######## uart_host_cmd_mstr ########
<file path="src/rtl/uart_host_cmd_mstr.sv">
// Host UART command master: sends a 24-bit command as three 8N1 frames (MSB byte first)
// and receives response bytes on an independent full-duplex receiver.
// Optional build macro RESP_TIMEOUT_EN adds a response timeout timer; otherwise resp_tmo is 0.
module uart_host_cmd_mstr #(
  parameter int BAUD_DIV    = 2604,
  parameter int TIMEOUT_CYC = 2000000
) (
  input  logic        clk,
  input  logic        rst,
  input  logic [23:0] cmd,
  input  logic        send_cmd,
  output logic        TX,
  input  logic        RX,
  output logic        cmd_sent,
  output logic        busy,
  output logic [7:0]  resp,
  output logic        resp_rdy,
  input  logic        clr_resp_rdy,
  output logic        resp_tmo
);

  localparam int            CW        = $clog2(BAUD_DIV);
  localparam logic [CW-1:0] BIT_LAST  = CW'(BAUD_DIV - 1);
  localparam logic [CW-1:0] HALF_LAST = CW'(BAUD_DIV / 2 - 1);

  typedef enum logic [1:0] {IDLE, START, DATA, STOP} tx_state_t;
  typedef enum logic [1:0] {R_IDLE, R_START, R_DATA, R_STOP} rx_state_t;

  // ---------------- transmitter ----------------
  tx_state_t     tx_state, tx_state_n;
  logic [CW-1:0] tx_cnt, tx_cnt_n;
  logic [2:0]    tx_bit, tx_bit_n;
  logic [1:0]    byte_idx, byte_idx_n;
  logic [23:0]   shadow, shadow_n;
  logic          tx_q, tx_n;
  logic          busy_q, busy_n;
  logic          sent_q, sent_n;
  logic [7:0]    cur_byte;
  logic          tx_bit_last;
  logic          accept;
  logic          cmd_done;

  assign tx_bit_last = (tx_cnt == BIT_LAST);

  // Select the byte currently on the wire, most significant byte first.
  always_comb begin
    case (byte_idx)
      2'd0:    cur_byte = shadow[23:16];
      2'd1:    cur_byte = shadow[15:8];
      default: cur_byte = shadow[7:0];
    endcase
  end

  // TX next-state and output logic; TX is registered so the line is glitch-free.
  always_comb begin
    tx_state_n = tx_state;
    tx_cnt_n   = tx_cnt;
    tx_bit_n   = tx_bit;
    byte_idx_n = byte_idx;
    shadow_n   = shadow;
    tx_n       = tx_q;
    busy_n     = busy_q;
    sent_n     = sent_q;
    accept     = 1'b0;
    cmd_done   = 1'b0;
    if (tx_state != IDLE) begin
      tx_cnt_n = tx_bit_last ? '0 : tx_cnt + CW'(1);
    end
    case (tx_state)
      IDLE: begin
        tx_n = 1'b1;
        if (send_cmd) begin
          accept     = 1'b1;
          shadow_n   = cmd;
          byte_idx_n = 2'd0;
          sent_n     = 1'b0;
          busy_n     = 1'b1;
          tx_n       = 1'b0;
          tx_cnt_n   = '0;
          tx_state_n = START;
        end
      end
      START: begin
        if (tx_bit_last) begin
          tx_state_n = DATA;
          tx_bit_n   = 3'd0;
          tx_n       = cur_byte[0];
        end
      end
      DATA: begin
        if (tx_bit_last) begin
          if (tx_bit == 3'd7) begin
            tx_state_n = STOP;
            tx_n       = 1'b1;
          end else begin
            tx_bit_n = tx_bit + 3'd1;
            tx_n     = cur_byte[tx_bit + 3'd1];
          end
        end
      end
      STOP: begin
        if (tx_bit_last) begin
          if (byte_idx != 2'd2) begin
            byte_idx_n = byte_idx + 2'd1;
            tx_state_n = START;
            tx_n       = 1'b0;
          end else begin
            cmd_done   = 1'b1;
            tx_state_n = IDLE;
            busy_n     = 1'b0;
            sent_n     = 1'b1;
            tx_n       = 1'b1;
          end
        end
      end
      default: tx_state_n = IDLE;
    endcase
  end

  // TX state register; reset aborts any frame in progress.
  always_ff @(posedge clk) begin
    if (rst) begin
      tx_state <= IDLE;
      tx_cnt   <= '0;
      tx_bit   <= 3'd0;
      byte_idx <= 2'd0;
      shadow   <= 24'h0;
      tx_q     <= 1'b1;
      busy_q   <= 1'b0;
      sent_q   <= 1'b0;
    end else begin
      tx_state <= tx_state_n;
      tx_cnt   <= tx_cnt_n;
      tx_bit   <= tx_bit_n;
      byte_idx <= byte_idx_n;
      shadow   <= shadow_n;
      tx_q     <= tx_n;
      busy_q   <= busy_n;
      sent_q   <= sent_n;
    end
  end

  assign TX       = tx_q;
  assign busy     = busy_q;
  assign cmd_sent = sent_q;

  // ---------------- receiver ----------------
  rx_state_t     rx_state, rx_state_n;
  logic [CW-1:0] rx_cnt, rx_cnt_n;
  logic [2:0]    rx_bit, rx_bit_n;
  logic [7:0]    rx_shift, rx_shift_n;
  logic          rx_s1, rx_s2, rx_prev;
  logic          byte_ok;
  logic [7:0]    resp_q;
  logic          rdy_q;

  // Two-flop synchroniser plus a delayed copy for falling-edge detection.
  always_ff @(posedge clk) begin
    if (rst) begin
      rx_s1   <= 1'b1;
      rx_s2   <= 1'b1;
      rx_prev <= 1'b1;
    end else begin
      rx_s1   <= RX;
      rx_s2   <= rx_s1;
      rx_prev <= rx_s2;
    end
  end

  // RX next-state logic: mid-bit sampling, glitch rejection on the start bit.
  always_comb begin
    rx_state_n = rx_state;
    rx_cnt_n   = rx_cnt + CW'(1);
    rx_bit_n   = rx_bit;
    rx_shift_n = rx_shift;
    byte_ok    = 1'b0;
    case (rx_state)
      R_IDLE: begin
        rx_cnt_n = '0;
        if (rx_prev && !rx_s2) begin
          rx_state_n = R_START;
        end
      end
      R_START: begin
        if (rx_cnt == HALF_LAST) begin
          rx_cnt_n   = '0;
          rx_bit_n   = 3'd0;
          rx_state_n = rx_s2 ? R_IDLE : R_DATA;
        end
      end
      R_DATA: begin
        if (rx_cnt == BIT_LAST) begin
          rx_cnt_n   = '0;
          rx_shift_n = {rx_s2, rx_shift[7:1]};
          if (rx_bit == 3'd7) begin
            rx_state_n = R_STOP;
          end else begin
            rx_bit_n = rx_bit + 3'd1;
          end
        end
      end
      R_STOP: begin
        if (rx_cnt == BIT_LAST) begin
          rx_cnt_n   = '0;
          byte_ok    = rx_s2;
          rx_state_n = R_IDLE;
        end
      end
      default: rx_state_n = R_IDLE;
    endcase
  end

  // RX state register.
  always_ff @(posedge clk) begin
    if (rst) begin
      rx_state <= R_IDLE;
      rx_cnt   <= '0;
      rx_bit   <= 3'd0;
      rx_shift <= 8'h00;
    end else begin
      rx_state <= rx_state_n;
      rx_cnt   <= rx_cnt_n;
      rx_bit   <= rx_bit_n;
      rx_shift <= rx_shift_n;
    end
  end

  // Response holding register; a new byte beats a simultaneous clear.
  always_ff @(posedge clk) begin
    if (rst) begin
      resp_q <= 8'h00;
      rdy_q  <= 1'b0;
    end else if (byte_ok) begin
      resp_q <= rx_shift;
      rdy_q  <= 1'b1;
    end else if (clr_resp_rdy) begin
      rdy_q  <= 1'b0;
    end
  end

  assign resp     = resp_q;
  assign resp_rdy = rdy_q;

  // ---------------- optional response timeout ----------------
`ifdef RESP_TIMEOUT_EN
  logic [31:0] tmr;
  logic        tmr_run;
  logic        tmo_q;

  // Timer runs from cmd_sent until the first good byte or expiry.
  always_ff @(posedge clk) begin
    if (rst) begin
      tmr     <= 32'd0;
      tmr_run <= 1'b0;
      tmo_q   <= 1'b0;
    end else if (accept) begin
      tmr     <= 32'd0;
      tmr_run <= 1'b0;
      tmo_q   <= 1'b0;
    end else if (cmd_done) begin
      tmr     <= 32'd0;
      tmr_run <= 1'b1;
    end else if (tmr_run) begin
      if (byte_ok) begin
        tmr_run <= 1'b0;
      end else begin
        tmr <= tmr + 32'd1;
        if (tmr + 32'd1 == 32'(TIMEOUT_CYC)) begin
          tmo_q   <= 1'b1;
          tmr_run <= 1'b0;
        end
      end
    end
  end

  assign resp_tmo = tmo_q;
`else
  logic unused_tmo_cfg;
  assign unused_tmo_cfg = accept ^ cmd_done ^ (|32'(TIMEOUT_CYC));
  assign resp_tmo       = 1'b0;
`endif

endmodule

</file>
<file path="config.mk">
export PLATFORM = sky130hd
export DESIGN_NAME = uart_host_cmd_mstr
export DESIGN_NICKNAME = d
export VERILOG_FILES = /design/src/rtl/uart_host_cmd_mstr.sv
export SDC_FILE = /design/constraint.sdc
export NUM_CORES = 1
export LEC_CHECK = 0
export CAP_MARGIN = 5
export CORE_ASPECT_RATIO = 1.4
export CORE_MARGIN = 2
export CORE_UTILIZATION = 55
export DETAILED_ROUTE_END_ITERATION = 12
export GPL_ROUTABILITY_DRIVEN = 0
export MAX_ROUTING_LAYER = met4
export PLACE_DENSITY_LB_ADDON = 0.25
export SLEW_MARGIN = 20
export SYNTH_ARGS = -nofsm -noshare
export SYNTH_HDL_FRONTEND = slang
export SYNTH_SLANG_ARGS = --single-unit
export TNS_END_PERCENT = 100
</file>
<file path="constraint.sdc">
create_clock -name clk -period 5.13 [get_ports clk]
set_input_delay 1.026 -clock clk [delete_from_list [all_inputs] [get_ports clk]]
set_output_delay 1.026 -clock clk [all_outputs]
set_load 0.05 [all_outputs]
</file>
######## audio_volume_meter ########
[src/rtl/audio_volume_meter.sv]
// Windowed peak detector and 0..15 volume quantiser with peak-hold decay,
// driving registered level, thermometer LED bar and decimal digits.
module audio_volume_meter #(
    parameter int WINDOW_LEN   = 10000,
    parameter int BASE         = 2175,
    parameter int STEP_SHIFT   = 7,
    parameter int HOLD_WINDOWS = 4
) (
    input  logic        CLK,
    input  logic        reset,
    input  logic        sample_valid,
    input  logic [11:0] sample,
    output logic [4:0]  volume,
    output logic [15:0] led_bar,
    output logic        tens,
    output logic [3:0]  ones,
    output logic        level_valid
);

    localparam int CNT_W  = (WINDOW_LEN > 1) ? $clog2(WINDOW_LEN) : 1;
    localparam int HOLD_W = (HOLD_WINDOWS > 1) ? $clog2(HOLD_WINDOWS) : 1;
    localparam logic [CNT_W-1:0]  CNT_LAST  = CNT_W'(WINDOW_LEN - 1);
    localparam logic [HOLD_W-1:0] HOLD_LAST = HOLD_W'(HOLD_WINDOWS - 1);
    localparam logic [12:0]       BASE13    = 13'(BASE);

    // accumulate stage
    logic [CNT_W-1:0] win_cnt_reg;
    logic [11:0]      run_max_reg;
    logic [11:0]      peak_cand;
    // eval stage
    logic             eval_valid_reg;
    logic [11:0]      eval_peak_reg;
    logic [12:0]      peak13;
    logic [12:0]      diff13;
    logic [12:0]      quot13;
    logic [4:0]       level_next;
    // update stage
    logic             upd_valid_reg;
    logic [4:0]       upd_level_reg;
    logic [4:0]       volume_reg;
    logic [4:0]       volume_next;
    logic [HOLD_W-1:0] hold_reg;
    logic [HOLD_W-1:0] hold_next;
    logic [15:0]      led_bar_reg;
    logic [15:0]      led_bar_next;
    logic             tens_reg;
    logic             tens_next;
    logic [3:0]       ones_reg;
    logic [3:0]       ones_next;
    logic             level_valid_reg;

    // The first sample of a window replaces the stale max rather than competing with it.
    always_comb begin
        peak_cand = sample;
        if (win_cnt_reg != '0 && run_max_reg > sample) begin
            peak_cand = run_max_reg;
        end
    end

    always_comb begin
        peak13     = {1'b0, eval_peak_reg};
        diff13     = '0;
        quot13     = '0;
        level_next = '0;
        if (peak13 > BASE13) begin
            diff13 = peak13 - BASE13 - 13'd1;
            quot13 = diff13 >> STEP_SHIFT;
            level_next = (quot13 >= 13'd15) ? 5'd15 : 5'(quot13) + 5'd1;
        end
    end

    always_comb begin
        volume_next = volume_reg;
        hold_next   = hold_reg;
        if (upd_valid_reg) begin
            if (upd_level_reg >= volume_reg) begin
                volume_next = upd_level_reg;
                hold_next   = '0;
            end else if (hold_reg == HOLD_LAST) begin
                volume_next = volume_reg - 5'd1;
                hold_next   = '0;
            end else begin
                hold_next = hold_reg + HOLD_W'(1);
            end
        end
    end

    for (genvar gi = 0; gi < 16; gi++) begin : g_led
        assign led_bar_next[gi] = (5'(gi) <= volume_next);
    end

    always_comb begin
        tens_next = (volume_next >= 5'd10);
        ones_next = tens_next ? 4'(volume_next - 5'd10) : volume_next[3:0];
    end

    always_ff @(posedge CLK) begin
        if (reset) begin
            win_cnt_reg     <= '0;
            run_max_reg     <= '0;
            eval_valid_reg  <= 1'b0;
            eval_peak_reg   <= '0;
            upd_valid_reg   <= 1'b0;
            upd_level_reg   <= '0;
            volume_reg      <= '0;
            hold_reg        <= '0;
            led_bar_reg     <= 16'h0001;
            tens_reg        <= 1'b0;
            ones_reg        <= '0;
            level_valid_reg <= 1'b0;
        end else begin
            eval_valid_reg <= 1'b0;
            if (sample_valid) begin
                if (win_cnt_reg == CNT_LAST) begin
                    win_cnt_reg    <= '0;
                    eval_peak_reg  <= peak_cand;
                    eval_valid_reg <= 1'b1;
                end else begin
                    win_cnt_reg <= win_cnt_reg + CNT_W'(1);
                end
                run_max_reg <= peak_cand;
            end
            upd_valid_reg   <= eval_valid_reg;
            upd_level_reg   <= level_next;
            volume_reg      <= volume_next;
            hold_reg        <= hold_next;
            led_bar_reg     <= led_bar_next;
            tens_reg        <= tens_next;
            ones_reg        <= ones_next;
            level_valid_reg <= upd_valid_reg;
        end
    end

    assign volume      = volume_reg;
    assign led_bar     = led_bar_reg;
    assign tens        = tens_reg;
    assign ones        = ones_reg;
    assign level_valid = level_valid_reg;

endmodule

[config.mk]
export PLATFORM = sky130hd
export DESIGN_NAME = audio_volume_meter
export DESIGN_NICKNAME = d
export VERILOG_FILES = /design/src/rtl/audio_volume_meter.sv
export SDC_FILE = /design/constraint.sdc
export NUM_CORES = 1
export LEC_CHECK = 0
export CORE_UTILIZATION = 54
export DETAILED_ROUTE_END_ITERATION = 8
export GPL_ROUTABILITY_DRIVEN = 0
export MAX_ROUTING_LAYER = met4
export PLACE_DENSITY = 0.9
export SLEW_MARGIN = 20
export SYNTH_ARGS = -nofsm -noshare
export SYNTH_HDL_FRONTEND = slang
export SYNTH_SLANG_ARGS = --single-unit
[constraint.sdc]
create_clock -name CLK -period 2.5 [get_ports CLK]
set_input_delay 0.375 -clock CLK [delete_from_list [all_inputs] [get_ports CLK]]
set_output_delay 0.375 -clock CLK [all_outputs]
set_load 0.05 [all_outputs]
######## avalon_region_reader_flat ########
$ cat src/rtl/avalon_region_reader_if.sv
// Avalon-MM read master bus used by avalon_region_reader.
// The master modport belongs to the reader; the slave modport belongs to the memory side.
interface avalon_region_reader_if #(
  parameter int DATA_W = 128,
  parameter int ADDR_W = 26
);
  logic [ADDR_W-1:0]   avm_address;
  logic                avm_read;
  logic [DATA_W/8-1:0] avm_byteenable;
  logic [DATA_W-1:0]   avm_readdata;
  logic                avm_acknowledge;

  modport master (
    output avm_address, avm_read, avm_byteenable,
    input  avm_readdata, avm_acknowledge
  );

  modport slave (
    input  avm_address, avm_read, avm_byteenable,
    output avm_readdata, avm_acknowledge
  );
endinterface

$ cat src/rtl/avalon_region_reader.sv
// Multi-region SDRAM read engine: walks a runtime region table in index order.
// Each region is either unpacked byte-by-byte into a RAM or streamed beat-wise to a FIFO.
module avalon_region_reader #(
  parameter int DATA_W      = 128,
  parameter int ADDR_W      = 26,
  parameter int NUM_REGIONS = 4,
  parameter int LEN_W       = 20,
  parameter int RAM_ADDR_W  = 10,
  parameter int TIMEOUT     = 255,
  localparam int IDX_W      = (NUM_REGIONS > 1) ? $clog2(NUM_REGIONS) : 1
) (
  input  logic                  clk,
  input  logic                  reset,
  input  logic                  cfg_we,
  input  logic [IDX_W-1:0]      cfg_idx,
  input  logic [ADDR_W-1:0]     cfg_base,
  input  logic [LEN_W-1:0]      cfg_len,
  input  logic                  cfg_mode,
  input  logic                  cfg_en,
  input  logic                  start,
  input  logic                  abort,
  output logic                  busy,
  output logic                  done,
  output logic [IDX_W-1:0]      region_idx,
  output logic                  timeout_err,
  avalon_region_reader_if.master avm_bus,
  output logic                  byte_wren,
  output logic [RAM_ADDR_W-1:0] byte_addr,
  output logic [7:0]            byte_data,
  output logic                  beat_valid,
  output logic [DATA_W-1:0]     beat_data,
  input  logic                  beat_full
);

  localparam int BYTES  = DATA_W / 8;
  localparam int OFF_W  = $clog2(BYTES);
  localparam int BEAT_W = LEN_W - OFF_W + 1;
  localparam int CNT_W  = OFF_W + 1;
  localparam int TMO_W  = (TIMEOUT > 1) ? $clog2(TIMEOUT + 1) : 1;

  typedef enum logic [2:0] {IDLE, SEL, REQ, RD, UNPACK, FIN} state_t;

  // Region table
  logic [ADDR_W-1:0]      tbl_base [NUM_REGIONS];
  logic [LEN_W-1:0]       tbl_len  [NUM_REGIONS];
  logic [NUM_REGIONS-1:0] tbl_mode;
  logic [NUM_REGIONS-1:0] tbl_en;

  state_t                 state_q, state_d;
  logic [IDX_W-1:0]       region_q, region_d;
  logic [ADDR_W-1:0]      addr_q, addr_d;
  logic [BEAT_W-1:0]      beats_q, beats_d;
  logic                   mode_q, mode_d;
  logic [CNT_W-1:0]       last_q, last_d;
  logic [DATA_W-1:0]      shift_q, shift_d;
  logic [CNT_W-1:0]       ucnt_q, ucnt_d;
  logic [TMO_W-1:0]       tmo_q, tmo_d;
  logic [RAM_ADDR_W-1:0]  byte_addr_q, byte_addr_d;
  logic [7:0]             byte_data_q, byte_data_d;
  logic                   terr_q, terr_d;
  logic                   busy_q, done_q, read_q, wren_q;

  logic [LEN_W-1:0]       sel_len;
  logic [LEN_W:0]         len_round;
  logic [BEAT_W-1:0]      sel_beats;
  logic [CNT_W-1:0]       sel_last;
  logic [CNT_W-1:0]       n_bytes;
  logic                   last_region;
  logic                   ack;

  always_ff @(posedge clk) begin
    if (reset) begin
      for (int unsigned i = 0; i < NUM_REGIONS; i++) begin
        tbl_base[i] <= '0;
        tbl_len[i]  <= '0;
      end
      tbl_mode <= '0;
      tbl_en   <= '0;
    end else if (cfg_we && state_q == IDLE) begin
      tbl_base[cfg_idx] <= cfg_base & ~ADDR_W'(BYTES - 1);
      tbl_len[cfg_idx]  <= cfg_len;
      tbl_mode[cfg_idx] <= cfg_mode;
      tbl_en[cfg_idx]   <= cfg_en;
    end
  end

  assign sel_len     = tbl_len[region_q];
  assign len_round   = {1'b0, sel_len} + (LEN_W + 1)'(BYTES - 1);
  assign sel_beats   = len_round[LEN_W:OFF_W];
  assign sel_last    = (sel_len[OFF_W-1:0] == '0) ? CNT_W'(BYTES) : {1'b0, sel_len[OFF_W-1:0]};
  assign n_bytes     = (beats_q == BEAT_W'(1)) ? last_q : CNT_W'(BYTES);
  assign last_region = (region_q == IDX_W'(NUM_REGIONS - 1));
  assign ack         = avm_bus.avm_acknowledge;

  always_comb begin
    state_d     = state_q;
    region_d    = region_q;
    addr_d      = addr_q;
    beats_d     = beats_q;
    mode_d      = mode_q;
    last_d      = last_q;
    shift_d     = shift_q;
    ucnt_d      = ucnt_q;
    tmo_d       = '0;
    byte_addr_d = wren_q ? byte_addr_q + 1'b1 : byte_addr_q;
    byte_data_d = byte_data_q;
    terr_d      = terr_q;

    // Abort overrides everything, including an acknowledge in the same cycle.
    if (abort) begin
      state_d = IDLE;
    end else begin
      unique case (state_q)
        IDLE: begin
          if (start) begin
            state_d     = SEL;
            region_d    = '0;
            byte_addr_d = '0;
            terr_d      = 1'b0;
          end
        end
        SEL: begin
          if (!tbl_en[region_q] || sel_len == '0) begin
            if (last_region) state_d = FIN;
            else             region_d = region_q + 1'b1;
          end else begin
            addr_d  = tbl_base[region_q];
            beats_d = sel_beats;
            mode_d  = tbl_mode[region_q];
            last_d  = sel_last;
            state_d = REQ;
          end
        end
        REQ: begin
          if (!(mode_q && beat_full)) state_d = RD;
        end
        RD: begin
          if (ack) begin
            addr_d  = addr_q + ADDR_W'(BYTES);
            beats_d = beats_q - 1'b1;
            if (!mode_q) begin
              state_d     = UNPACK;
              byte_data_d = avm_bus.avm_readdata[7:0];
              shift_d     = avm_bus.avm_readdata >> 8;
              ucnt_d      = n_bytes - 1'b1;
            end else if (beats_q != BEAT_W'(1)) begin
              state_d = REQ;
            end else if (last_region) begin
              state_d = FIN;
            end else begin
              state_d  = SEL;
              region_d = region_q + 1'b1;
            end
          end else if (tmo_q == TMO_W'(TIMEOUT - 1)) begin
            terr_d  = 1'b1;
            state_d = FIN;
          end else begin
            tmo_d = tmo_q + 1'b1;
          end
        end
        UNPACK: begin
          // beats_q was already decremented on the acknowledge of this beat
          if (ucnt_q != '0) begin
            byte_data_d = shift_q[7:0];
            shift_d     = shift_q >> 8;
            ucnt_d      = ucnt_q - 1'b1;
          end else if (beats_q != '0) begin
            state_d = REQ;
          end else if (last_region) begin
            state_d = FIN;
          end else begin
            state_d  = SEL;
            region_d = region_q + 1'b1;
          end
        end
        FIN:     state_d = IDLE;
        default: state_d = IDLE;
      endcase
    end
  end

  always_ff @(posedge clk) begin
    if (reset) begin
      state_q     <= IDLE;
      region_q    <= '0;
      addr_q      <= '0;
      beats_q     <= '0;
      mode_q      <= 1'b0;
      last_q      <= '0;
      shift_q     <= '0;
      ucnt_q      <= '0;
      tmo_q       <= '0;
      byte_addr_q <= '0;
      byte_data_q <= '0;
      terr_q      <= 1'b0;
      busy_q      <= 1'b0;
      done_q      <= 1'b0;
      read_q      <= 1'b0;
      wren_q      <= 1'b0;
    end else begin
      state_q     <= state_d;
      region_q    <= region_d;
      addr_q      <= addr_d;
      beats_q     <= beats_d;
      mode_q      <= mode_d;
      last_q      <= last_d;
      shift_q     <= shift_d;
      ucnt_q      <= ucnt_d;
      tmo_q       <= tmo_d;
      byte_addr_q <= byte_addr_d;
      byte_data_q <= byte_data_d;
      terr_q      <= terr_d;
      busy_q      <= (state_d != IDLE);
      done_q      <= (state_d == FIN);
      read_q      <= (state_d == RD);
      wren_q      <= (state_d == UNPACK);
    end
  end

  assign busy                   = busy_q;
  assign done                   = done_q;
  assign region_idx             = region_q;
  assign timeout_err            = terr_q;
  assign avm_bus.avm_address    = addr_q;
  assign avm_bus.avm_read       = read_q;
  assign avm_bus.avm_byteenable = '1;
  assign byte_wren              = wren_q;
  assign byte_addr              = byte_addr_q;
  assign byte_data              = byte_data_q;
  assign beat_valid             = (state_q == RD) && mode_q && ack && !abort;
  assign beat_data              = avm_bus.avm_readdata;

endmodule

$ cat src/flat_wrapper.sv
// flat-port wrapper written by rule: the top's interface ports become plain ports
module avalon_region_reader_flat 
#(
  parameter int DATA_W      = 128,
  parameter int ADDR_W      = 26,
  parameter int NUM_REGIONS = 4,
  parameter int LEN_W       = 20,
  parameter int RAM_ADDR_W  = 10,
  parameter int TIMEOUT     = 255,
  localparam int IDX_W      = (NUM_REGIONS > 1) ? $clog2(NUM_REGIONS) : 1
)
  (clk, reset, cfg_we, cfg_idx, cfg_base, cfg_len, cfg_mode, cfg_en, start, abort, busy, done, region_idx, timeout_err, byte_wren, byte_addr, byte_data, beat_valid, beat_data, beat_full, avm_bus_avm_address, avm_bus_avm_read, avm_bus_avm_byteenable, avm_bus_avm_readdata, avm_bus_avm_acknowledge);
  avalon_region_reader_if #(.DATA_W(DATA_W), .ADDR_W(ADDR_W)) avm_bus_i ();
  input  logic clk;
  input  logic reset;
  input  logic cfg_we;
  input  logic [IDX_W-1:0] cfg_idx;
  input  logic [ADDR_W-1:0] cfg_base;
  input  logic [LEN_W-1:0] cfg_len;
  input  logic cfg_mode;
  input  logic cfg_en;
  input  logic start;
  input  logic abort;
  output logic busy;
  output logic done;
  output logic [IDX_W-1:0] region_idx;
  output logic timeout_err;
  output logic byte_wren;
  output logic [RAM_ADDR_W-1:0] byte_addr;
  output logic [7:0] byte_data;
  output logic beat_valid;
  output logic [DATA_W-1:0] beat_data;
  input  logic beat_full;
  output wire logic [$bits(avm_bus_i.avm_address)-1:0] avm_bus_avm_address;
  output wire logic [$bits(avm_bus_i.avm_read)-1:0] avm_bus_avm_read;
  output wire logic [$bits(avm_bus_i.avm_byteenable)-1:0] avm_bus_avm_byteenable;
  input wire logic [$bits(avm_bus_i.avm_readdata)-1:0] avm_bus_avm_readdata;
  input wire logic [$bits(avm_bus_i.avm_acknowledge)-1:0] avm_bus_avm_acknowledge;
  assign avm_bus_avm_address = avm_bus_i.avm_address;
  assign avm_bus_avm_read = avm_bus_i.avm_read;
  assign avm_bus_avm_byteenable = avm_bus_i.avm_byteenable;
  assign avm_bus_i.avm_readdata = avm_bus_avm_readdata;
  assign avm_bus_i.avm_acknowledge = avm_bus_avm_acknowledge;
  avalon_region_reader #(.DATA_W(DATA_W), .ADDR_W(ADDR_W), .NUM_REGIONS(NUM_REGIONS), .LEN_W(LEN_W), .RAM_ADDR_W(RAM_ADDR_W), .TIMEOUT(TIMEOUT)) u_core (.clk(clk), .reset(reset), .cfg_we(cfg_we), .cfg_idx(cfg_idx), .cfg_base(cfg_base), .cfg_len(cfg_len), .cfg_mode(cfg_mode), .cfg_en(cfg_en), .start(start), .abort(abort), .busy(busy), .done(done), .region_idx(region_idx), .timeout_err(timeout_err), .avm_bus(avm_bus_i), .byte_wren(byte_wren), .byte_addr(byte_addr), .byte_data(byte_data), .beat_valid(beat_valid), .beat_data(beat_data), .beat_full(beat_full));
endmodule
$ cat config.mk
export PLATFORM = sky130hd
export DESIGN_NAME = avalon_region_reader_flat
export DESIGN_NICKNAME = d
export VERILOG_FILES = /design/src/rtl/avalon_region_reader_if.sv /design/src/rtl/avalon_region_reader.sv /design/src/flat_wrapper.sv
export SDC_FILE = /design/constraint.sdc
export NUM_CORES = 1
export LEC_CHECK = 0
export CAP_MARGIN = 5
export CORE_MARGIN = 2
export CORE_UTILIZATION = 40
export CTS_BUF_LIST = sky130_fd_sc_hd__clkbuf_2 sky130_fd_sc_hd__clkbuf_4 sky130_fd_sc_hd__clkbuf_8
export DETAILED_ROUTE_END_ITERATION = 10
export GPL_ROUTABILITY_DRIVEN = 0
export GPL_TIMING_DRIVEN = 0
export PLACE_DENSITY = 0.69
export SLEW_MARGIN = 20
export SYNTH_ARGS = -nofsm -noshare
export SYNTH_HDL_FRONTEND = slang
export SYNTH_SLANG_ARGS = --single-unit
$ cat constraint.sdc
create_clock -name clk -period 3.2 [get_ports clk]
set_input_delay 0.96 -clock clk [delete_from_list [all_inputs] [get_ports clk]]
set_output_delay 0.96 -clock clk [all_outputs]
set_load 0.02 [all_outputs]

==> gallery <==
Cell area per tile.
image #1
(3 px per µm) The die is cut into 7 by 10 equal tiles; black is low, pale yellow is high, 0 to 100% covered.
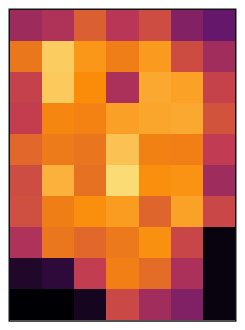
image #2
(1 px per µm) The die is cut into 22 by 22 equal tiles; black is low, pale yellow is high, 0 to 100% covered.
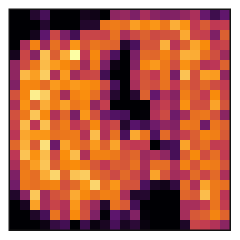
image #3
(4 px per µm) The die is cut into 8 by 8 equal tiles; black is low, pale yellow is high, 0 to 100% covered.
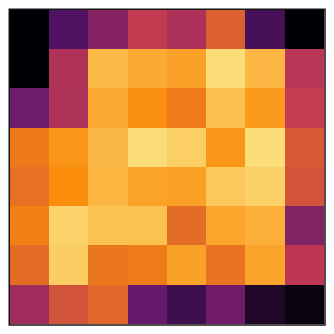
audio_volume_meter is image #3.
uart_host_cmd_mstr is image #1.
avalon_region_reader_flat is image #2.

==> audio_volume_meter/class_map.png <==
(4 px per µm) Fill, decap, tap and diode cells in gray.
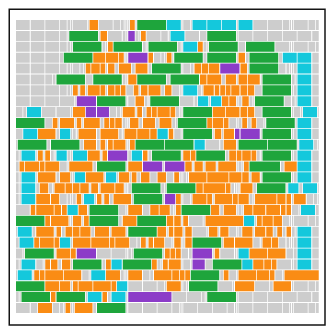
legend:
  clock drivers and dummy loads:
    color: purple
    cells: 16
    share_of_their_area: 5.1%
  remaining buffers and delay cells:
    color: cyan
    cells: 59
    share_of_their_area: 14%
  remaining logic cells:
    color: orange
    cells: 264
    share_of_their_area: 47%
  registers:
    color: green
    cells: 65
    share_of_their_area: 34%

==> flow_summary.json, audio_volume_meter <==
{
  "fin_setup_tns_ns": 0,
  "cts_resized": 0,
  "largest_reg_flops": 16,
  "cp-startpoint": "volume[4]$_SDFF_PP0_",
  "slew_headroom_pct": 66.1,
  "drv_cap": 0,
  "fp_nets": 380,
  "cts_made_buffers": 9,
  "ir_worst_vdd_mv": 0.427,
  "cts.sinks": 65,
  "period_used_pct": 93.9,
  "synth_seq_share_pct": 41.1,
  "crit_family": "AND-OR/OR-AND gates",
  "die_w_um": 78.6,
  "io_pins": 42,
  "via_count": 2621,
  "min-delay-start": "eval_valid_reg$_SDFF_PP0_",
  "hold_viol_final": 0,
  "critPathMaxStageDelay_ns": 0.47,
  "ys_top_cells_by_count": "dfxtp_1 (65), nor2_1 (47), inv_1 (26)",
  "wl_um": 6470,
  "status": "finished, final reports clean",
  "antenna_left": 0,
  "routedWlPerCell_um": 13.6,
  "crit_arrival_ns": 2.59,
  "async_flop_share_pct": 0,
  "path_depth": 8,
  "drtIter0Drc": 122,
  "synth_cell_type_count": 52,
  "core_util_floorplan_pct": 56.8,
  "reg2reg_from": "volume[4]$_SDFF_PP0_",
  "path_cells": "inv_1, ha_1, a21o_1, o21a_1, a211oi_2, a311oi_4, nor2_1, a22o_1",
  "fin_util_pct": 70.2,
  "cts_hold_buf": 0,
  "synthFlopType": "dfxtp_1",
  "worst_hold_path_type": "flip-flop to flip-flop",
  "critPathLaunchType": "flip-flop",
  "clock.fmax_mhz": 426
}
## audio_volume_meter: final cells by class
cell class,count,area [µm²]
Timing Repair Buffer,59,546
Clock inverter,6,67.6
Inverter,26,97.6
Sequential cell,65,1300
Clock buffer,10,128
Fill cell,432,1660
Multi-Input combinational cell,238,1680
Tap cell,72,90.1
## audio_volume_meter: logic make-up (layout without fill, tap and decap cells)
group                      after synthesis  in the layout
AOI/OAI and AO/OA                       65             65
xor gates and xnor gates                14             14
adders and majority gates               22             22
buffers and inverters                   40            101
DFF                                     65             65
muxes                                   16             16
other                                    2              2
and+or+nand+nor                        119            119
## audio_volume_meter: per-layer routing
layer	GRT usage (%)	share of wire, %	vias up
met2	42.3	53	61
met1	24.3	41	1238
met5	-	0	-
met3	7.44	4.0	14
li1	-	-	1308
met4	9.81	1.9	0
## audio_volume_meter: power breakdown
part	internal (W)	leakage, nW	switching, W
Clock	0.000463	0.0929	0.000418
Sequential	0.00106	0.528	0.0000170
Combinational	0.0000993	0.953	0.000103
Total	0.00162	1.57	0.000538
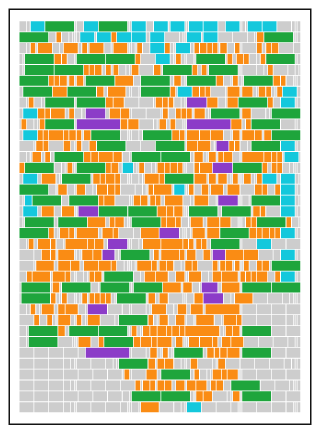
(uart_host_cmd_mstr/class_map.png)
(4 px per µm) Fill, decap, tap and diode cells in gray.
legend:
  remaining buffers and delay cells:
    color: cyan
    cells: 42
    share_of_their_area: 9.2%
  clock drivers and dummy loads:
    color: purple
    cells: 16
    share_of_their_area: 5.7%
  registers:
    color: green
    cells: 83
    share_of_their_area: 37%
  remaining logic cells:
    color: orange
    cells: 359
    share_of_their_area: 48%
utilization after layout: 66.1%
design area: 4560 µm²
# rows: 36
flop share of the area: 36.5%

==> flow_summary.json, uart_host_cmd_mstr <==
{
  "status": "finished, final reports clean",
  "synthTopCellsByArea": "dfxtp_1 (43%), nand2_1 (8.3%), a21oi_1 (7.0%)",
  "ys.flops": 83,
  "cts_resized": 0,
  "clkPwrFrac_pct": 33.5,
  "drtIter0Drc": 141,
  "ctsLongestPathBuffers": 2,
  "crit_path_end_kind": "flip-flop",
  "die_height_um": 103,
  "synthFlopType": "dfxtp_1",
  "r2r_slack_ns": 2.79,
  "routedWlPerCell_um": 13.3,
  "worst_pin_slew_ns": 0.850,
  "synthMuxAreaShare_pct": 3.13,
  "dominant_cells": "combinational gates",
  "layout.nonclk_buf_share_pct": 9.00,
  "power_switching_w": 0.000552,
  "reg2reg_from": "tx_state[1]$_SDFFE_PP0P_",
  "first_pass_iters": 4,
  "path_clk_slew_ns": 0.09,
  "wl_um": 7930,
  "cts_made_buffers": 9,
  "cp-startpoint": "send_cmd",
  "fp_nets": 509,
  "p_per_area_nw_per_um2": 383,
  "grt.busiest_layer": "met2",
  "cellInternalPower_w": 0.00119
}
## uart_host_cmd_mstr: cells in the mapped netlist (2+ instances only)
| cell type | number |
|---|---|
| a211oi_1 | 5 |
| a21o_1 | 4 |
| a21oi_1 | 54 |
| a221oi_1 | 6 |
| a22oi_1 | 2 |
| a311oi_1 | 4 |
| a31oi_1 | 4 |
| and2_1 | 2 |
| and3_1 | 3 |
| and4_1 | 4 |
| buf_2 | 7 |
| clkbuf_1 | 16 |
| dfxtp_1 | 83 |
| ha_1 | 14 |
| inv_1 | 19 |
| mux2i_1 | 11 |
| nand2_1 | 86 |
| nand2b_1 | 6 |
| nand3_1 | 9 |
| nand3b_1 | 3 |
| nand4_1 | 7 |
| nor2_1 | 43 |
| nor3_1 | 6 |
| nor3_2 | 2 |
| nor3b_1 | 2 |
| nor4_1 | 2 |
| nor4b_2 | 2 |
| nor4b_4 | 2 |
| o211ai_1 | 4 |
| o21ai_0 | 13 |
| or2_2 | 5 |
| or3_1 | 5 |
| xnor2_1 | 5 |
| xor2_1 | 5 |
## uart_host_cmd_mstr: cell families after synthesis
logic type	count (synthesis)
compound gates	110
fa+ha+maj	14
xor+xnor	10
mux	12
other cells	1
flops	83
simple gates	193
buf+inv	43
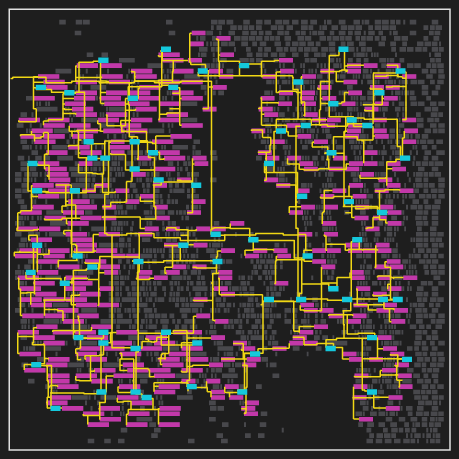
(avalon_region_reader_flat/clock_wires.png)
(2 px per µm)
legend:
  clock-net drivers:
    color: cyan
    count: 70
  flip-flops:
    color: magenta
    count: 384
  clock wires:
    color: yellow
    length: 5,440 µm
routed clock nets: 71
Clk pwr share: 42.6%
Fin Clk Skew: 0.0333 ns
clock latency (worst-skew pair): 0.63 ns

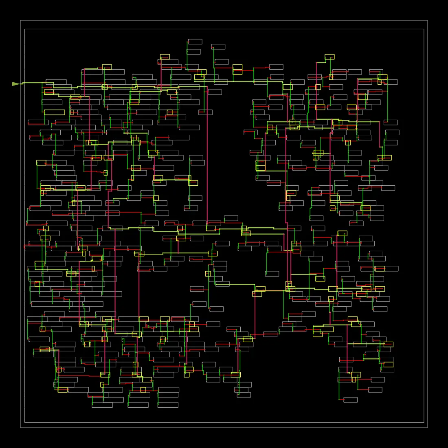
(avalon_region_reader_flat/clock_nets.png)
Layout clock buffers: 105
cts bufs inserted: 70
Clk. pwr: 0.00482 W
layout sequential cell count: 384
total clock sinks: 384

==> flow_summary.json, avalon_region_reader_flat <==
{
  "combPwrFrac_pct": 10.8,
  "inverters_excl_clock": 62,
  "final-clk-cell-share_pct": 5.87,
  "crit_type": "input port to primary output",
  "critPathMaxStageDelay_ns": 0.58,
  "crit_top_cell": "clkdlybuf4s50_1",
  "status": "finished, final reports clean",
  "nWellTaps": 600,
  "diodes": 1,
  "p_leak_nw": 9.20,
  "sh_comb_area_pct": 30.6,
  "clock-root-buffer": "clkbuf_8",
  "grt_overflow": 0,
  "mostFrequentLayoutCell": "nand2_1",
  "clock.fmax_mhz": 314,
  "edf_count": 168,
  "ys_warn_count": 0,
  "highest_layer": "met5",
  "cts_resized": 38,
  "path_cells": "clkdlybuf4s50_1, buf_4, clkdlybuf4s50_1",
  "dominant_cells": "sequential cells",
  "crit_slowest_cell": "clkdlybuf4s50_1",
  "synthFlopType": "dfxtp_1",
  "nMultiInputCombCells": 1259,
  "synthMuxAreaShare_pct": 6.25,
  "tritoncts": "done",
  "htree_levels": 3,
  "nNonClkBuffers": 642,
  "crit_buf_inv": 3,
  "cts_hold_buf": 0,
  "die_height_um": 220,
  "p_total_w": 0.0113,
  "nets": 2612,
  "holdPathEnd": "u_core.shift_q[75]$_SDFFE_PP0P_"
}
-- avalon_region_reader_flat: metrics by stage --
stage	instance area [µm²]	instances	worst slack, ns
detailed placement	23000	2946	-0.619
CTS	24400	3069	0.000631
global route	24500	3073	0.00114
global placement	23000	2946	-1.68
finish	24500	3073	0.0131
floorplan	18700	1991	0.123
-- avalon_region_reader_flat: state kept, by name, summed over array words and instances (netlist names), 2 cells and up, named ones only --
name and flops:
u_core.avm_bus.avm_address 22, u_core.beats_q 17, u_core.byte_addr 10, u_core.byte_data 8, u_core.last_q 5, u_core.region_idx 2
u_core.shift_q 120, u_core.state_q 3, u_core.tbl_base 88, u_core.tbl_en 4, u_core.tbl_len 80, u_core.tbl_mode 4
u_core.tmo_q 8, u_core.ucnt_q 5
-- avalon_region_reader_flat: metal layers --
layer,global-route usage [%],up-vias
met5,0,-
met4,10.6,2
met3,4.44,176
met2,43.4,807
met1,28.9,7974
li1,-,7731
-- avalon_region_reader_flat: cell families after synthesis --
| kind of cell | after synthesis |
|---|---|
| compound gates | 294 |
| xor+xnor | 26 |
| fa+ha+maj | 8 |
| buf+inv | 348 |
| flops | 384 |
| mux | 61 |
| other cells | 2 |
| simple gates | 850 |

######## ib_capture_fifo ########
==> ib_capture_fifo/util_map.png <==
(4 px per µm) The die is cut into 6 by 6 equal tiles; black is low, pale yellow is high, 0 to 100% covered.
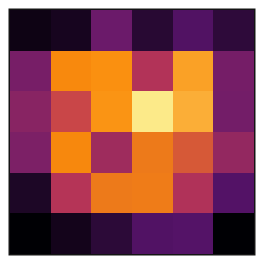

### src/rtl/ib_capture_fifo.sv
// ib_capture_fifo
//
// Purpose: captures 4-bit nibbles from an internal bus into a 4-entry FIFO.
// A request from IDLE is answered by a three-state transfer: DRIVE enables
// the source register's bus drivers and lets the bus settle, SAMPLE keeps
// them enabled, and the bus value is written to the FIFO tail on the
// SAMPLE->IDLE edge. A request arriving while the FIFO is full is refused
// and latches the sticky Overflow flag.
//
// Ports:
//   MainClock  in   sole clock, rising edge
//   ClearN     in   asynchronous active-low reset
//   Req        in   capture request (level, ignored while a transfer runs)
//   IB         in   4-bit internal bus, stored exactly as sampled
//   EnableOut  out  bus driver enable, high during DRIVE and SAMPLE
//   OutData    out  FIFO head entry
//   OutValid   out  FIFO not empty
//   OutReady   in   consumer accept; pop when OutValid & OutReady
//   Count      out  FIFO occupancy, 0..4
//   Busy       out  transfer FSM not in IDLE
//   Overflow   out  sticky: a request was refused because the FIFO was full

module ib_capture_fifo (
  input  logic       MainClock,
  input  logic       ClearN,
  input  logic       Req,
  input  logic [3:0] IB,
  output logic       EnableOut,
  output logic [3:0] OutData,
  output logic       OutValid,
  input  logic       OutReady,
  output logic [2:0] Count,
  output logic       Busy,
  output logic       Overflow
);

  localparam int DEPTH = 4;

  typedef enum logic [1:0] {
    IDLE   = 2'd0,
    DRIVE  = 2'd1,
    SAMPLE = 2'd2
  } stateT;

  stateT      stateReg;
  stateT      stateNext;

  logic [3:0] fifoMem [DEPTH];
  logic [1:0] rdPtrReg;
  logic [1:0] wrPtrReg;
  logic [2:0] countReg;
  logic       overflowReg;

  logic       fifoFull;
  logic       acceptReq;
  logic       refuseReq;
  logic       pushNow;
  logic       popNow;

  // Occupancy is judged on the pre-edge count; a pop on the same edge does
  // not open room for a new transfer.
  assign fifoFull  = (countReg == 3'd4);
  assign acceptReq = (stateReg == IDLE) && Req && !fifoFull;
  assign refuseReq = (stateReg == IDLE) && Req && fifoFull;
  // Only one transfer is ever in flight and it was admitted with room to
  // spare, so a push in SAMPLE always fits even if no pop happens.
  assign pushNow   = (stateReg == SAMPLE);
  assign popNow    = (countReg != 3'd0) && OutReady;

  // Transfer FSM: state register
  always_ff @(posedge MainClock or negedge ClearN) begin
    if (!ClearN) begin
      stateReg <= IDLE;
    end else begin
      stateReg <= stateNext;
    end
  end

  // Transfer FSM: next state
  always_comb begin
    stateNext = stateReg;
    case (stateReg)
      IDLE:    if (acceptReq) stateNext = DRIVE;
      DRIVE:   stateNext = SAMPLE;
      SAMPLE:  stateNext = IDLE;
      default: stateNext = IDLE;
    endcase
  end

  // FIFO storage: one register per entry so every entry clears on reset.
  for (genvar gi = 0; gi < DEPTH; gi++) begin : gEntry
    always_ff @(posedge MainClock or negedge ClearN) begin
      if (!ClearN) begin
        fifoMem[gi] <= 4'h0;
      end else if (pushNow && (wrPtrReg == 2'(gi))) begin
        fifoMem[gi] <= IB;
      end
    end
  end

  // Pointers and occupancy; 2-bit pointers wrap from 3 to 0 naturally.
  always_ff @(posedge MainClock or negedge ClearN) begin
    if (!ClearN) begin
      rdPtrReg <= 2'd0;
      wrPtrReg <= 2'd0;
      countReg <= 3'd0;
    end else begin
      if (pushNow) wrPtrReg <= wrPtrReg + 2'd1;
      if (popNow)  rdPtrReg <= rdPtrReg + 2'd1;
      case ({pushNow, popNow})
        2'b10:   countReg <= countReg + 3'd1;
        2'b01:   countReg <= countReg - 3'd1;
        default: countReg <= countReg;
      endcase
    end
  end

  // Sticky overflow, cleared only by reset.
  always_ff @(posedge MainClock or negedge ClearN) begin
    if (!ClearN) begin
      overflowReg <= 1'b0;
    end else if (refuseReq) begin
      overflowReg <= 1'b1;
    end
  end

  // All outputs decode registered state only.
  assign EnableOut = (stateReg == DRIVE) || (stateReg == SAMPLE);
  assign Busy      = (stateReg != IDLE);
  assign Count     = countReg;
  assign OutValid  = (countReg != 3'd0);
  assign OutData   = fifoMem[rdPtrReg];
  assign Overflow  = overflowReg;

endmodule

### config.mk
export PLATFORM = sky130hd
export DESIGN_NAME = ib_capture_fifo
export DESIGN_NICKNAME = d
export VERILOG_FILES = /design/src/rtl/ib_capture_fifo.sv
export SDC_FILE = /design/constraint.sdc
export NUM_CORES = 1
export LEC_CHECK = 0
export CORE_MARGIN = 4
export CORE_UTILIZATION = 45
export DETAILED_ROUTE_END_ITERATION = 8
export GPL_TIMING_DRIVEN = 0
export MAX_ROUTING_LAYER = met4
export PLACE_DENSITY_LB_ADDON = 0.2
export SYNTH_ARGS = -nofsm -noshare
export SYNTH_HDL_FRONTEND = slang
export SYNTH_SLANG_ARGS = --single-unit
### constraint.sdc
create_clock -name MainClock -period 2.2 [get_ports MainClock]
set_input_delay 0.22 -clock MainClock [delete_from_list [all_inputs] [get_ports MainClock]]
set_output_delay 0.22 -clock MainClock [all_outputs]
set_load 0.02 [all_outputs]
######## gilbert_error_injector_flat ########
## config.mk

```make
export PLATFORM = sky130hd
export DESIGN_NAME = gilbert_error_injector_flat
export DESIGN_NICKNAME = d
export VERILOG_FILES = /design/src/rtl/chan_pkg.sv /design/src/rtl/gilbert_error_injector_if.sv /design/src/rtl/galois_lfsr.sv /design/src/rtl/gilbert_error_injector.sv /design/src/flat_wrapper.sv
export SDC_FILE = /design/constraint.sdc
export NUM_CORES = 1
export LEC_CHECK = 0
export CORE_MARGIN = 10
export CORE_UTILIZATION = 35
export CTS_CLUSTER_DIAMETER = 100
export DETAILED_ROUTE_END_ITERATION = 10
export GPL_TIMING_DRIVEN = 1
export HOLD_SLACK_MARGIN = 0.1
export PLACE_DENSITY = 0.69
export SLEW_MARGIN = 30
export SYNTH_ARGS = -nofsm -noshare
export SYNTH_HDL_FRONTEND = slang
export SYNTH_HIERARCHICAL = 1
export SYNTH_SLANG_ARGS = --single-unit
```

## constraint.sdc

```tcl
create_clock -name clk -period 2.4 [get_ports clk]
set_input_delay 0.24 -clock clk [delete_from_list [all_inputs] [get_ports clk]]
set_output_delay 0.24 -clock clk [all_outputs]
set_load 0.005 [all_outputs]
```

## src/rtl/chan_pkg.sv

```systemverilog
// Shared definitions for the Gilbert-Elliott channel model: the PRNG
// polynomial, the channel state encoding and the default error thresholds.
package chan_pkg;

  // Galois feedback mask for x^16 + x^14 + x^13 + x^11 + 1 (right-shifting form)
  localparam logic [15:0] LFSR16_POLY  = 16'hB400;
  localparam logic [15:0] LFSR16_SEED  = 16'hACE1;

  // Default thresholds: roughly 0.1 % error rate when good, 25 % when bad
  localparam logic [16:0] THR_GOOD_DEF = 17'd66;
  localparam logic [16:0] THR_BAD_DEF  = 17'd16384;

  // Channel condition as produced by the Gilbert FSM
  typedef enum logic {
    CH_BAD  = 1'b0,
    CH_GOOD = 1'b1
  } channel_state_e;

endpackage

```

## src/rtl/gilbert_error_injector_if.sv

```systemverilog
// Stream bundle for the error injector: the upstream word channel (s_*) and
// the downstream corrupted-word channel (m_*). The master side is whoever
// feeds words in and drains them; the slave side is the injector itself.
interface gilbert_error_injector_if #(
  parameter int DATA_W = 8
);

  logic              s_valid;
  logic              s_ready;
  logic [DATA_W-1:0] s_data;
  logic              m_valid;
  logic              m_ready;
  logic [DATA_W-1:0] m_data;
  logic [DATA_W-1:0] m_err_mask;

  modport master (
    output s_valid, s_data, m_ready,
    input  s_ready, m_valid, m_data, m_err_mask
  );

  modport slave (
    input  s_valid, s_data, m_ready,
    output s_ready, m_valid, m_data, m_err_mask
  );

endinterface

```

## src/rtl/galois_lfsr.sv

```systemverilog
// Galois-form LFSR that advances one step only when 'step' is high.
// The state is exposed directly so the consumer can use the pre-advance value.
module galois_lfsr #(
  parameter int           W    = 16,
  parameter logic [W-1:0] SEED = 16'hACE1,
  parameter logic [W-1:0] POLY = 16'hB400
) (
  input  logic         clk,
  input  logic         reset,
  input  logic         step,
  output logic [W-1:0] state
);

  logic [W-1:0] state_q;
  logic [W-1:0] state_d;

  // Next state: shift right and fold the feedback taps in when the LSB is set
  always_comb begin
    state_d = state_q;
    if (step) begin
      state_d = {1'b0, state_q[W-1:1]} ^ (state_q[0] ? POLY : {W{1'b0}});
    end else begin
      state_d = state_q;
    end
  end

  // State register; restarts from the seed on reset
  always_ff @(posedge clk or negedge reset) begin
    if (!reset) begin
      state_q <= SEED;
    end else begin
      state_q <= state_d;
    end
  end

  assign state = state_q;

endmodule

```

## src/rtl/gilbert_error_injector.sv

```systemverilog
// Gilbert-Elliott error injector: flips at most one bit of each accepted word,
// with the error probability chosen by the current channel state. One output
// register stage, full throughput, saturating word/error statistics.
module gilbert_error_injector
  import chan_pkg::*;
#(
  parameter int                DATA_W = 8,
  parameter int                LFSR_W = 16,
  parameter logic [LFSR_W-1:0] SEED   = 16'hACE1,
  parameter int                CNT_W  = 32
) (
  input  logic                    clk,
  input  logic                    reset,
  input  logic                    enable,
  input  logic [LFSR_W:0]         thr_good,
  input  logic [LFSR_W:0]         thr_bad,
  input  logic                    channel_state,
  input  logic                    clear_stats,
  gilbert_error_injector_if.slave bus,
  output logic [CNT_W-1:0]        word_count,
  output logic [CNT_W-1:0]        err_count
);

  localparam int IDX_W = $clog2(DATA_W);

  logic [LFSR_W-1:0] lfsr_s;
  logic              ready_s;
  logic              accept_s;
  logic [LFSR_W:0]   thr_s;
  logic              err_s;
  logic [IDX_W-1:0]  idx_s;
  logic [DATA_W-1:0] mask_s;

  logic              m_valid_q, m_valid_d;
  logic [DATA_W-1:0] m_data_q, m_data_d;
  logic [DATA_W-1:0] m_mask_q, m_mask_d;
  logic [CNT_W-1:0]  word_cnt_q, word_cnt_d;
  logic [CNT_W-1:0]  err_cnt_q, err_cnt_d;

  // The PRNG moves exactly once per accepted word, so stalls freeze it
  galois_lfsr #(
    .W    (LFSR_W),
    .SEED (SEED),
    .POLY (LFSR16_POLY)
  ) u_lfsr (
    .clk   (clk),
    .reset (reset),
    .step  (accept_s),
    .state (lfsr_s)
  );

  // Single register stage: a new word may enter whenever the slot is empty or draining
  assign ready_s  = !m_valid_q || bus.m_ready;
  assign accept_s = bus.s_valid && ready_s;

  // Error decision from the pre-advance PRNG value; the top bits pick the bit to flip
  always_comb begin
    thr_s  = (channel_state_e'(channel_state) == CH_GOOD) ? thr_good : thr_bad;
    err_s  = enable && ({1'b0, lfsr_s} < thr_s);
    idx_s  = lfsr_s[LFSR_W-1 -: IDX_W];
    mask_s = {DATA_W{1'b0}};
    if (err_s) begin
      mask_s = {{(DATA_W-1){1'b0}}, 1'b1} << idx_s;
    end else begin
      mask_s = {DATA_W{1'b0}};
    end
  end

  // Output stage next state: load on accept, drop valid once drained, hold on stall
  always_comb begin
    m_valid_d = m_valid_q;
    m_data_d  = m_data_q;
    m_mask_d  = m_mask_q;
    if (accept_s) begin
      m_valid_d = 1'b1;
      m_data_d  = bus.s_data ^ mask_s;
      m_mask_d  = mask_s;
    end else if (bus.m_ready) begin
      m_valid_d = 1'b0;
    end else begin
      m_valid_d = m_valid_q;
    end
  end

  // Statistics next state: clear wins over a same-cycle accept; both counters saturate
  always_comb begin
    word_cnt_d = word_cnt_q;
    err_cnt_d  = err_cnt_q;
    if (clear_stats) begin
      word_cnt_d = {CNT_W{1'b0}};
      err_cnt_d  = {CNT_W{1'b0}};
    end else if (accept_s) begin
      if (word_cnt_q != {CNT_W{1'b1}}) begin
        word_cnt_d = word_cnt_q + {{(CNT_W-1){1'b0}}, 1'b1};
      end else begin
        word_cnt_d = word_cnt_q;
      end
      if (err_s && (err_cnt_q != {CNT_W{1'b1}})) begin
        err_cnt_d = err_cnt_q + {{(CNT_W-1){1'b0}}, 1'b1};
      end else begin
        err_cnt_d = err_cnt_q;
      end
    end else begin
      word_cnt_d = word_cnt_q;
      err_cnt_d  = err_cnt_q;
    end
  end

  // Output and statistics registers; reset discards any in-flight word
  always_ff @(posedge clk or negedge reset) begin
    if (!reset) begin
      m_valid_q  <= 1'b0;
      m_data_q   <= {DATA_W{1'b0}};
      m_mask_q   <= {DATA_W{1'b0}};
      word_cnt_q <= {CNT_W{1'b0}};
      err_cnt_q  <= {CNT_W{1'b0}};
    end else begin
      m_valid_q  <= m_valid_d;
      m_data_q   <= m_data_d;
      m_mask_q   <= m_mask_d;
      word_cnt_q <= word_cnt_d;
      err_cnt_q  <= err_cnt_d;
    end
  end

  assign bus.s_ready    = ready_s;
  assign bus.m_valid    = m_valid_q;
  assign bus.m_data     = m_data_q;
  assign bus.m_err_mask = m_mask_q;
  assign word_count     = word_cnt_q;
  assign err_count      = err_cnt_q;

endmodule

```

## src/flat_wrapper.sv

```systemverilog
// flat-port wrapper written by rule: the top's interface ports become plain ports
module gilbert_error_injector_flat import chan_pkg::*;
#(
  parameter int                DATA_W = 8,
  parameter int                LFSR_W = 16,
  parameter logic [LFSR_W-1:0] SEED   = 16'hACE1,
  parameter int                CNT_W  = 32
)
  (clk, reset, enable, thr_good, thr_bad, channel_state, clear_stats, word_count, err_count, bus_s_valid, bus_s_data, bus_m_ready, bus_s_ready, bus_m_valid, bus_m_data, bus_m_err_mask);
  gilbert_error_injector_if #(.DATA_W(DATA_W)) bus_i ();
  input  logic clk;
  input  logic reset;
  input  logic enable;
  input  logic [LFSR_W:0] thr_good;
  input  logic [LFSR_W:0] thr_bad;
  input  logic channel_state;
  input  logic clear_stats;
  output logic [CNT_W-1:0] word_count;
  output logic [CNT_W-1:0] err_count;
  input wire logic [$bits(bus_i.s_valid)-1:0] bus_s_valid;
  input wire logic [$bits(bus_i.s_data)-1:0] bus_s_data;
  input wire logic [$bits(bus_i.m_ready)-1:0] bus_m_ready;
  output wire logic [$bits(bus_i.s_ready)-1:0] bus_s_ready;
  output wire logic [$bits(bus_i.m_valid)-1:0] bus_m_valid;
  output wire logic [$bits(bus_i.m_data)-1:0] bus_m_data;
  output wire logic [$bits(bus_i.m_err_mask)-1:0] bus_m_err_mask;
  assign bus_i.s_valid = bus_s_valid;
  assign bus_i.s_data = bus_s_data;
  assign bus_i.m_ready = bus_m_ready;
  assign bus_s_ready = bus_i.s_ready;
  assign bus_m_valid = bus_i.m_valid;
  assign bus_m_data = bus_i.m_data;
  assign bus_m_err_mask = bus_i.m_err_mask;
  gilbert_error_injector #(.DATA_W(DATA_W), .LFSR_W(LFSR_W), .SEED(SEED), .CNT_W(CNT_W)) u_core (.clk(clk), .reset(reset), .enable(enable), .thr_good(thr_good), .thr_bad(thr_bad), .channel_state(channel_state), .clear_stats(clear_stats), .bus(bus_i), .word_count(word_count), .err_count(err_count));
endmodule
```

######## radar_burst_scheduler ########
**src/rtl/radar_burst_scheduler.sv**
```systemverilog
// Burst scheduler for the radar pulse controller: PRP-timed triggers grouped into
// bursts separated by idle gaps, with overrun flagging and abort that never drops an in-flight pulse.
module radar_burst_scheduler #(
    parameter int CNT_W = 32,
    parameter int IDX_W = 16
) (
    input  logic             aclk,
    input  logic             areset,
    input  logic [CNT_W-1:0] cfg_prp,
    input  logic [IDX_W-1:0] cfg_num_pulses,
    input  logic [CNT_W-1:0] cfg_burst_gap,
    input  logic [IDX_W-1:0] cfg_num_bursts,
    input  logic             start,
    input  logic             stop,
    input  logic             pulse_ready,
    input  logic             pulse_done,
    output logic             pulse_trig,
    output logic             busy,
    output logic [IDX_W-1:0] pulse_idx,
    output logic [IDX_W-1:0] burst_idx,
    output logic             burst_done,
    output logic             seq_done,
    output logic             overrun
);

    typedef enum logic [2:0] {
        S_IDLE      = 3'd0,
        S_ARM       = 3'd1,
        S_TRIG      = 3'd2,
        S_WAIT_DONE = 3'd3,
        S_GAP       = 3'd4,
        S_FINISH    = 3'd5
    } state_t;

    localparam logic [CNT_W-1:0] CNT_ONE = {{(CNT_W-1){1'b0}}, 1'b1};
    localparam logic [IDX_W-1:0] IDX_ONE = {{(IDX_W-1){1'b0}}, 1'b1};

    state_t           state_q, state_d;
    logic [CNT_W-1:0] prp_cnt_q, prp_cnt_d;
    logic [CNT_W-1:0] gap_cnt_q, gap_cnt_d;
    logic [CNT_W-1:0] prp_sh_q, prp_sh_d;
    logic [CNT_W-1:0] gap_sh_q, gap_sh_d;
    logic [IDX_W-1:0] npulse_sh_q, npulse_sh_d;
    logic [IDX_W-1:0] nburst_sh_q, nburst_sh_d;
    logic [IDX_W-1:0] pulse_idx_q, pulse_idx_d;
    logic [IDX_W-1:0] burst_idx_q, burst_idx_d;
    logic             overrun_q, overrun_d;
    logic             stop_pend_q, stop_pend_d;
    logic             trig_q, trig_d;
    logic             busy_q, busy_d;
    logic             burst_done_q, burst_done_d;
    logic             seq_done_q, seq_done_d;

    logic [IDX_W-1:0] pulse_inc_s;
    logic [IDX_W-1:0] burst_inc_s;
    logic             burst_end_s;
    logic             last_burst_s;
    logic [CNT_W-1:0] prp_load_s;

    assign pulse_inc_s  = pulse_idx_q + IDX_ONE;
    assign burst_inc_s  = burst_idx_q + IDX_ONE;
    assign burst_end_s  = (npulse_sh_q != '0) && (pulse_inc_s == npulse_sh_q);
    assign last_burst_s = (nburst_sh_q != '0) && (burst_inc_s == nburst_sh_q);
    // A programmed period of zero behaves like a period of one.
    assign prp_load_s   = (prp_sh_q == '0) ? '0 : (prp_sh_q - CNT_ONE);

    // Next-state and next-output computation for the scheduler.
    always_comb begin
        state_d      = state_q;
        prp_cnt_d    = (prp_cnt_q != '0) ? (prp_cnt_q - CNT_ONE) : '0;
        gap_cnt_d    = gap_cnt_q;
        prp_sh_d     = prp_sh_q;
        gap_sh_d     = gap_sh_q;
        npulse_sh_d  = npulse_sh_q;
        nburst_sh_d  = nburst_sh_q;
        pulse_idx_d  = pulse_idx_q;
        burst_idx_d  = burst_idx_q;
        overrun_d    = overrun_q;
        stop_pend_d  = stop_pend_q;
        burst_done_d = 1'b0;

        case (state_q)
            S_IDLE: begin
                if (start) begin
                    prp_sh_d    = cfg_prp;
                    gap_sh_d    = cfg_burst_gap;
                    npulse_sh_d = cfg_num_pulses;
                    nburst_sh_d = cfg_num_bursts;
                    pulse_idx_d = '0;
                    burst_idx_d = '0;
                    overrun_d   = 1'b0;
                    stop_pend_d = 1'b0;
                    prp_cnt_d   = '0;
                    state_d     = S_ARM;
                end else begin
                    state_d = S_IDLE;
                end
            end
            S_ARM: begin
                if (stop) begin
                    state_d = S_FINISH;
                end else if (pulse_ready && (prp_cnt_q == '0)) begin
                    prp_cnt_d = prp_load_s;
                    state_d   = S_TRIG;
                end else begin
                    state_d = S_ARM;
                end
            end
            S_TRIG: begin
                stop_pend_d = stop_pend_q | stop;
                state_d     = S_WAIT_DONE;
            end
            S_WAIT_DONE: begin
                if (pulse_done) begin
                    if (burst_end_s) begin
                        burst_done_d = 1'b1;
                        pulse_idx_d  = '0;
                        burst_idx_d  = burst_inc_s;
                    end else begin
                        pulse_idx_d = pulse_inc_s;
                    end
                    // The finished pulse is always counted, even when aborting.
                    if (stop_pend_q || stop || (burst_end_s && last_burst_s)) begin
                        state_d = S_FINISH;
                    end else if (burst_end_s) begin
                        gap_cnt_d = gap_sh_q;
                        state_d   = S_GAP;
                    end else begin
                        state_d = S_ARM;
                    end
                end else begin
                    stop_pend_d = stop_pend_q | stop;
                    overrun_d   = overrun_q | (prp_cnt_q == '0);
                    state_d     = S_WAIT_DONE;
                end
            end
            S_GAP: begin
                if (stop) begin
                    state_d = S_FINISH;
                end else if (gap_cnt_q == '0) begin
                    state_d = S_ARM;
                end else begin
                    gap_cnt_d = gap_cnt_q - CNT_ONE;
                    state_d   = S_GAP;
                end
            end
            S_FINISH: begin
                state_d = S_IDLE;
            end
            default: begin
                state_d = S_IDLE;
            end
        endcase

        trig_d     = (state_d == S_TRIG);
        busy_d     = (state_d != S_IDLE);
        seq_done_d = (state_d == S_FINISH);
    end

    // State, shadow configuration, counters and registered outputs.
    always_ff @(posedge aclk or posedge areset) begin
        if (areset) begin
            state_q      <= S_IDLE;
            prp_cnt_q    <= '0;
            gap_cnt_q    <= '0;
            prp_sh_q     <= '0;
            gap_sh_q     <= '0;
            npulse_sh_q  <= '0;
            nburst_sh_q  <= '0;
            pulse_idx_q  <= '0;
            burst_idx_q  <= '0;
            overrun_q    <= 1'b0;
            stop_pend_q  <= 1'b0;
            trig_q       <= 1'b0;
            busy_q       <= 1'b0;
            burst_done_q <= 1'b0;
            seq_done_q   <= 1'b0;
        end else begin
            state_q      <= state_d;
            prp_cnt_q    <= prp_cnt_d;
            gap_cnt_q    <= gap_cnt_d;
            prp_sh_q     <= prp_sh_d;
            gap_sh_q     <= gap_sh_d;
            npulse_sh_q  <= npulse_sh_d;
            nburst_sh_q  <= nburst_sh_d;
            pulse_idx_q  <= pulse_idx_d;
            burst_idx_q  <= burst_idx_d;
            overrun_q    <= overrun_d;
            stop_pend_q  <= stop_pend_d;
            trig_q       <= trig_d;
            busy_q       <= busy_d;
            burst_done_q <= burst_done_d;
            seq_done_q   <= seq_done_d;
        end
    end

    assign pulse_trig = trig_q;
    assign busy       = busy_q;
    assign pulse_idx  = pulse_idx_q;
    assign burst_idx  = burst_idx_q;
    assign burst_done = burst_done_q;
    assign seq_done   = seq_done_q;
    assign overrun    = overrun_q;

endmodule

```
**config.mk**
```make
export PLATFORM = sky130hd
export DESIGN_NAME = radar_burst_scheduler
export DESIGN_NICKNAME = d
export VERILOG_FILES = /design/src/rtl/radar_burst_scheduler.sv
export SDC_FILE = /design/constraint.sdc
export NUM_CORES = 1
export LEC_CHECK = 0
export ABC_AREA = 1
export CORE_MARGIN = 3
export CORE_UTILIZATION = 57
export CTS_CLUSTER_SIZE = 10
export DETAILED_ROUTE_END_ITERATION = 8
export PLACE_DENSITY = 0.8
export SYNTH_ARGS = -nofsm -noshare
export SYNTH_HDL_FRONTEND = slang
export SYNTH_SLANG_ARGS = --single-unit
export TNS_END_PERCENT = 10
```
**constraint.sdc**
```tcl
create_clock -name aclk -period 7.5 [get_ports aclk]
set_input_delay 1.5 -clock aclk [delete_from_list [all_inputs] [get_ports aclk]]
set_output_delay 1.5 -clock aclk [all_outputs]
set_load 0.01 [all_outputs]
```
######## key_lookup_scan_flat ########
--- config.mk ---
export PLATFORM = sky130hd
export DESIGN_NAME = key_lookup_scan_flat
export DESIGN_NICKNAME = d
export VERILOG_FILES = /design/src/rtl/ctrl_types_pkg.sv /design/src/rtl/key_lookup_scan_if.sv /design/src/rtl/key_cmp_lane.sv /design/src/rtl/key_lookup_scan.sv /design/src/flat_wrapper.sv
export SDC_FILE = /design/constraint.sdc
export NUM_CORES = 1
export LEC_CHECK = 0
export ABC_AREA = 1
export CORE_AREA = 2 2 446 448
export DETAILED_ROUTE_END_ITERATION = 10
export DIE_AREA = 0 0 448 450
export GPL_TIMING_DRIVEN = 0
export PLACE_DENSITY_LB_ADDON = 0.2
export SKIP_LAST_GASP = 1
export SYNTH_ARGS = -nofsm -noshare
export SYNTH_HDL_FRONTEND = slang
export SYNTH_SLANG_ARGS = --single-unit
export TNS_END_PERCENT = 10
--- constraint.sdc ---
create_clock -name clk -period 4.2 [get_ports clk]
set_input_delay 0.84 -clock clk [delete_from_list [all_inputs] [get_ports clk]]
set_output_delay 0.84 -clock clk [all_outputs]
set_load 0.01 [all_outputs]
--- src/rtl/ctrl_types_pkg.sv ---
// Shared control types for the key lookup scan engine.
package ctrl_types_pkg;

  typedef enum logic [1:0] {
    IDLE,
    SCAN,
    DONE
  } lookup_state_e;

  // Counter width for n chunks, never narrower than one bit.
  function automatic int unsigned chunk_width(input int unsigned n);
    return (n > 1) ? $clog2(n) : 1;
  endfunction

endpackage

--- src/rtl/key_lookup_scan_if.sv ---
// Request/result bundle between the lookup requester and key_lookup_scan.
interface key_lookup_scan_if #(
  parameter int unsigned NUM_ENTRIES = 16,
  parameter int unsigned KEY_WIDTH   = 64
);
  logic                             start;
  logic [KEY_WIDTH-1:0]             key_in;
  logic [NUM_ENTRIES*KEY_WIDTH-1:0] keys;
  logic [NUM_ENTRIES-1:0]           used;
  logic                             busy;
  logic                             done;
  logic                             hit;
  logic [NUM_ENTRIES-1:0]           idx_out;
  logic [NUM_ENTRIES-1:0]           used_out;
  logic                             multi_hit;

  modport master (
    output start, key_in, keys, used,
    input  busy, done, hit, idx_out, used_out, multi_hit
  );

  modport slave (
    input  start, key_in, keys, used,
    output busy, done, hit, idx_out, used_out, multi_hit
  );
endinterface

--- src/rtl/key_cmp_lane.sv ---
// One comparator lane: matches when the entry is valid and the keys are equal.
module key_cmp_lane #(
  parameter int unsigned KEY_WIDTH = 64
) (
  input  logic [KEY_WIDTH-1:0] key_a,
  input  logic [KEY_WIDTH-1:0] key_b,
  input  logic                 valid,
  output logic                 match
);
  assign match = valid && (key_a == key_b);
endmodule

--- src/rtl/key_lookup_scan.sv ---
// Multi-cycle associative key lookup: scans LANES entries per cycle, reports
// the lowest matching entry one-hot and flags duplicate matches.
module key_lookup_scan
  import ctrl_types_pkg::*;
#(
  parameter int unsigned NUM_ENTRIES = 16,
  parameter int unsigned KEY_WIDTH   = 64,
  parameter int unsigned LANES       = 4
) (
  input logic             clk,
  input logic             rst_n,
  key_lookup_scan_if.slave bus
);
  localparam int unsigned NUM_CHUNKS = NUM_ENTRIES / LANES;
  localparam int unsigned CW         = chunk_width(NUM_CHUNKS);
  localparam logic [CW-1:0] LAST_CHUNK = CW'(NUM_CHUNKS - 1);

  lookup_state_e          state_q, state_d;
  logic [CW-1:0]          chunk_q, chunk_d;
  logic [KEY_WIDTH-1:0]   key_q, key_d;
  logic [NUM_ENTRIES-1:0] used_q, used_d;
  logic                   hit_q, hit_d;
  logic [NUM_ENTRIES-1:0] idx_q, idx_d;
  logic                   multi_q, multi_d;

  logic [LANES*KEY_WIDTH-1:0] chunk_keys;
  logic [LANES-1:0]           chunk_used;
  logic [LANES-1:0]           lane_match;

  // Bring the current chunk down to lane 0 so each lane sees a fixed slice.
  assign chunk_keys = (LANES*KEY_WIDTH)'(bus.keys >> (32'(chunk_q) * LANES * KEY_WIDTH));
  assign chunk_used = LANES'(used_q >> (32'(chunk_q) * LANES));

  for (genvar l = 0; l < LANES; l++) begin : g_lane
    key_cmp_lane #(.KEY_WIDTH(KEY_WIDTH)) u_lane (
      .key_a (key_q),
      .key_b (chunk_keys[l*KEY_WIDTH +: KEY_WIDTH]),
      .valid (chunk_used[l]),
      .match (lane_match[l])
    );
  end

  always_comb begin
    logic found;
    state_d = state_q;
    chunk_d = chunk_q;
    key_d   = key_q;
    used_d  = used_q;
    hit_d   = hit_q;
    idx_d   = idx_q;
    multi_d = multi_q;
    found   = hit_q;
    unique case (state_q)
      IDLE: begin
        if (bus.start) begin
          key_d   = bus.key_in;
          used_d  = bus.used;
          chunk_d = '0;
          hit_d   = 1'b0;
          idx_d   = '0;
          multi_d = 1'b0;
          state_d = SCAN;
        end
      end
      SCAN: begin
        // Lanes are visited low to high so the first match in a chunk wins.
        for (int unsigned l = 0; l < LANES; l++) begin
          if (lane_match[l]) begin
            if (found) begin
              multi_d = 1'b1;
            end else begin
              hit_d = 1'b1;
              idx_d = NUM_ENTRIES'(1) << (32'(chunk_q) * LANES + l);
              found = 1'b1;
            end
          end
        end
        if (chunk_q == LAST_CHUNK) begin
          chunk_d = '0;
          state_d = DONE;
        end else begin
          chunk_d = chunk_q + CW'(1);
        end
      end
      DONE:    state_d = IDLE;
      default: state_d = IDLE;
    endcase
  end

  always_ff @(posedge clk or negedge rst_n) begin
    if (!rst_n) begin
      state_q <= IDLE;
      chunk_q <= '0;
      key_q   <= '0;
      used_q  <= '0;
      hit_q   <= 1'b0;
      idx_q   <= '0;
      multi_q <= 1'b0;
    end else begin
      state_q <= state_d;
      chunk_q <= chunk_d;
      key_q   <= key_d;
      used_q  <= used_d;
      hit_q   <= hit_d;
      idx_q   <= idx_d;
      multi_q <= multi_d;
    end
  end

  assign bus.busy      = (state_q != IDLE);
  assign bus.done      = (state_q == DONE);
  assign bus.hit       = hit_q;
  assign bus.idx_out   = idx_q;
  assign bus.used_out  = used_q;
  assign bus.multi_hit = multi_q;

endmodule

--- src/flat_wrapper.sv ---
// flat-port wrapper written by rule: the top's interface ports become plain ports
module key_lookup_scan_flat import ctrl_types_pkg::*;
#(
  parameter int unsigned NUM_ENTRIES = 16,
  parameter int unsigned KEY_WIDTH   = 64,
  parameter int unsigned LANES       = 4
)
  (clk, rst_n, bus_start, bus_key_in, bus_keys, bus_used, bus_busy, bus_done, bus_hit, bus_idx_out, bus_used_out, bus_multi_hit);
  key_lookup_scan_if #(.NUM_ENTRIES(NUM_ENTRIES), .KEY_WIDTH(KEY_WIDTH)) bus_i ();
  input logic clk;
  input logic rst_n;
  input wire logic [$bits(bus_i.start)-1:0] bus_start;
  input wire logic [$bits(bus_i.key_in)-1:0] bus_key_in;
  input wire logic [$bits(bus_i.keys)-1:0] bus_keys;
  input wire logic [$bits(bus_i.used)-1:0] bus_used;
  output wire logic [$bits(bus_i.busy)-1:0] bus_busy;
  output wire logic [$bits(bus_i.done)-1:0] bus_done;
  output wire logic [$bits(bus_i.hit)-1:0] bus_hit;
  output wire logic [$bits(bus_i.idx_out)-1:0] bus_idx_out;
  output wire logic [$bits(bus_i.used_out)-1:0] bus_used_out;
  output wire logic [$bits(bus_i.multi_hit)-1:0] bus_multi_hit;
  assign bus_i.start = bus_start;
  assign bus_i.key_in = bus_key_in;
  assign bus_i.keys = bus_keys;
  assign bus_i.used = bus_used;
  assign bus_busy = bus_i.busy;
  assign bus_done = bus_i.done;
  assign bus_hit = bus_i.hit;
  assign bus_idx_out = bus_i.idx_out;
  assign bus_used_out = bus_i.used_out;
  assign bus_multi_hit = bus_i.multi_hit;
  key_lookup_scan #(.NUM_ENTRIES(NUM_ENTRIES), .KEY_WIDTH(KEY_WIDTH), .LANES(LANES)) u_core (.clk(clk), .rst_n(rst_n), .bus(bus_i));
endmodule
==> ib_capture_fifo/clock_wires.png <==
(10 px per µm)
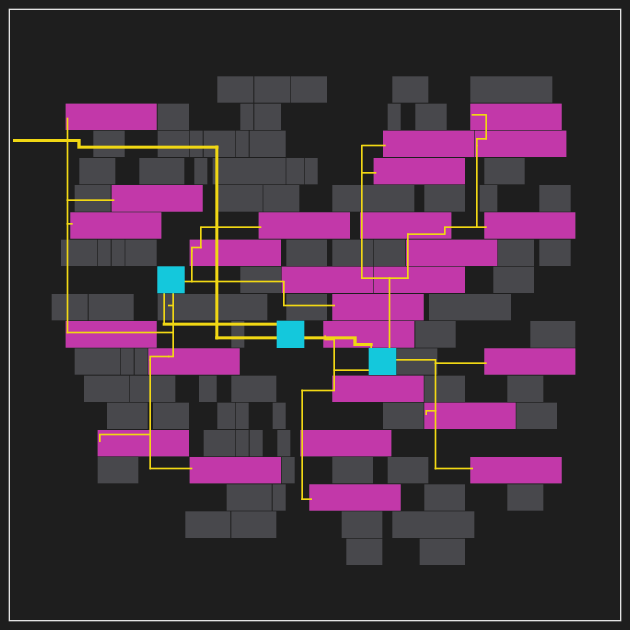
legend:
  clock-net drivers:
    color: cyan
    count: 3
  clock wires:
    color: yellow
    length: 282 µm
  flip-flops:
    color: magenta
    count: 26
routed clock nets: 4
Clk pwr share: 13.1%
clock latency (worst-skew pair): 0.32 ns

## Picture notes: ib_capture_fifo/util_map.png
densest ninth of the die: center
mean over tiles: 40%
tiles over 75% full: 14%
utilization after layout: 59.8%
FP Core Util: 49.2%
Core ar.: 2570 µm²

==> flow_summary.json, ib_capture_fifo <==
{
  "cts.sinks": 26,
  "critical_path_peak_fanout": 6,
  "crit_path_end_kind": "primary output",
  "highest_layer": "met4",
  "synthFlopType": "dfrtp_1",
  "port_buffers": 18,
  "tritoncts": "done",
  "seq_cell_count": 26,
  "wl_um": 2230,
  "maxSlewViolCount": 0,
  "largest_area_cell": "dfrtp_1",
  "dr_wl_met3_um": 113,
  "async_flop_share_pct": 100,
  "fin_crit_ns": 2.04,
  "inverters_excl_clock": 10,
  "via_count": 745,
  "p_leak_nw": 0.701,
  "path_clk_slew_ns": 0.14,
  "layout_setup_ws_ns": 0.155,
  "wirelength_met1_um": 916,
  "final-clk-cell-share_pct": 3.42,
  "cp-startpoint": "Count[1]$_DFFE_PN0P_",
  "syn_avg_cell_area_um2": 13.9,
  "antenna_left": 0,
  "p_sw_share_pct": 36.2,
  "grt.busiest_layer": "met2",
  "layout-drive-gt1-share_pct": 27.4,
  "cts_setup_buffers": 0,
  "ys.flops": 26,
  "yosysChipArea_um2": 1260,
  "largest_reg_flops": 16,
  "rsz0062_at_grt": "false",
  "status": "finished, final reports clean",
  "p_per_area_nw_per_um2": 1590,
  "crit_arrival_ns": 1.82,
  "grt_overflow": 0,
  "dominant_cells": "sequential cells",
  "grt_pass1_vias": 810
}
## ib_capture_fifo: placed cells by master, fill, tap and decap left out, types with 2 or more instances in the layout
cell type and n:
inv_1 10, buf_2 2, dlygate4sd2_1 2, mux2_2 16, o21ai_0 2, ha_1 9
mux4_2 4, mux2_1 2, dlymetal6s2s_1 2, xnor2_1 2, nand2_1 7, xor2_1 4
dfrtp_1 26, clkbuf_4 3, clkdlybuf4s50_1 14
## ib_capture_fifo: power groups by stage
stage | sequential, W | clock [W] | combinational (W)
after global routing | 0.000933 | 0.000348 | 0.00135
after CTS | 0.000908 | 0.000333 | 0.00125
after detailed placement | 0.000921 | 0 | 0.00127
after floorplan | 0.000900 | 0 | 0.000821
final | 0.000906 | 0.000320 | 0.00122
after global placement | 0.000893 | 0 | 0.00123
## ib_capture_fifo: worst max-delay path, delay by kind of cell, from the launching register on
family	cells	cell delay, ns
flops	1	0.48
simple gates	1	0.49
buf+inv	1	0.55
## ib_capture_fifo: cell families after synthesis
kind of cell	count (synthesis)	share of synthesized area, %
mux	22	23.2
xor+xnor	6	4.16
flops	26	51.5
fa+ha+maj	10	10.5
buf+inv	12	3.76
simple gates	10	3.96
compound gates	5	2.97
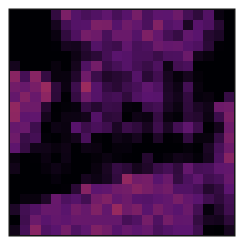
(key_lookup_scan_flat/util_map.png)
(0.5 px per µm) The die is cut into 22 by 22 equal tiles; black is low, pale yellow is high, 0 to 100% covered.
fullest tile: 41%
nearly empty tiles: 23%
emptiest ninth of the die: upper left
mean over tiles: 15%
Core ar.: 197,000 µm²
FP Core Util: 8.79%
utilization after layout: 16.7%

==> flow_summary.json, key_lookup_scan_flat <==
{
  "layout-drive-gt1-share_pct": 5.39,
  "cts_resized": 50,
  "grt_overflow": 0,
  "hold_ws_ns": 0.303,
  "layout_setup_ws_ns": -0.0328,
  "setup_viol": 4,
  "rr_worst_depth": 14,
  "synth_seq_share_pct": 14.8,
  "tritoncts": "done",
  "power_switching_w": 0.0183,
  "status": "finished, violations left",
  "cts_setup_buffers": 4,
  "seqPwrFrac_pct": 12.7,
  "nets": 5777,
  "port_buffers": 1142,
  "grt_pass1_wl_um": 334000,
  "yosysMostFrequentCell": "nand2_1",
  "netlist_area_um2": 17300,
  "r2r_slack_ns": -0.03,
  "die_height_um": 450,
  "fa_ha_area_share_pct": 0.290,
  "dp_hpwl_um": 241000,
  "dp_slack_ns": -1.04,
  "io_pins": 1143,
  "worst_hold_path_type": "input port to async pin",
  "p_total_w": 0.0254,
  "viasPerCell": 4.12,
  "p_per_area_nw_per_um2": 771,
  "violations": "setup timing"
}
==> key_lookup_scan_flat: power groups by stage <==
| stage | registers [W] | clock network, W | logic [W] |
|---|---|---|---|
| after detailed placement | 0.00318 | 0 | 0.0208 |
| after global placement | 0.00319 | 0 | 0.0208 |
| after floorplan | 0.00176 | 0 | 0.00938 |
| after global routing | 0.00315 | 0.00106 | 0.0222 |
| final | 0.00322 | 0.00101 | 0.0212 |
| after CTS | 0.00320 | 0.00105 | 0.0210 |
==> key_lookup_scan_flat: layout make-up <==
class                      count  area (µm²)
sequential                   102        2560
clock inverter                 7        78.8
timing repair buffer        1149       11500
clock buffer                   9         225
buffer                       199        1190
tap                         2640        3300
antenna                       42         105
multi-input combinational   3106       13500
inverter                      99         383
fill                       23200      164000
==> key_lookup_scan_flat: sequential cells by signal (all words and copies together), names as in the netlist <==
register              count
u_core.key_q             64
u_core.bus.idx_out       16
u_core.bus.used_out      16
u_core.chunk_q            2
u_core.state_q            2
u_core.bus.hit            1
u_core.bus.multi_hit      1
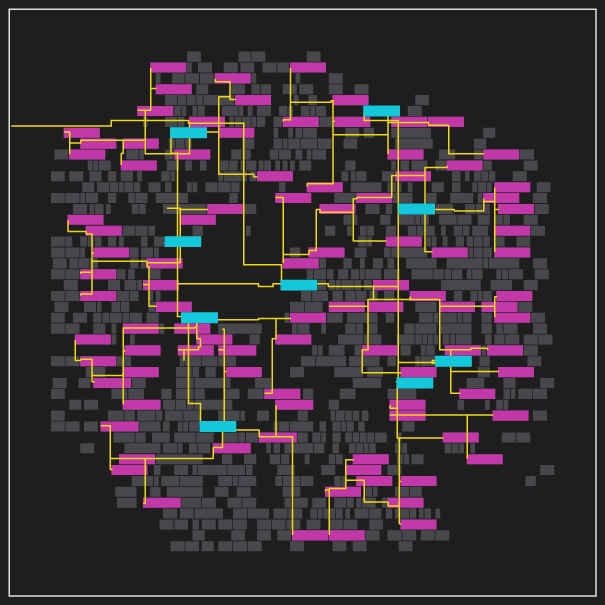
(gilbert_error_injector_flat/clock_wires.png)
(4 px per µm)
legend:
  clock wires:
    color: yellow
    length: 1,360 µm
  flip-flops:
    color: magenta
    count: 97
  clock-net drivers:
    color: cyan
    count: 9
routed clock nets: 10
Fin Clk Skew: 0.00867 ns
Clk. pwr: 0.00152 W

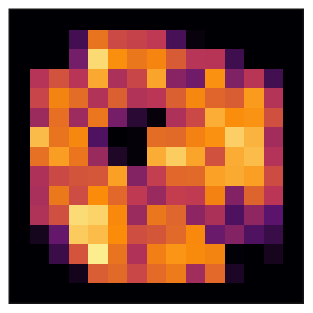
(gilbert_error_injector_flat/util_map.png)
(2 px per µm) The die is cut into 15 by 15 equal tiles; black is low, pale yellow is high, 0 to 100% covered.
fullest tile: 96%
emptiest ninth of the die: lower right
densest ninth of the die: middle right
tiles over 75% full: 13%

==> flow_summary.json, gilbert_error_injector_flat <==
{
  "status": "finished, violations left",
  "violations": "setup timing",
  "layout_setup_ws_ns": -0.0877,
  "setup_viol": 23,
  "fin_crit_ns": 2.49,
  "path_depth": 12,
  "place_area_um2": 7380,
  "grt_pass1_wl_um": 27000,
  "grt_overflow": 0,
  "routedWlPerCell_um": 17.6,
  "fin_setup_tns_ns": -1.04,
  "ctsLongestPathBuffers": 2,
  "edf_count": 0,
  "grt_max_degree": 45,
  "core_area_um2": 15800,
  "seq_cell_power_w": 0.00205,
  "ys_top_cells_by_count": "dfrtp_1 (89), nor2_1 (53), nand2_1 (50)",
  "crit_path_end_kind": "flip-flop",
  "grt.busiest_layer": "met2",
  "yosysCellCount": 578,
  "ys_sh_aoi_pct": 10.3,
  "seqPwrFrac_pct": 40.6,
  "reg2reg_from": "u_core/u_lfsr/state[6]$_DFFE_PN1P_"
}
gilbert_error_injector_flat: layout make-up:
cell class | count | share of cell area (%)
well taps | 216 | 3.31
multi-input cells | 438 | 39.9
flip-flops and latches | 97 | 29.8
clock buffers | 11 | 2.85
inverters | 17 | 0.780
clock inverters | 3 | 0.826
repair buffers | 183 | 22.6
gilbert_error_injector_flat: state kept, by name (all words and copies together) (netlist names):
register / flops
u_core/bus.m_valid: 1
u_core/word_count: 32
u_core/err_count: 32
u_core/bus.m_err_mask: 8
u_core/bus.m_data: 8
u_core/u_lfsr/state: 16
gilbert_error_injector_flat: how the worst min path moves through the flow:
stage | end | from | slack [ns] | depth (start not counted)
global placement | u_core/bus.m_data[6]$_DFFE_PN0P_ | reset | 0.19 | 1
detailed placement | u_core/bus.m_data[6]$_DFFE_PN0P_ | reset | 0.20 | 1
floorplan | u_core/bus.m_data[0]$_DFFE_PN0P_ | reset | -0.06 | 0
CTS | u_core/err_count[30]$_DFFE_PN0P_ | clear_stats | 0.32 | 3
finish | u_core/err_count[16]$_DFFE_PN0P_ | clear_stats | 0.33 | 3
global route | u_core/err_count[18]$_DFFE_PN0P_ | clear_stats | 0.34 | 3
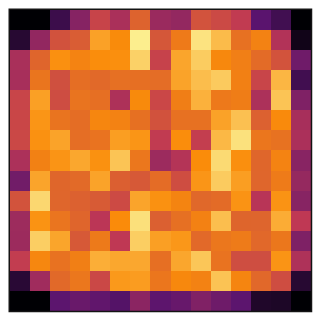
(radar_burst_scheduler/util_map.png)
(2 px per µm) The die is cut into 15 by 15 equal tiles; black is low, pale yellow is high, 0 to 100% covered.
tiles over 75% full: 28%
fullest tile: 96%
mean over tiles: 61%
nearly empty tiles: 2.7%
utilization after layout: 69.3%
FP Core Util: 58.4%
Core ar.: 20,400 µm²

==> flow_summary.json, radar_burst_scheduler <==
{
  "status": "finished, final reports clean",
  "cts_setup_buffers": 0,
  "grt_pass1_wl_um": 51300,
  "largest_area_cell": "dfrtp_1",
  "cts_hold_buf": 0,
  "rsz0062_at_grt": "false",
  "fin_crit_ns": 3.58,
  "syn_avg_cell_area_um2": 7.07,
  "worstHoldPathCells": 2,
  "crit_top_cell": "nand2_1",
  "p_leak_nw": 6.61,
  "hold_ws_ns": 0.478,
  "synth_cell_type_count": 44,
  "synthTopCellsByArea": "dfrtp_1 (42%), nand2_1 (17%), nand3_1 (6.4%)",
  "layout-drive-gt1-share_pct": 3.65,
  "maxSlewViolCount": 0,
  "io_pins": 139,
  "ys.flops": 201,
  "critPathLaunchType": "flip-flop",
  "cellInternalPower_w": 0.00285,
  "grt_max_degree": 125,
  "instances_no_fill": 2077,
  "path_clk_slew_ns": 0.06,
  "r2r_slack_ns": 3.92,
  "drtIter0Drc": 947
}
==> radar_burst_scheduler: routing by layer <==
metal	global-route usage, %	wire [µm]	vias up
met5	0	0	-
met4	7.37	739	0
met3	3.85	1750	57
met2	47.1	15400	343
met1	37.1	13500	5387
li1	-	-	5647
==> radar_burst_scheduler: state kept, by name, indices dropped and copies added (netlist names) <==
name and cells:
busy 1, state_q 3, seq_done 1, burst_idx 16
nburst_sh_q 16, burst_done 1, overrun 1, gap_sh_q 32
stop_pend_q 1, prp_sh_q 32, pulse_trig 1, npulse_sh_q 16
pulse_idx 16, prp_cnt_q 32, gap_cnt_q 32
==> radar_burst_scheduler: cell families after synthesis <==
logic type,after synthesis,share of synthesized area (%)
AND/OR/NAND/NOR,979,35.1
buffers and inverters,233,7.74
flip-flops,201,42.3
AND-OR/OR-AND,196,9.03
XOR/XNOR,65,5.13
adder cells (fa/ha/maj),7,0.736
==> radar_burst_scheduler: area by class of cell <==
class	count	area, µm²
sequential	201	5030
timing repair buffer	142	1410
tap	270	338
clock buffer	31	678
inverter	186	708
multi-input combinational	1247	5950
fill	1732	6250


==> gallery <==
A small window of the routed layout.
Plate I
Window x 61 to 86, y 61 to 86 µm. Cells in gray, sequential cells in the stronger gray; small squares are vias.
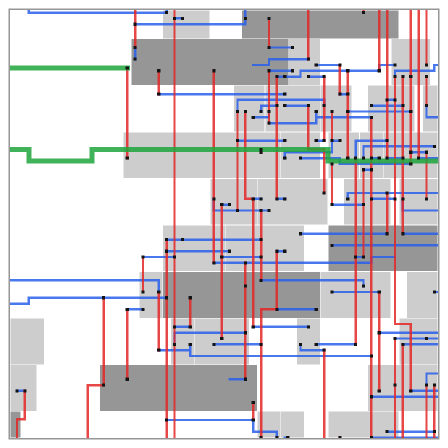
Plate II
Window x 27 to 52, y 27 to 52 µm. Cells in gray, sequential cells in the stronger gray; small squares are vias.
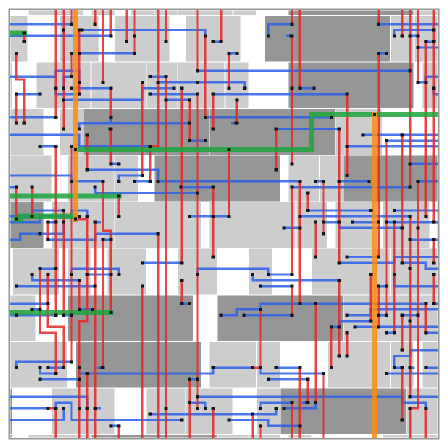
Plate III
Window x 63 to 88, y 63 to 88 µm. Cells in gray, sequential cells in the stronger gray; small squares are vias.
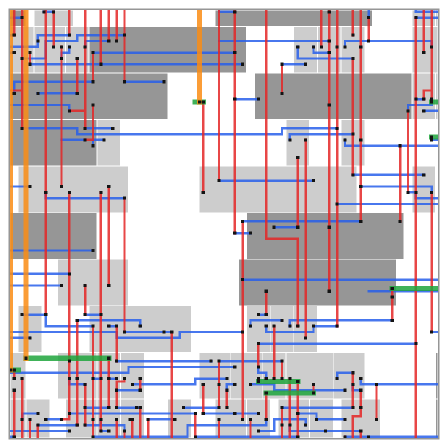
Plate IV
Window x 97 to 122, y 97 to 122 µm. Cells in gray, sequential cells in the stronger gray; small squares are vias.
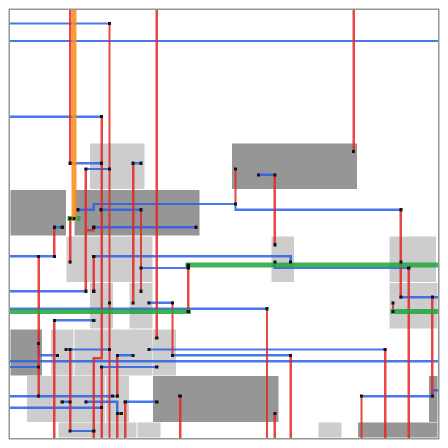
Plate V
Window x 18 to 43, y 18 to 43 µm. Cells in gray, sequential cells in the stronger gray; small squares are vias.
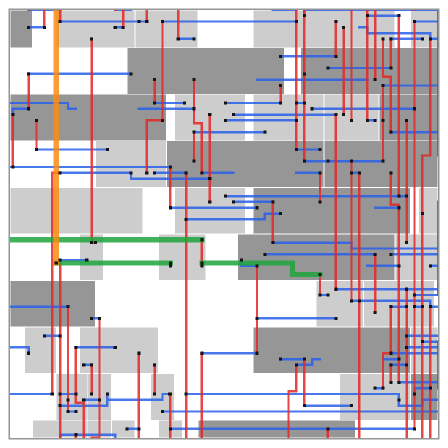
Plate VI
Window x 25 to 50, y 39 to 64 µm. Cells in gray, sequential cells in the stronger gray; small squares are vias.
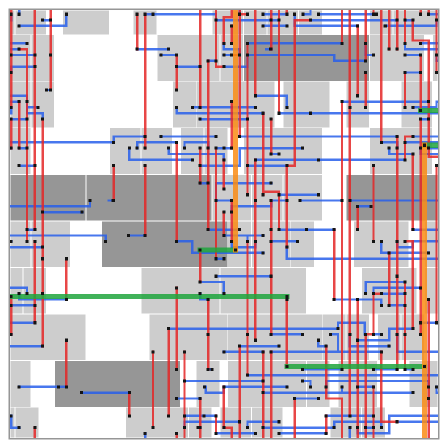
Plate I comes from gilbert_error_injector_flat.
Plate V comes from ib_capture_fifo.
Plate VI comes from uart_host_cmd_mstr.
Plate IV comes from avalon_region_reader_flat.
Plate III comes from radar_burst_scheduler.
Plate II comes from audio_volume_meter.


## Gallery

Clock wires, drivers and flops.
panel A
(1 px per µm)
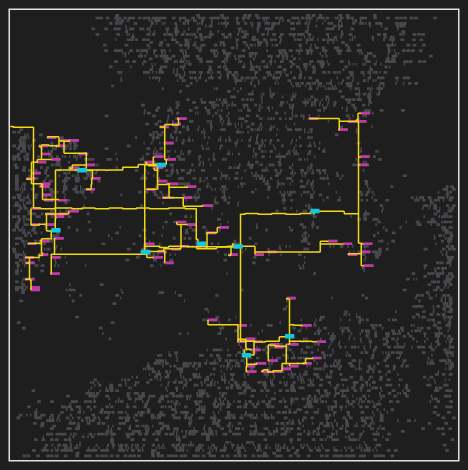
panel B
(6 px per µm)
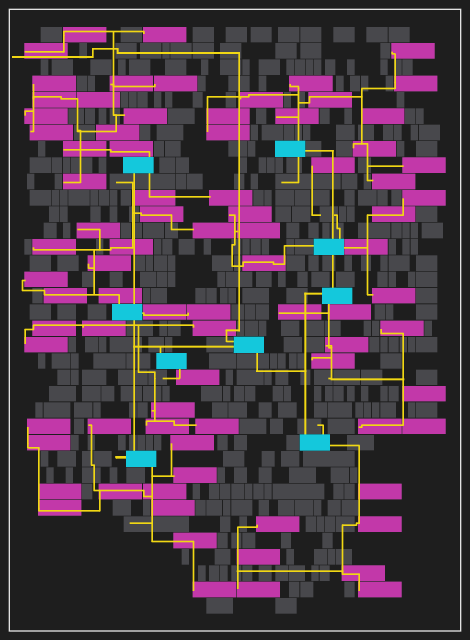
panel C
(8 px per µm)
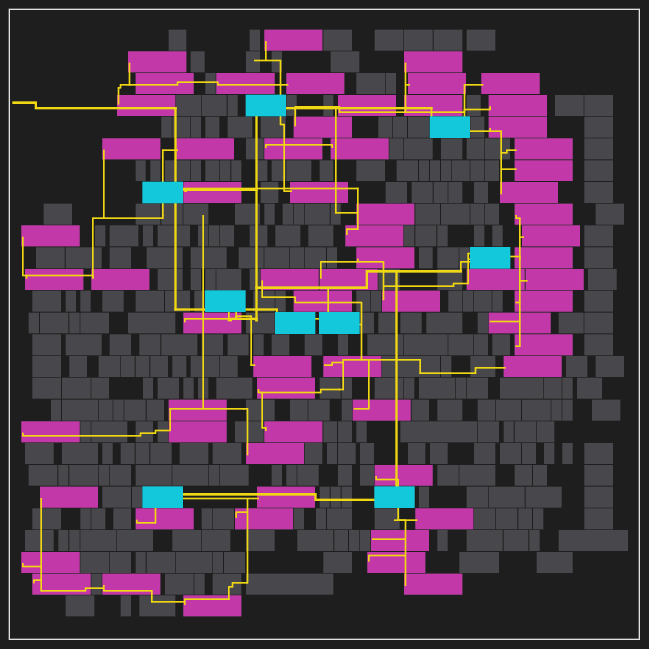
panel D
(4 px per µm)
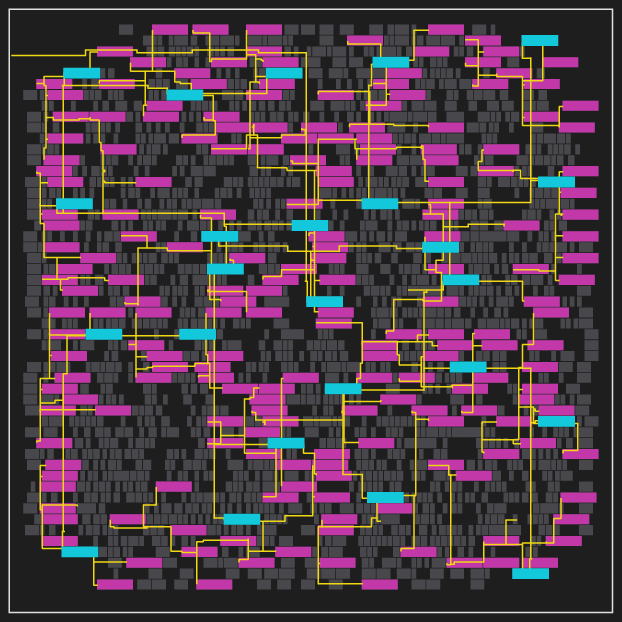
- fewest sequential cells: panel C
| picture | from |
|---|---|
| panel C | audio_volume_meter |
| panel D | radar_burst_scheduler |
| panel A | key_lookup_scan_flat |
| panel B | uart_host_cmd_mstr |

Key to panel D:
legend:
  clock wires:
    color: yellow
    length: 2,780 µm
  clock-net drivers:
    color: cyan
    count: 24
  flip-flops:
    color: magenta
    count: 201
flops lie: widely spread
routed clock nets: 25

Power figures rest on the tool's default switching activity, not on a simulated workload.
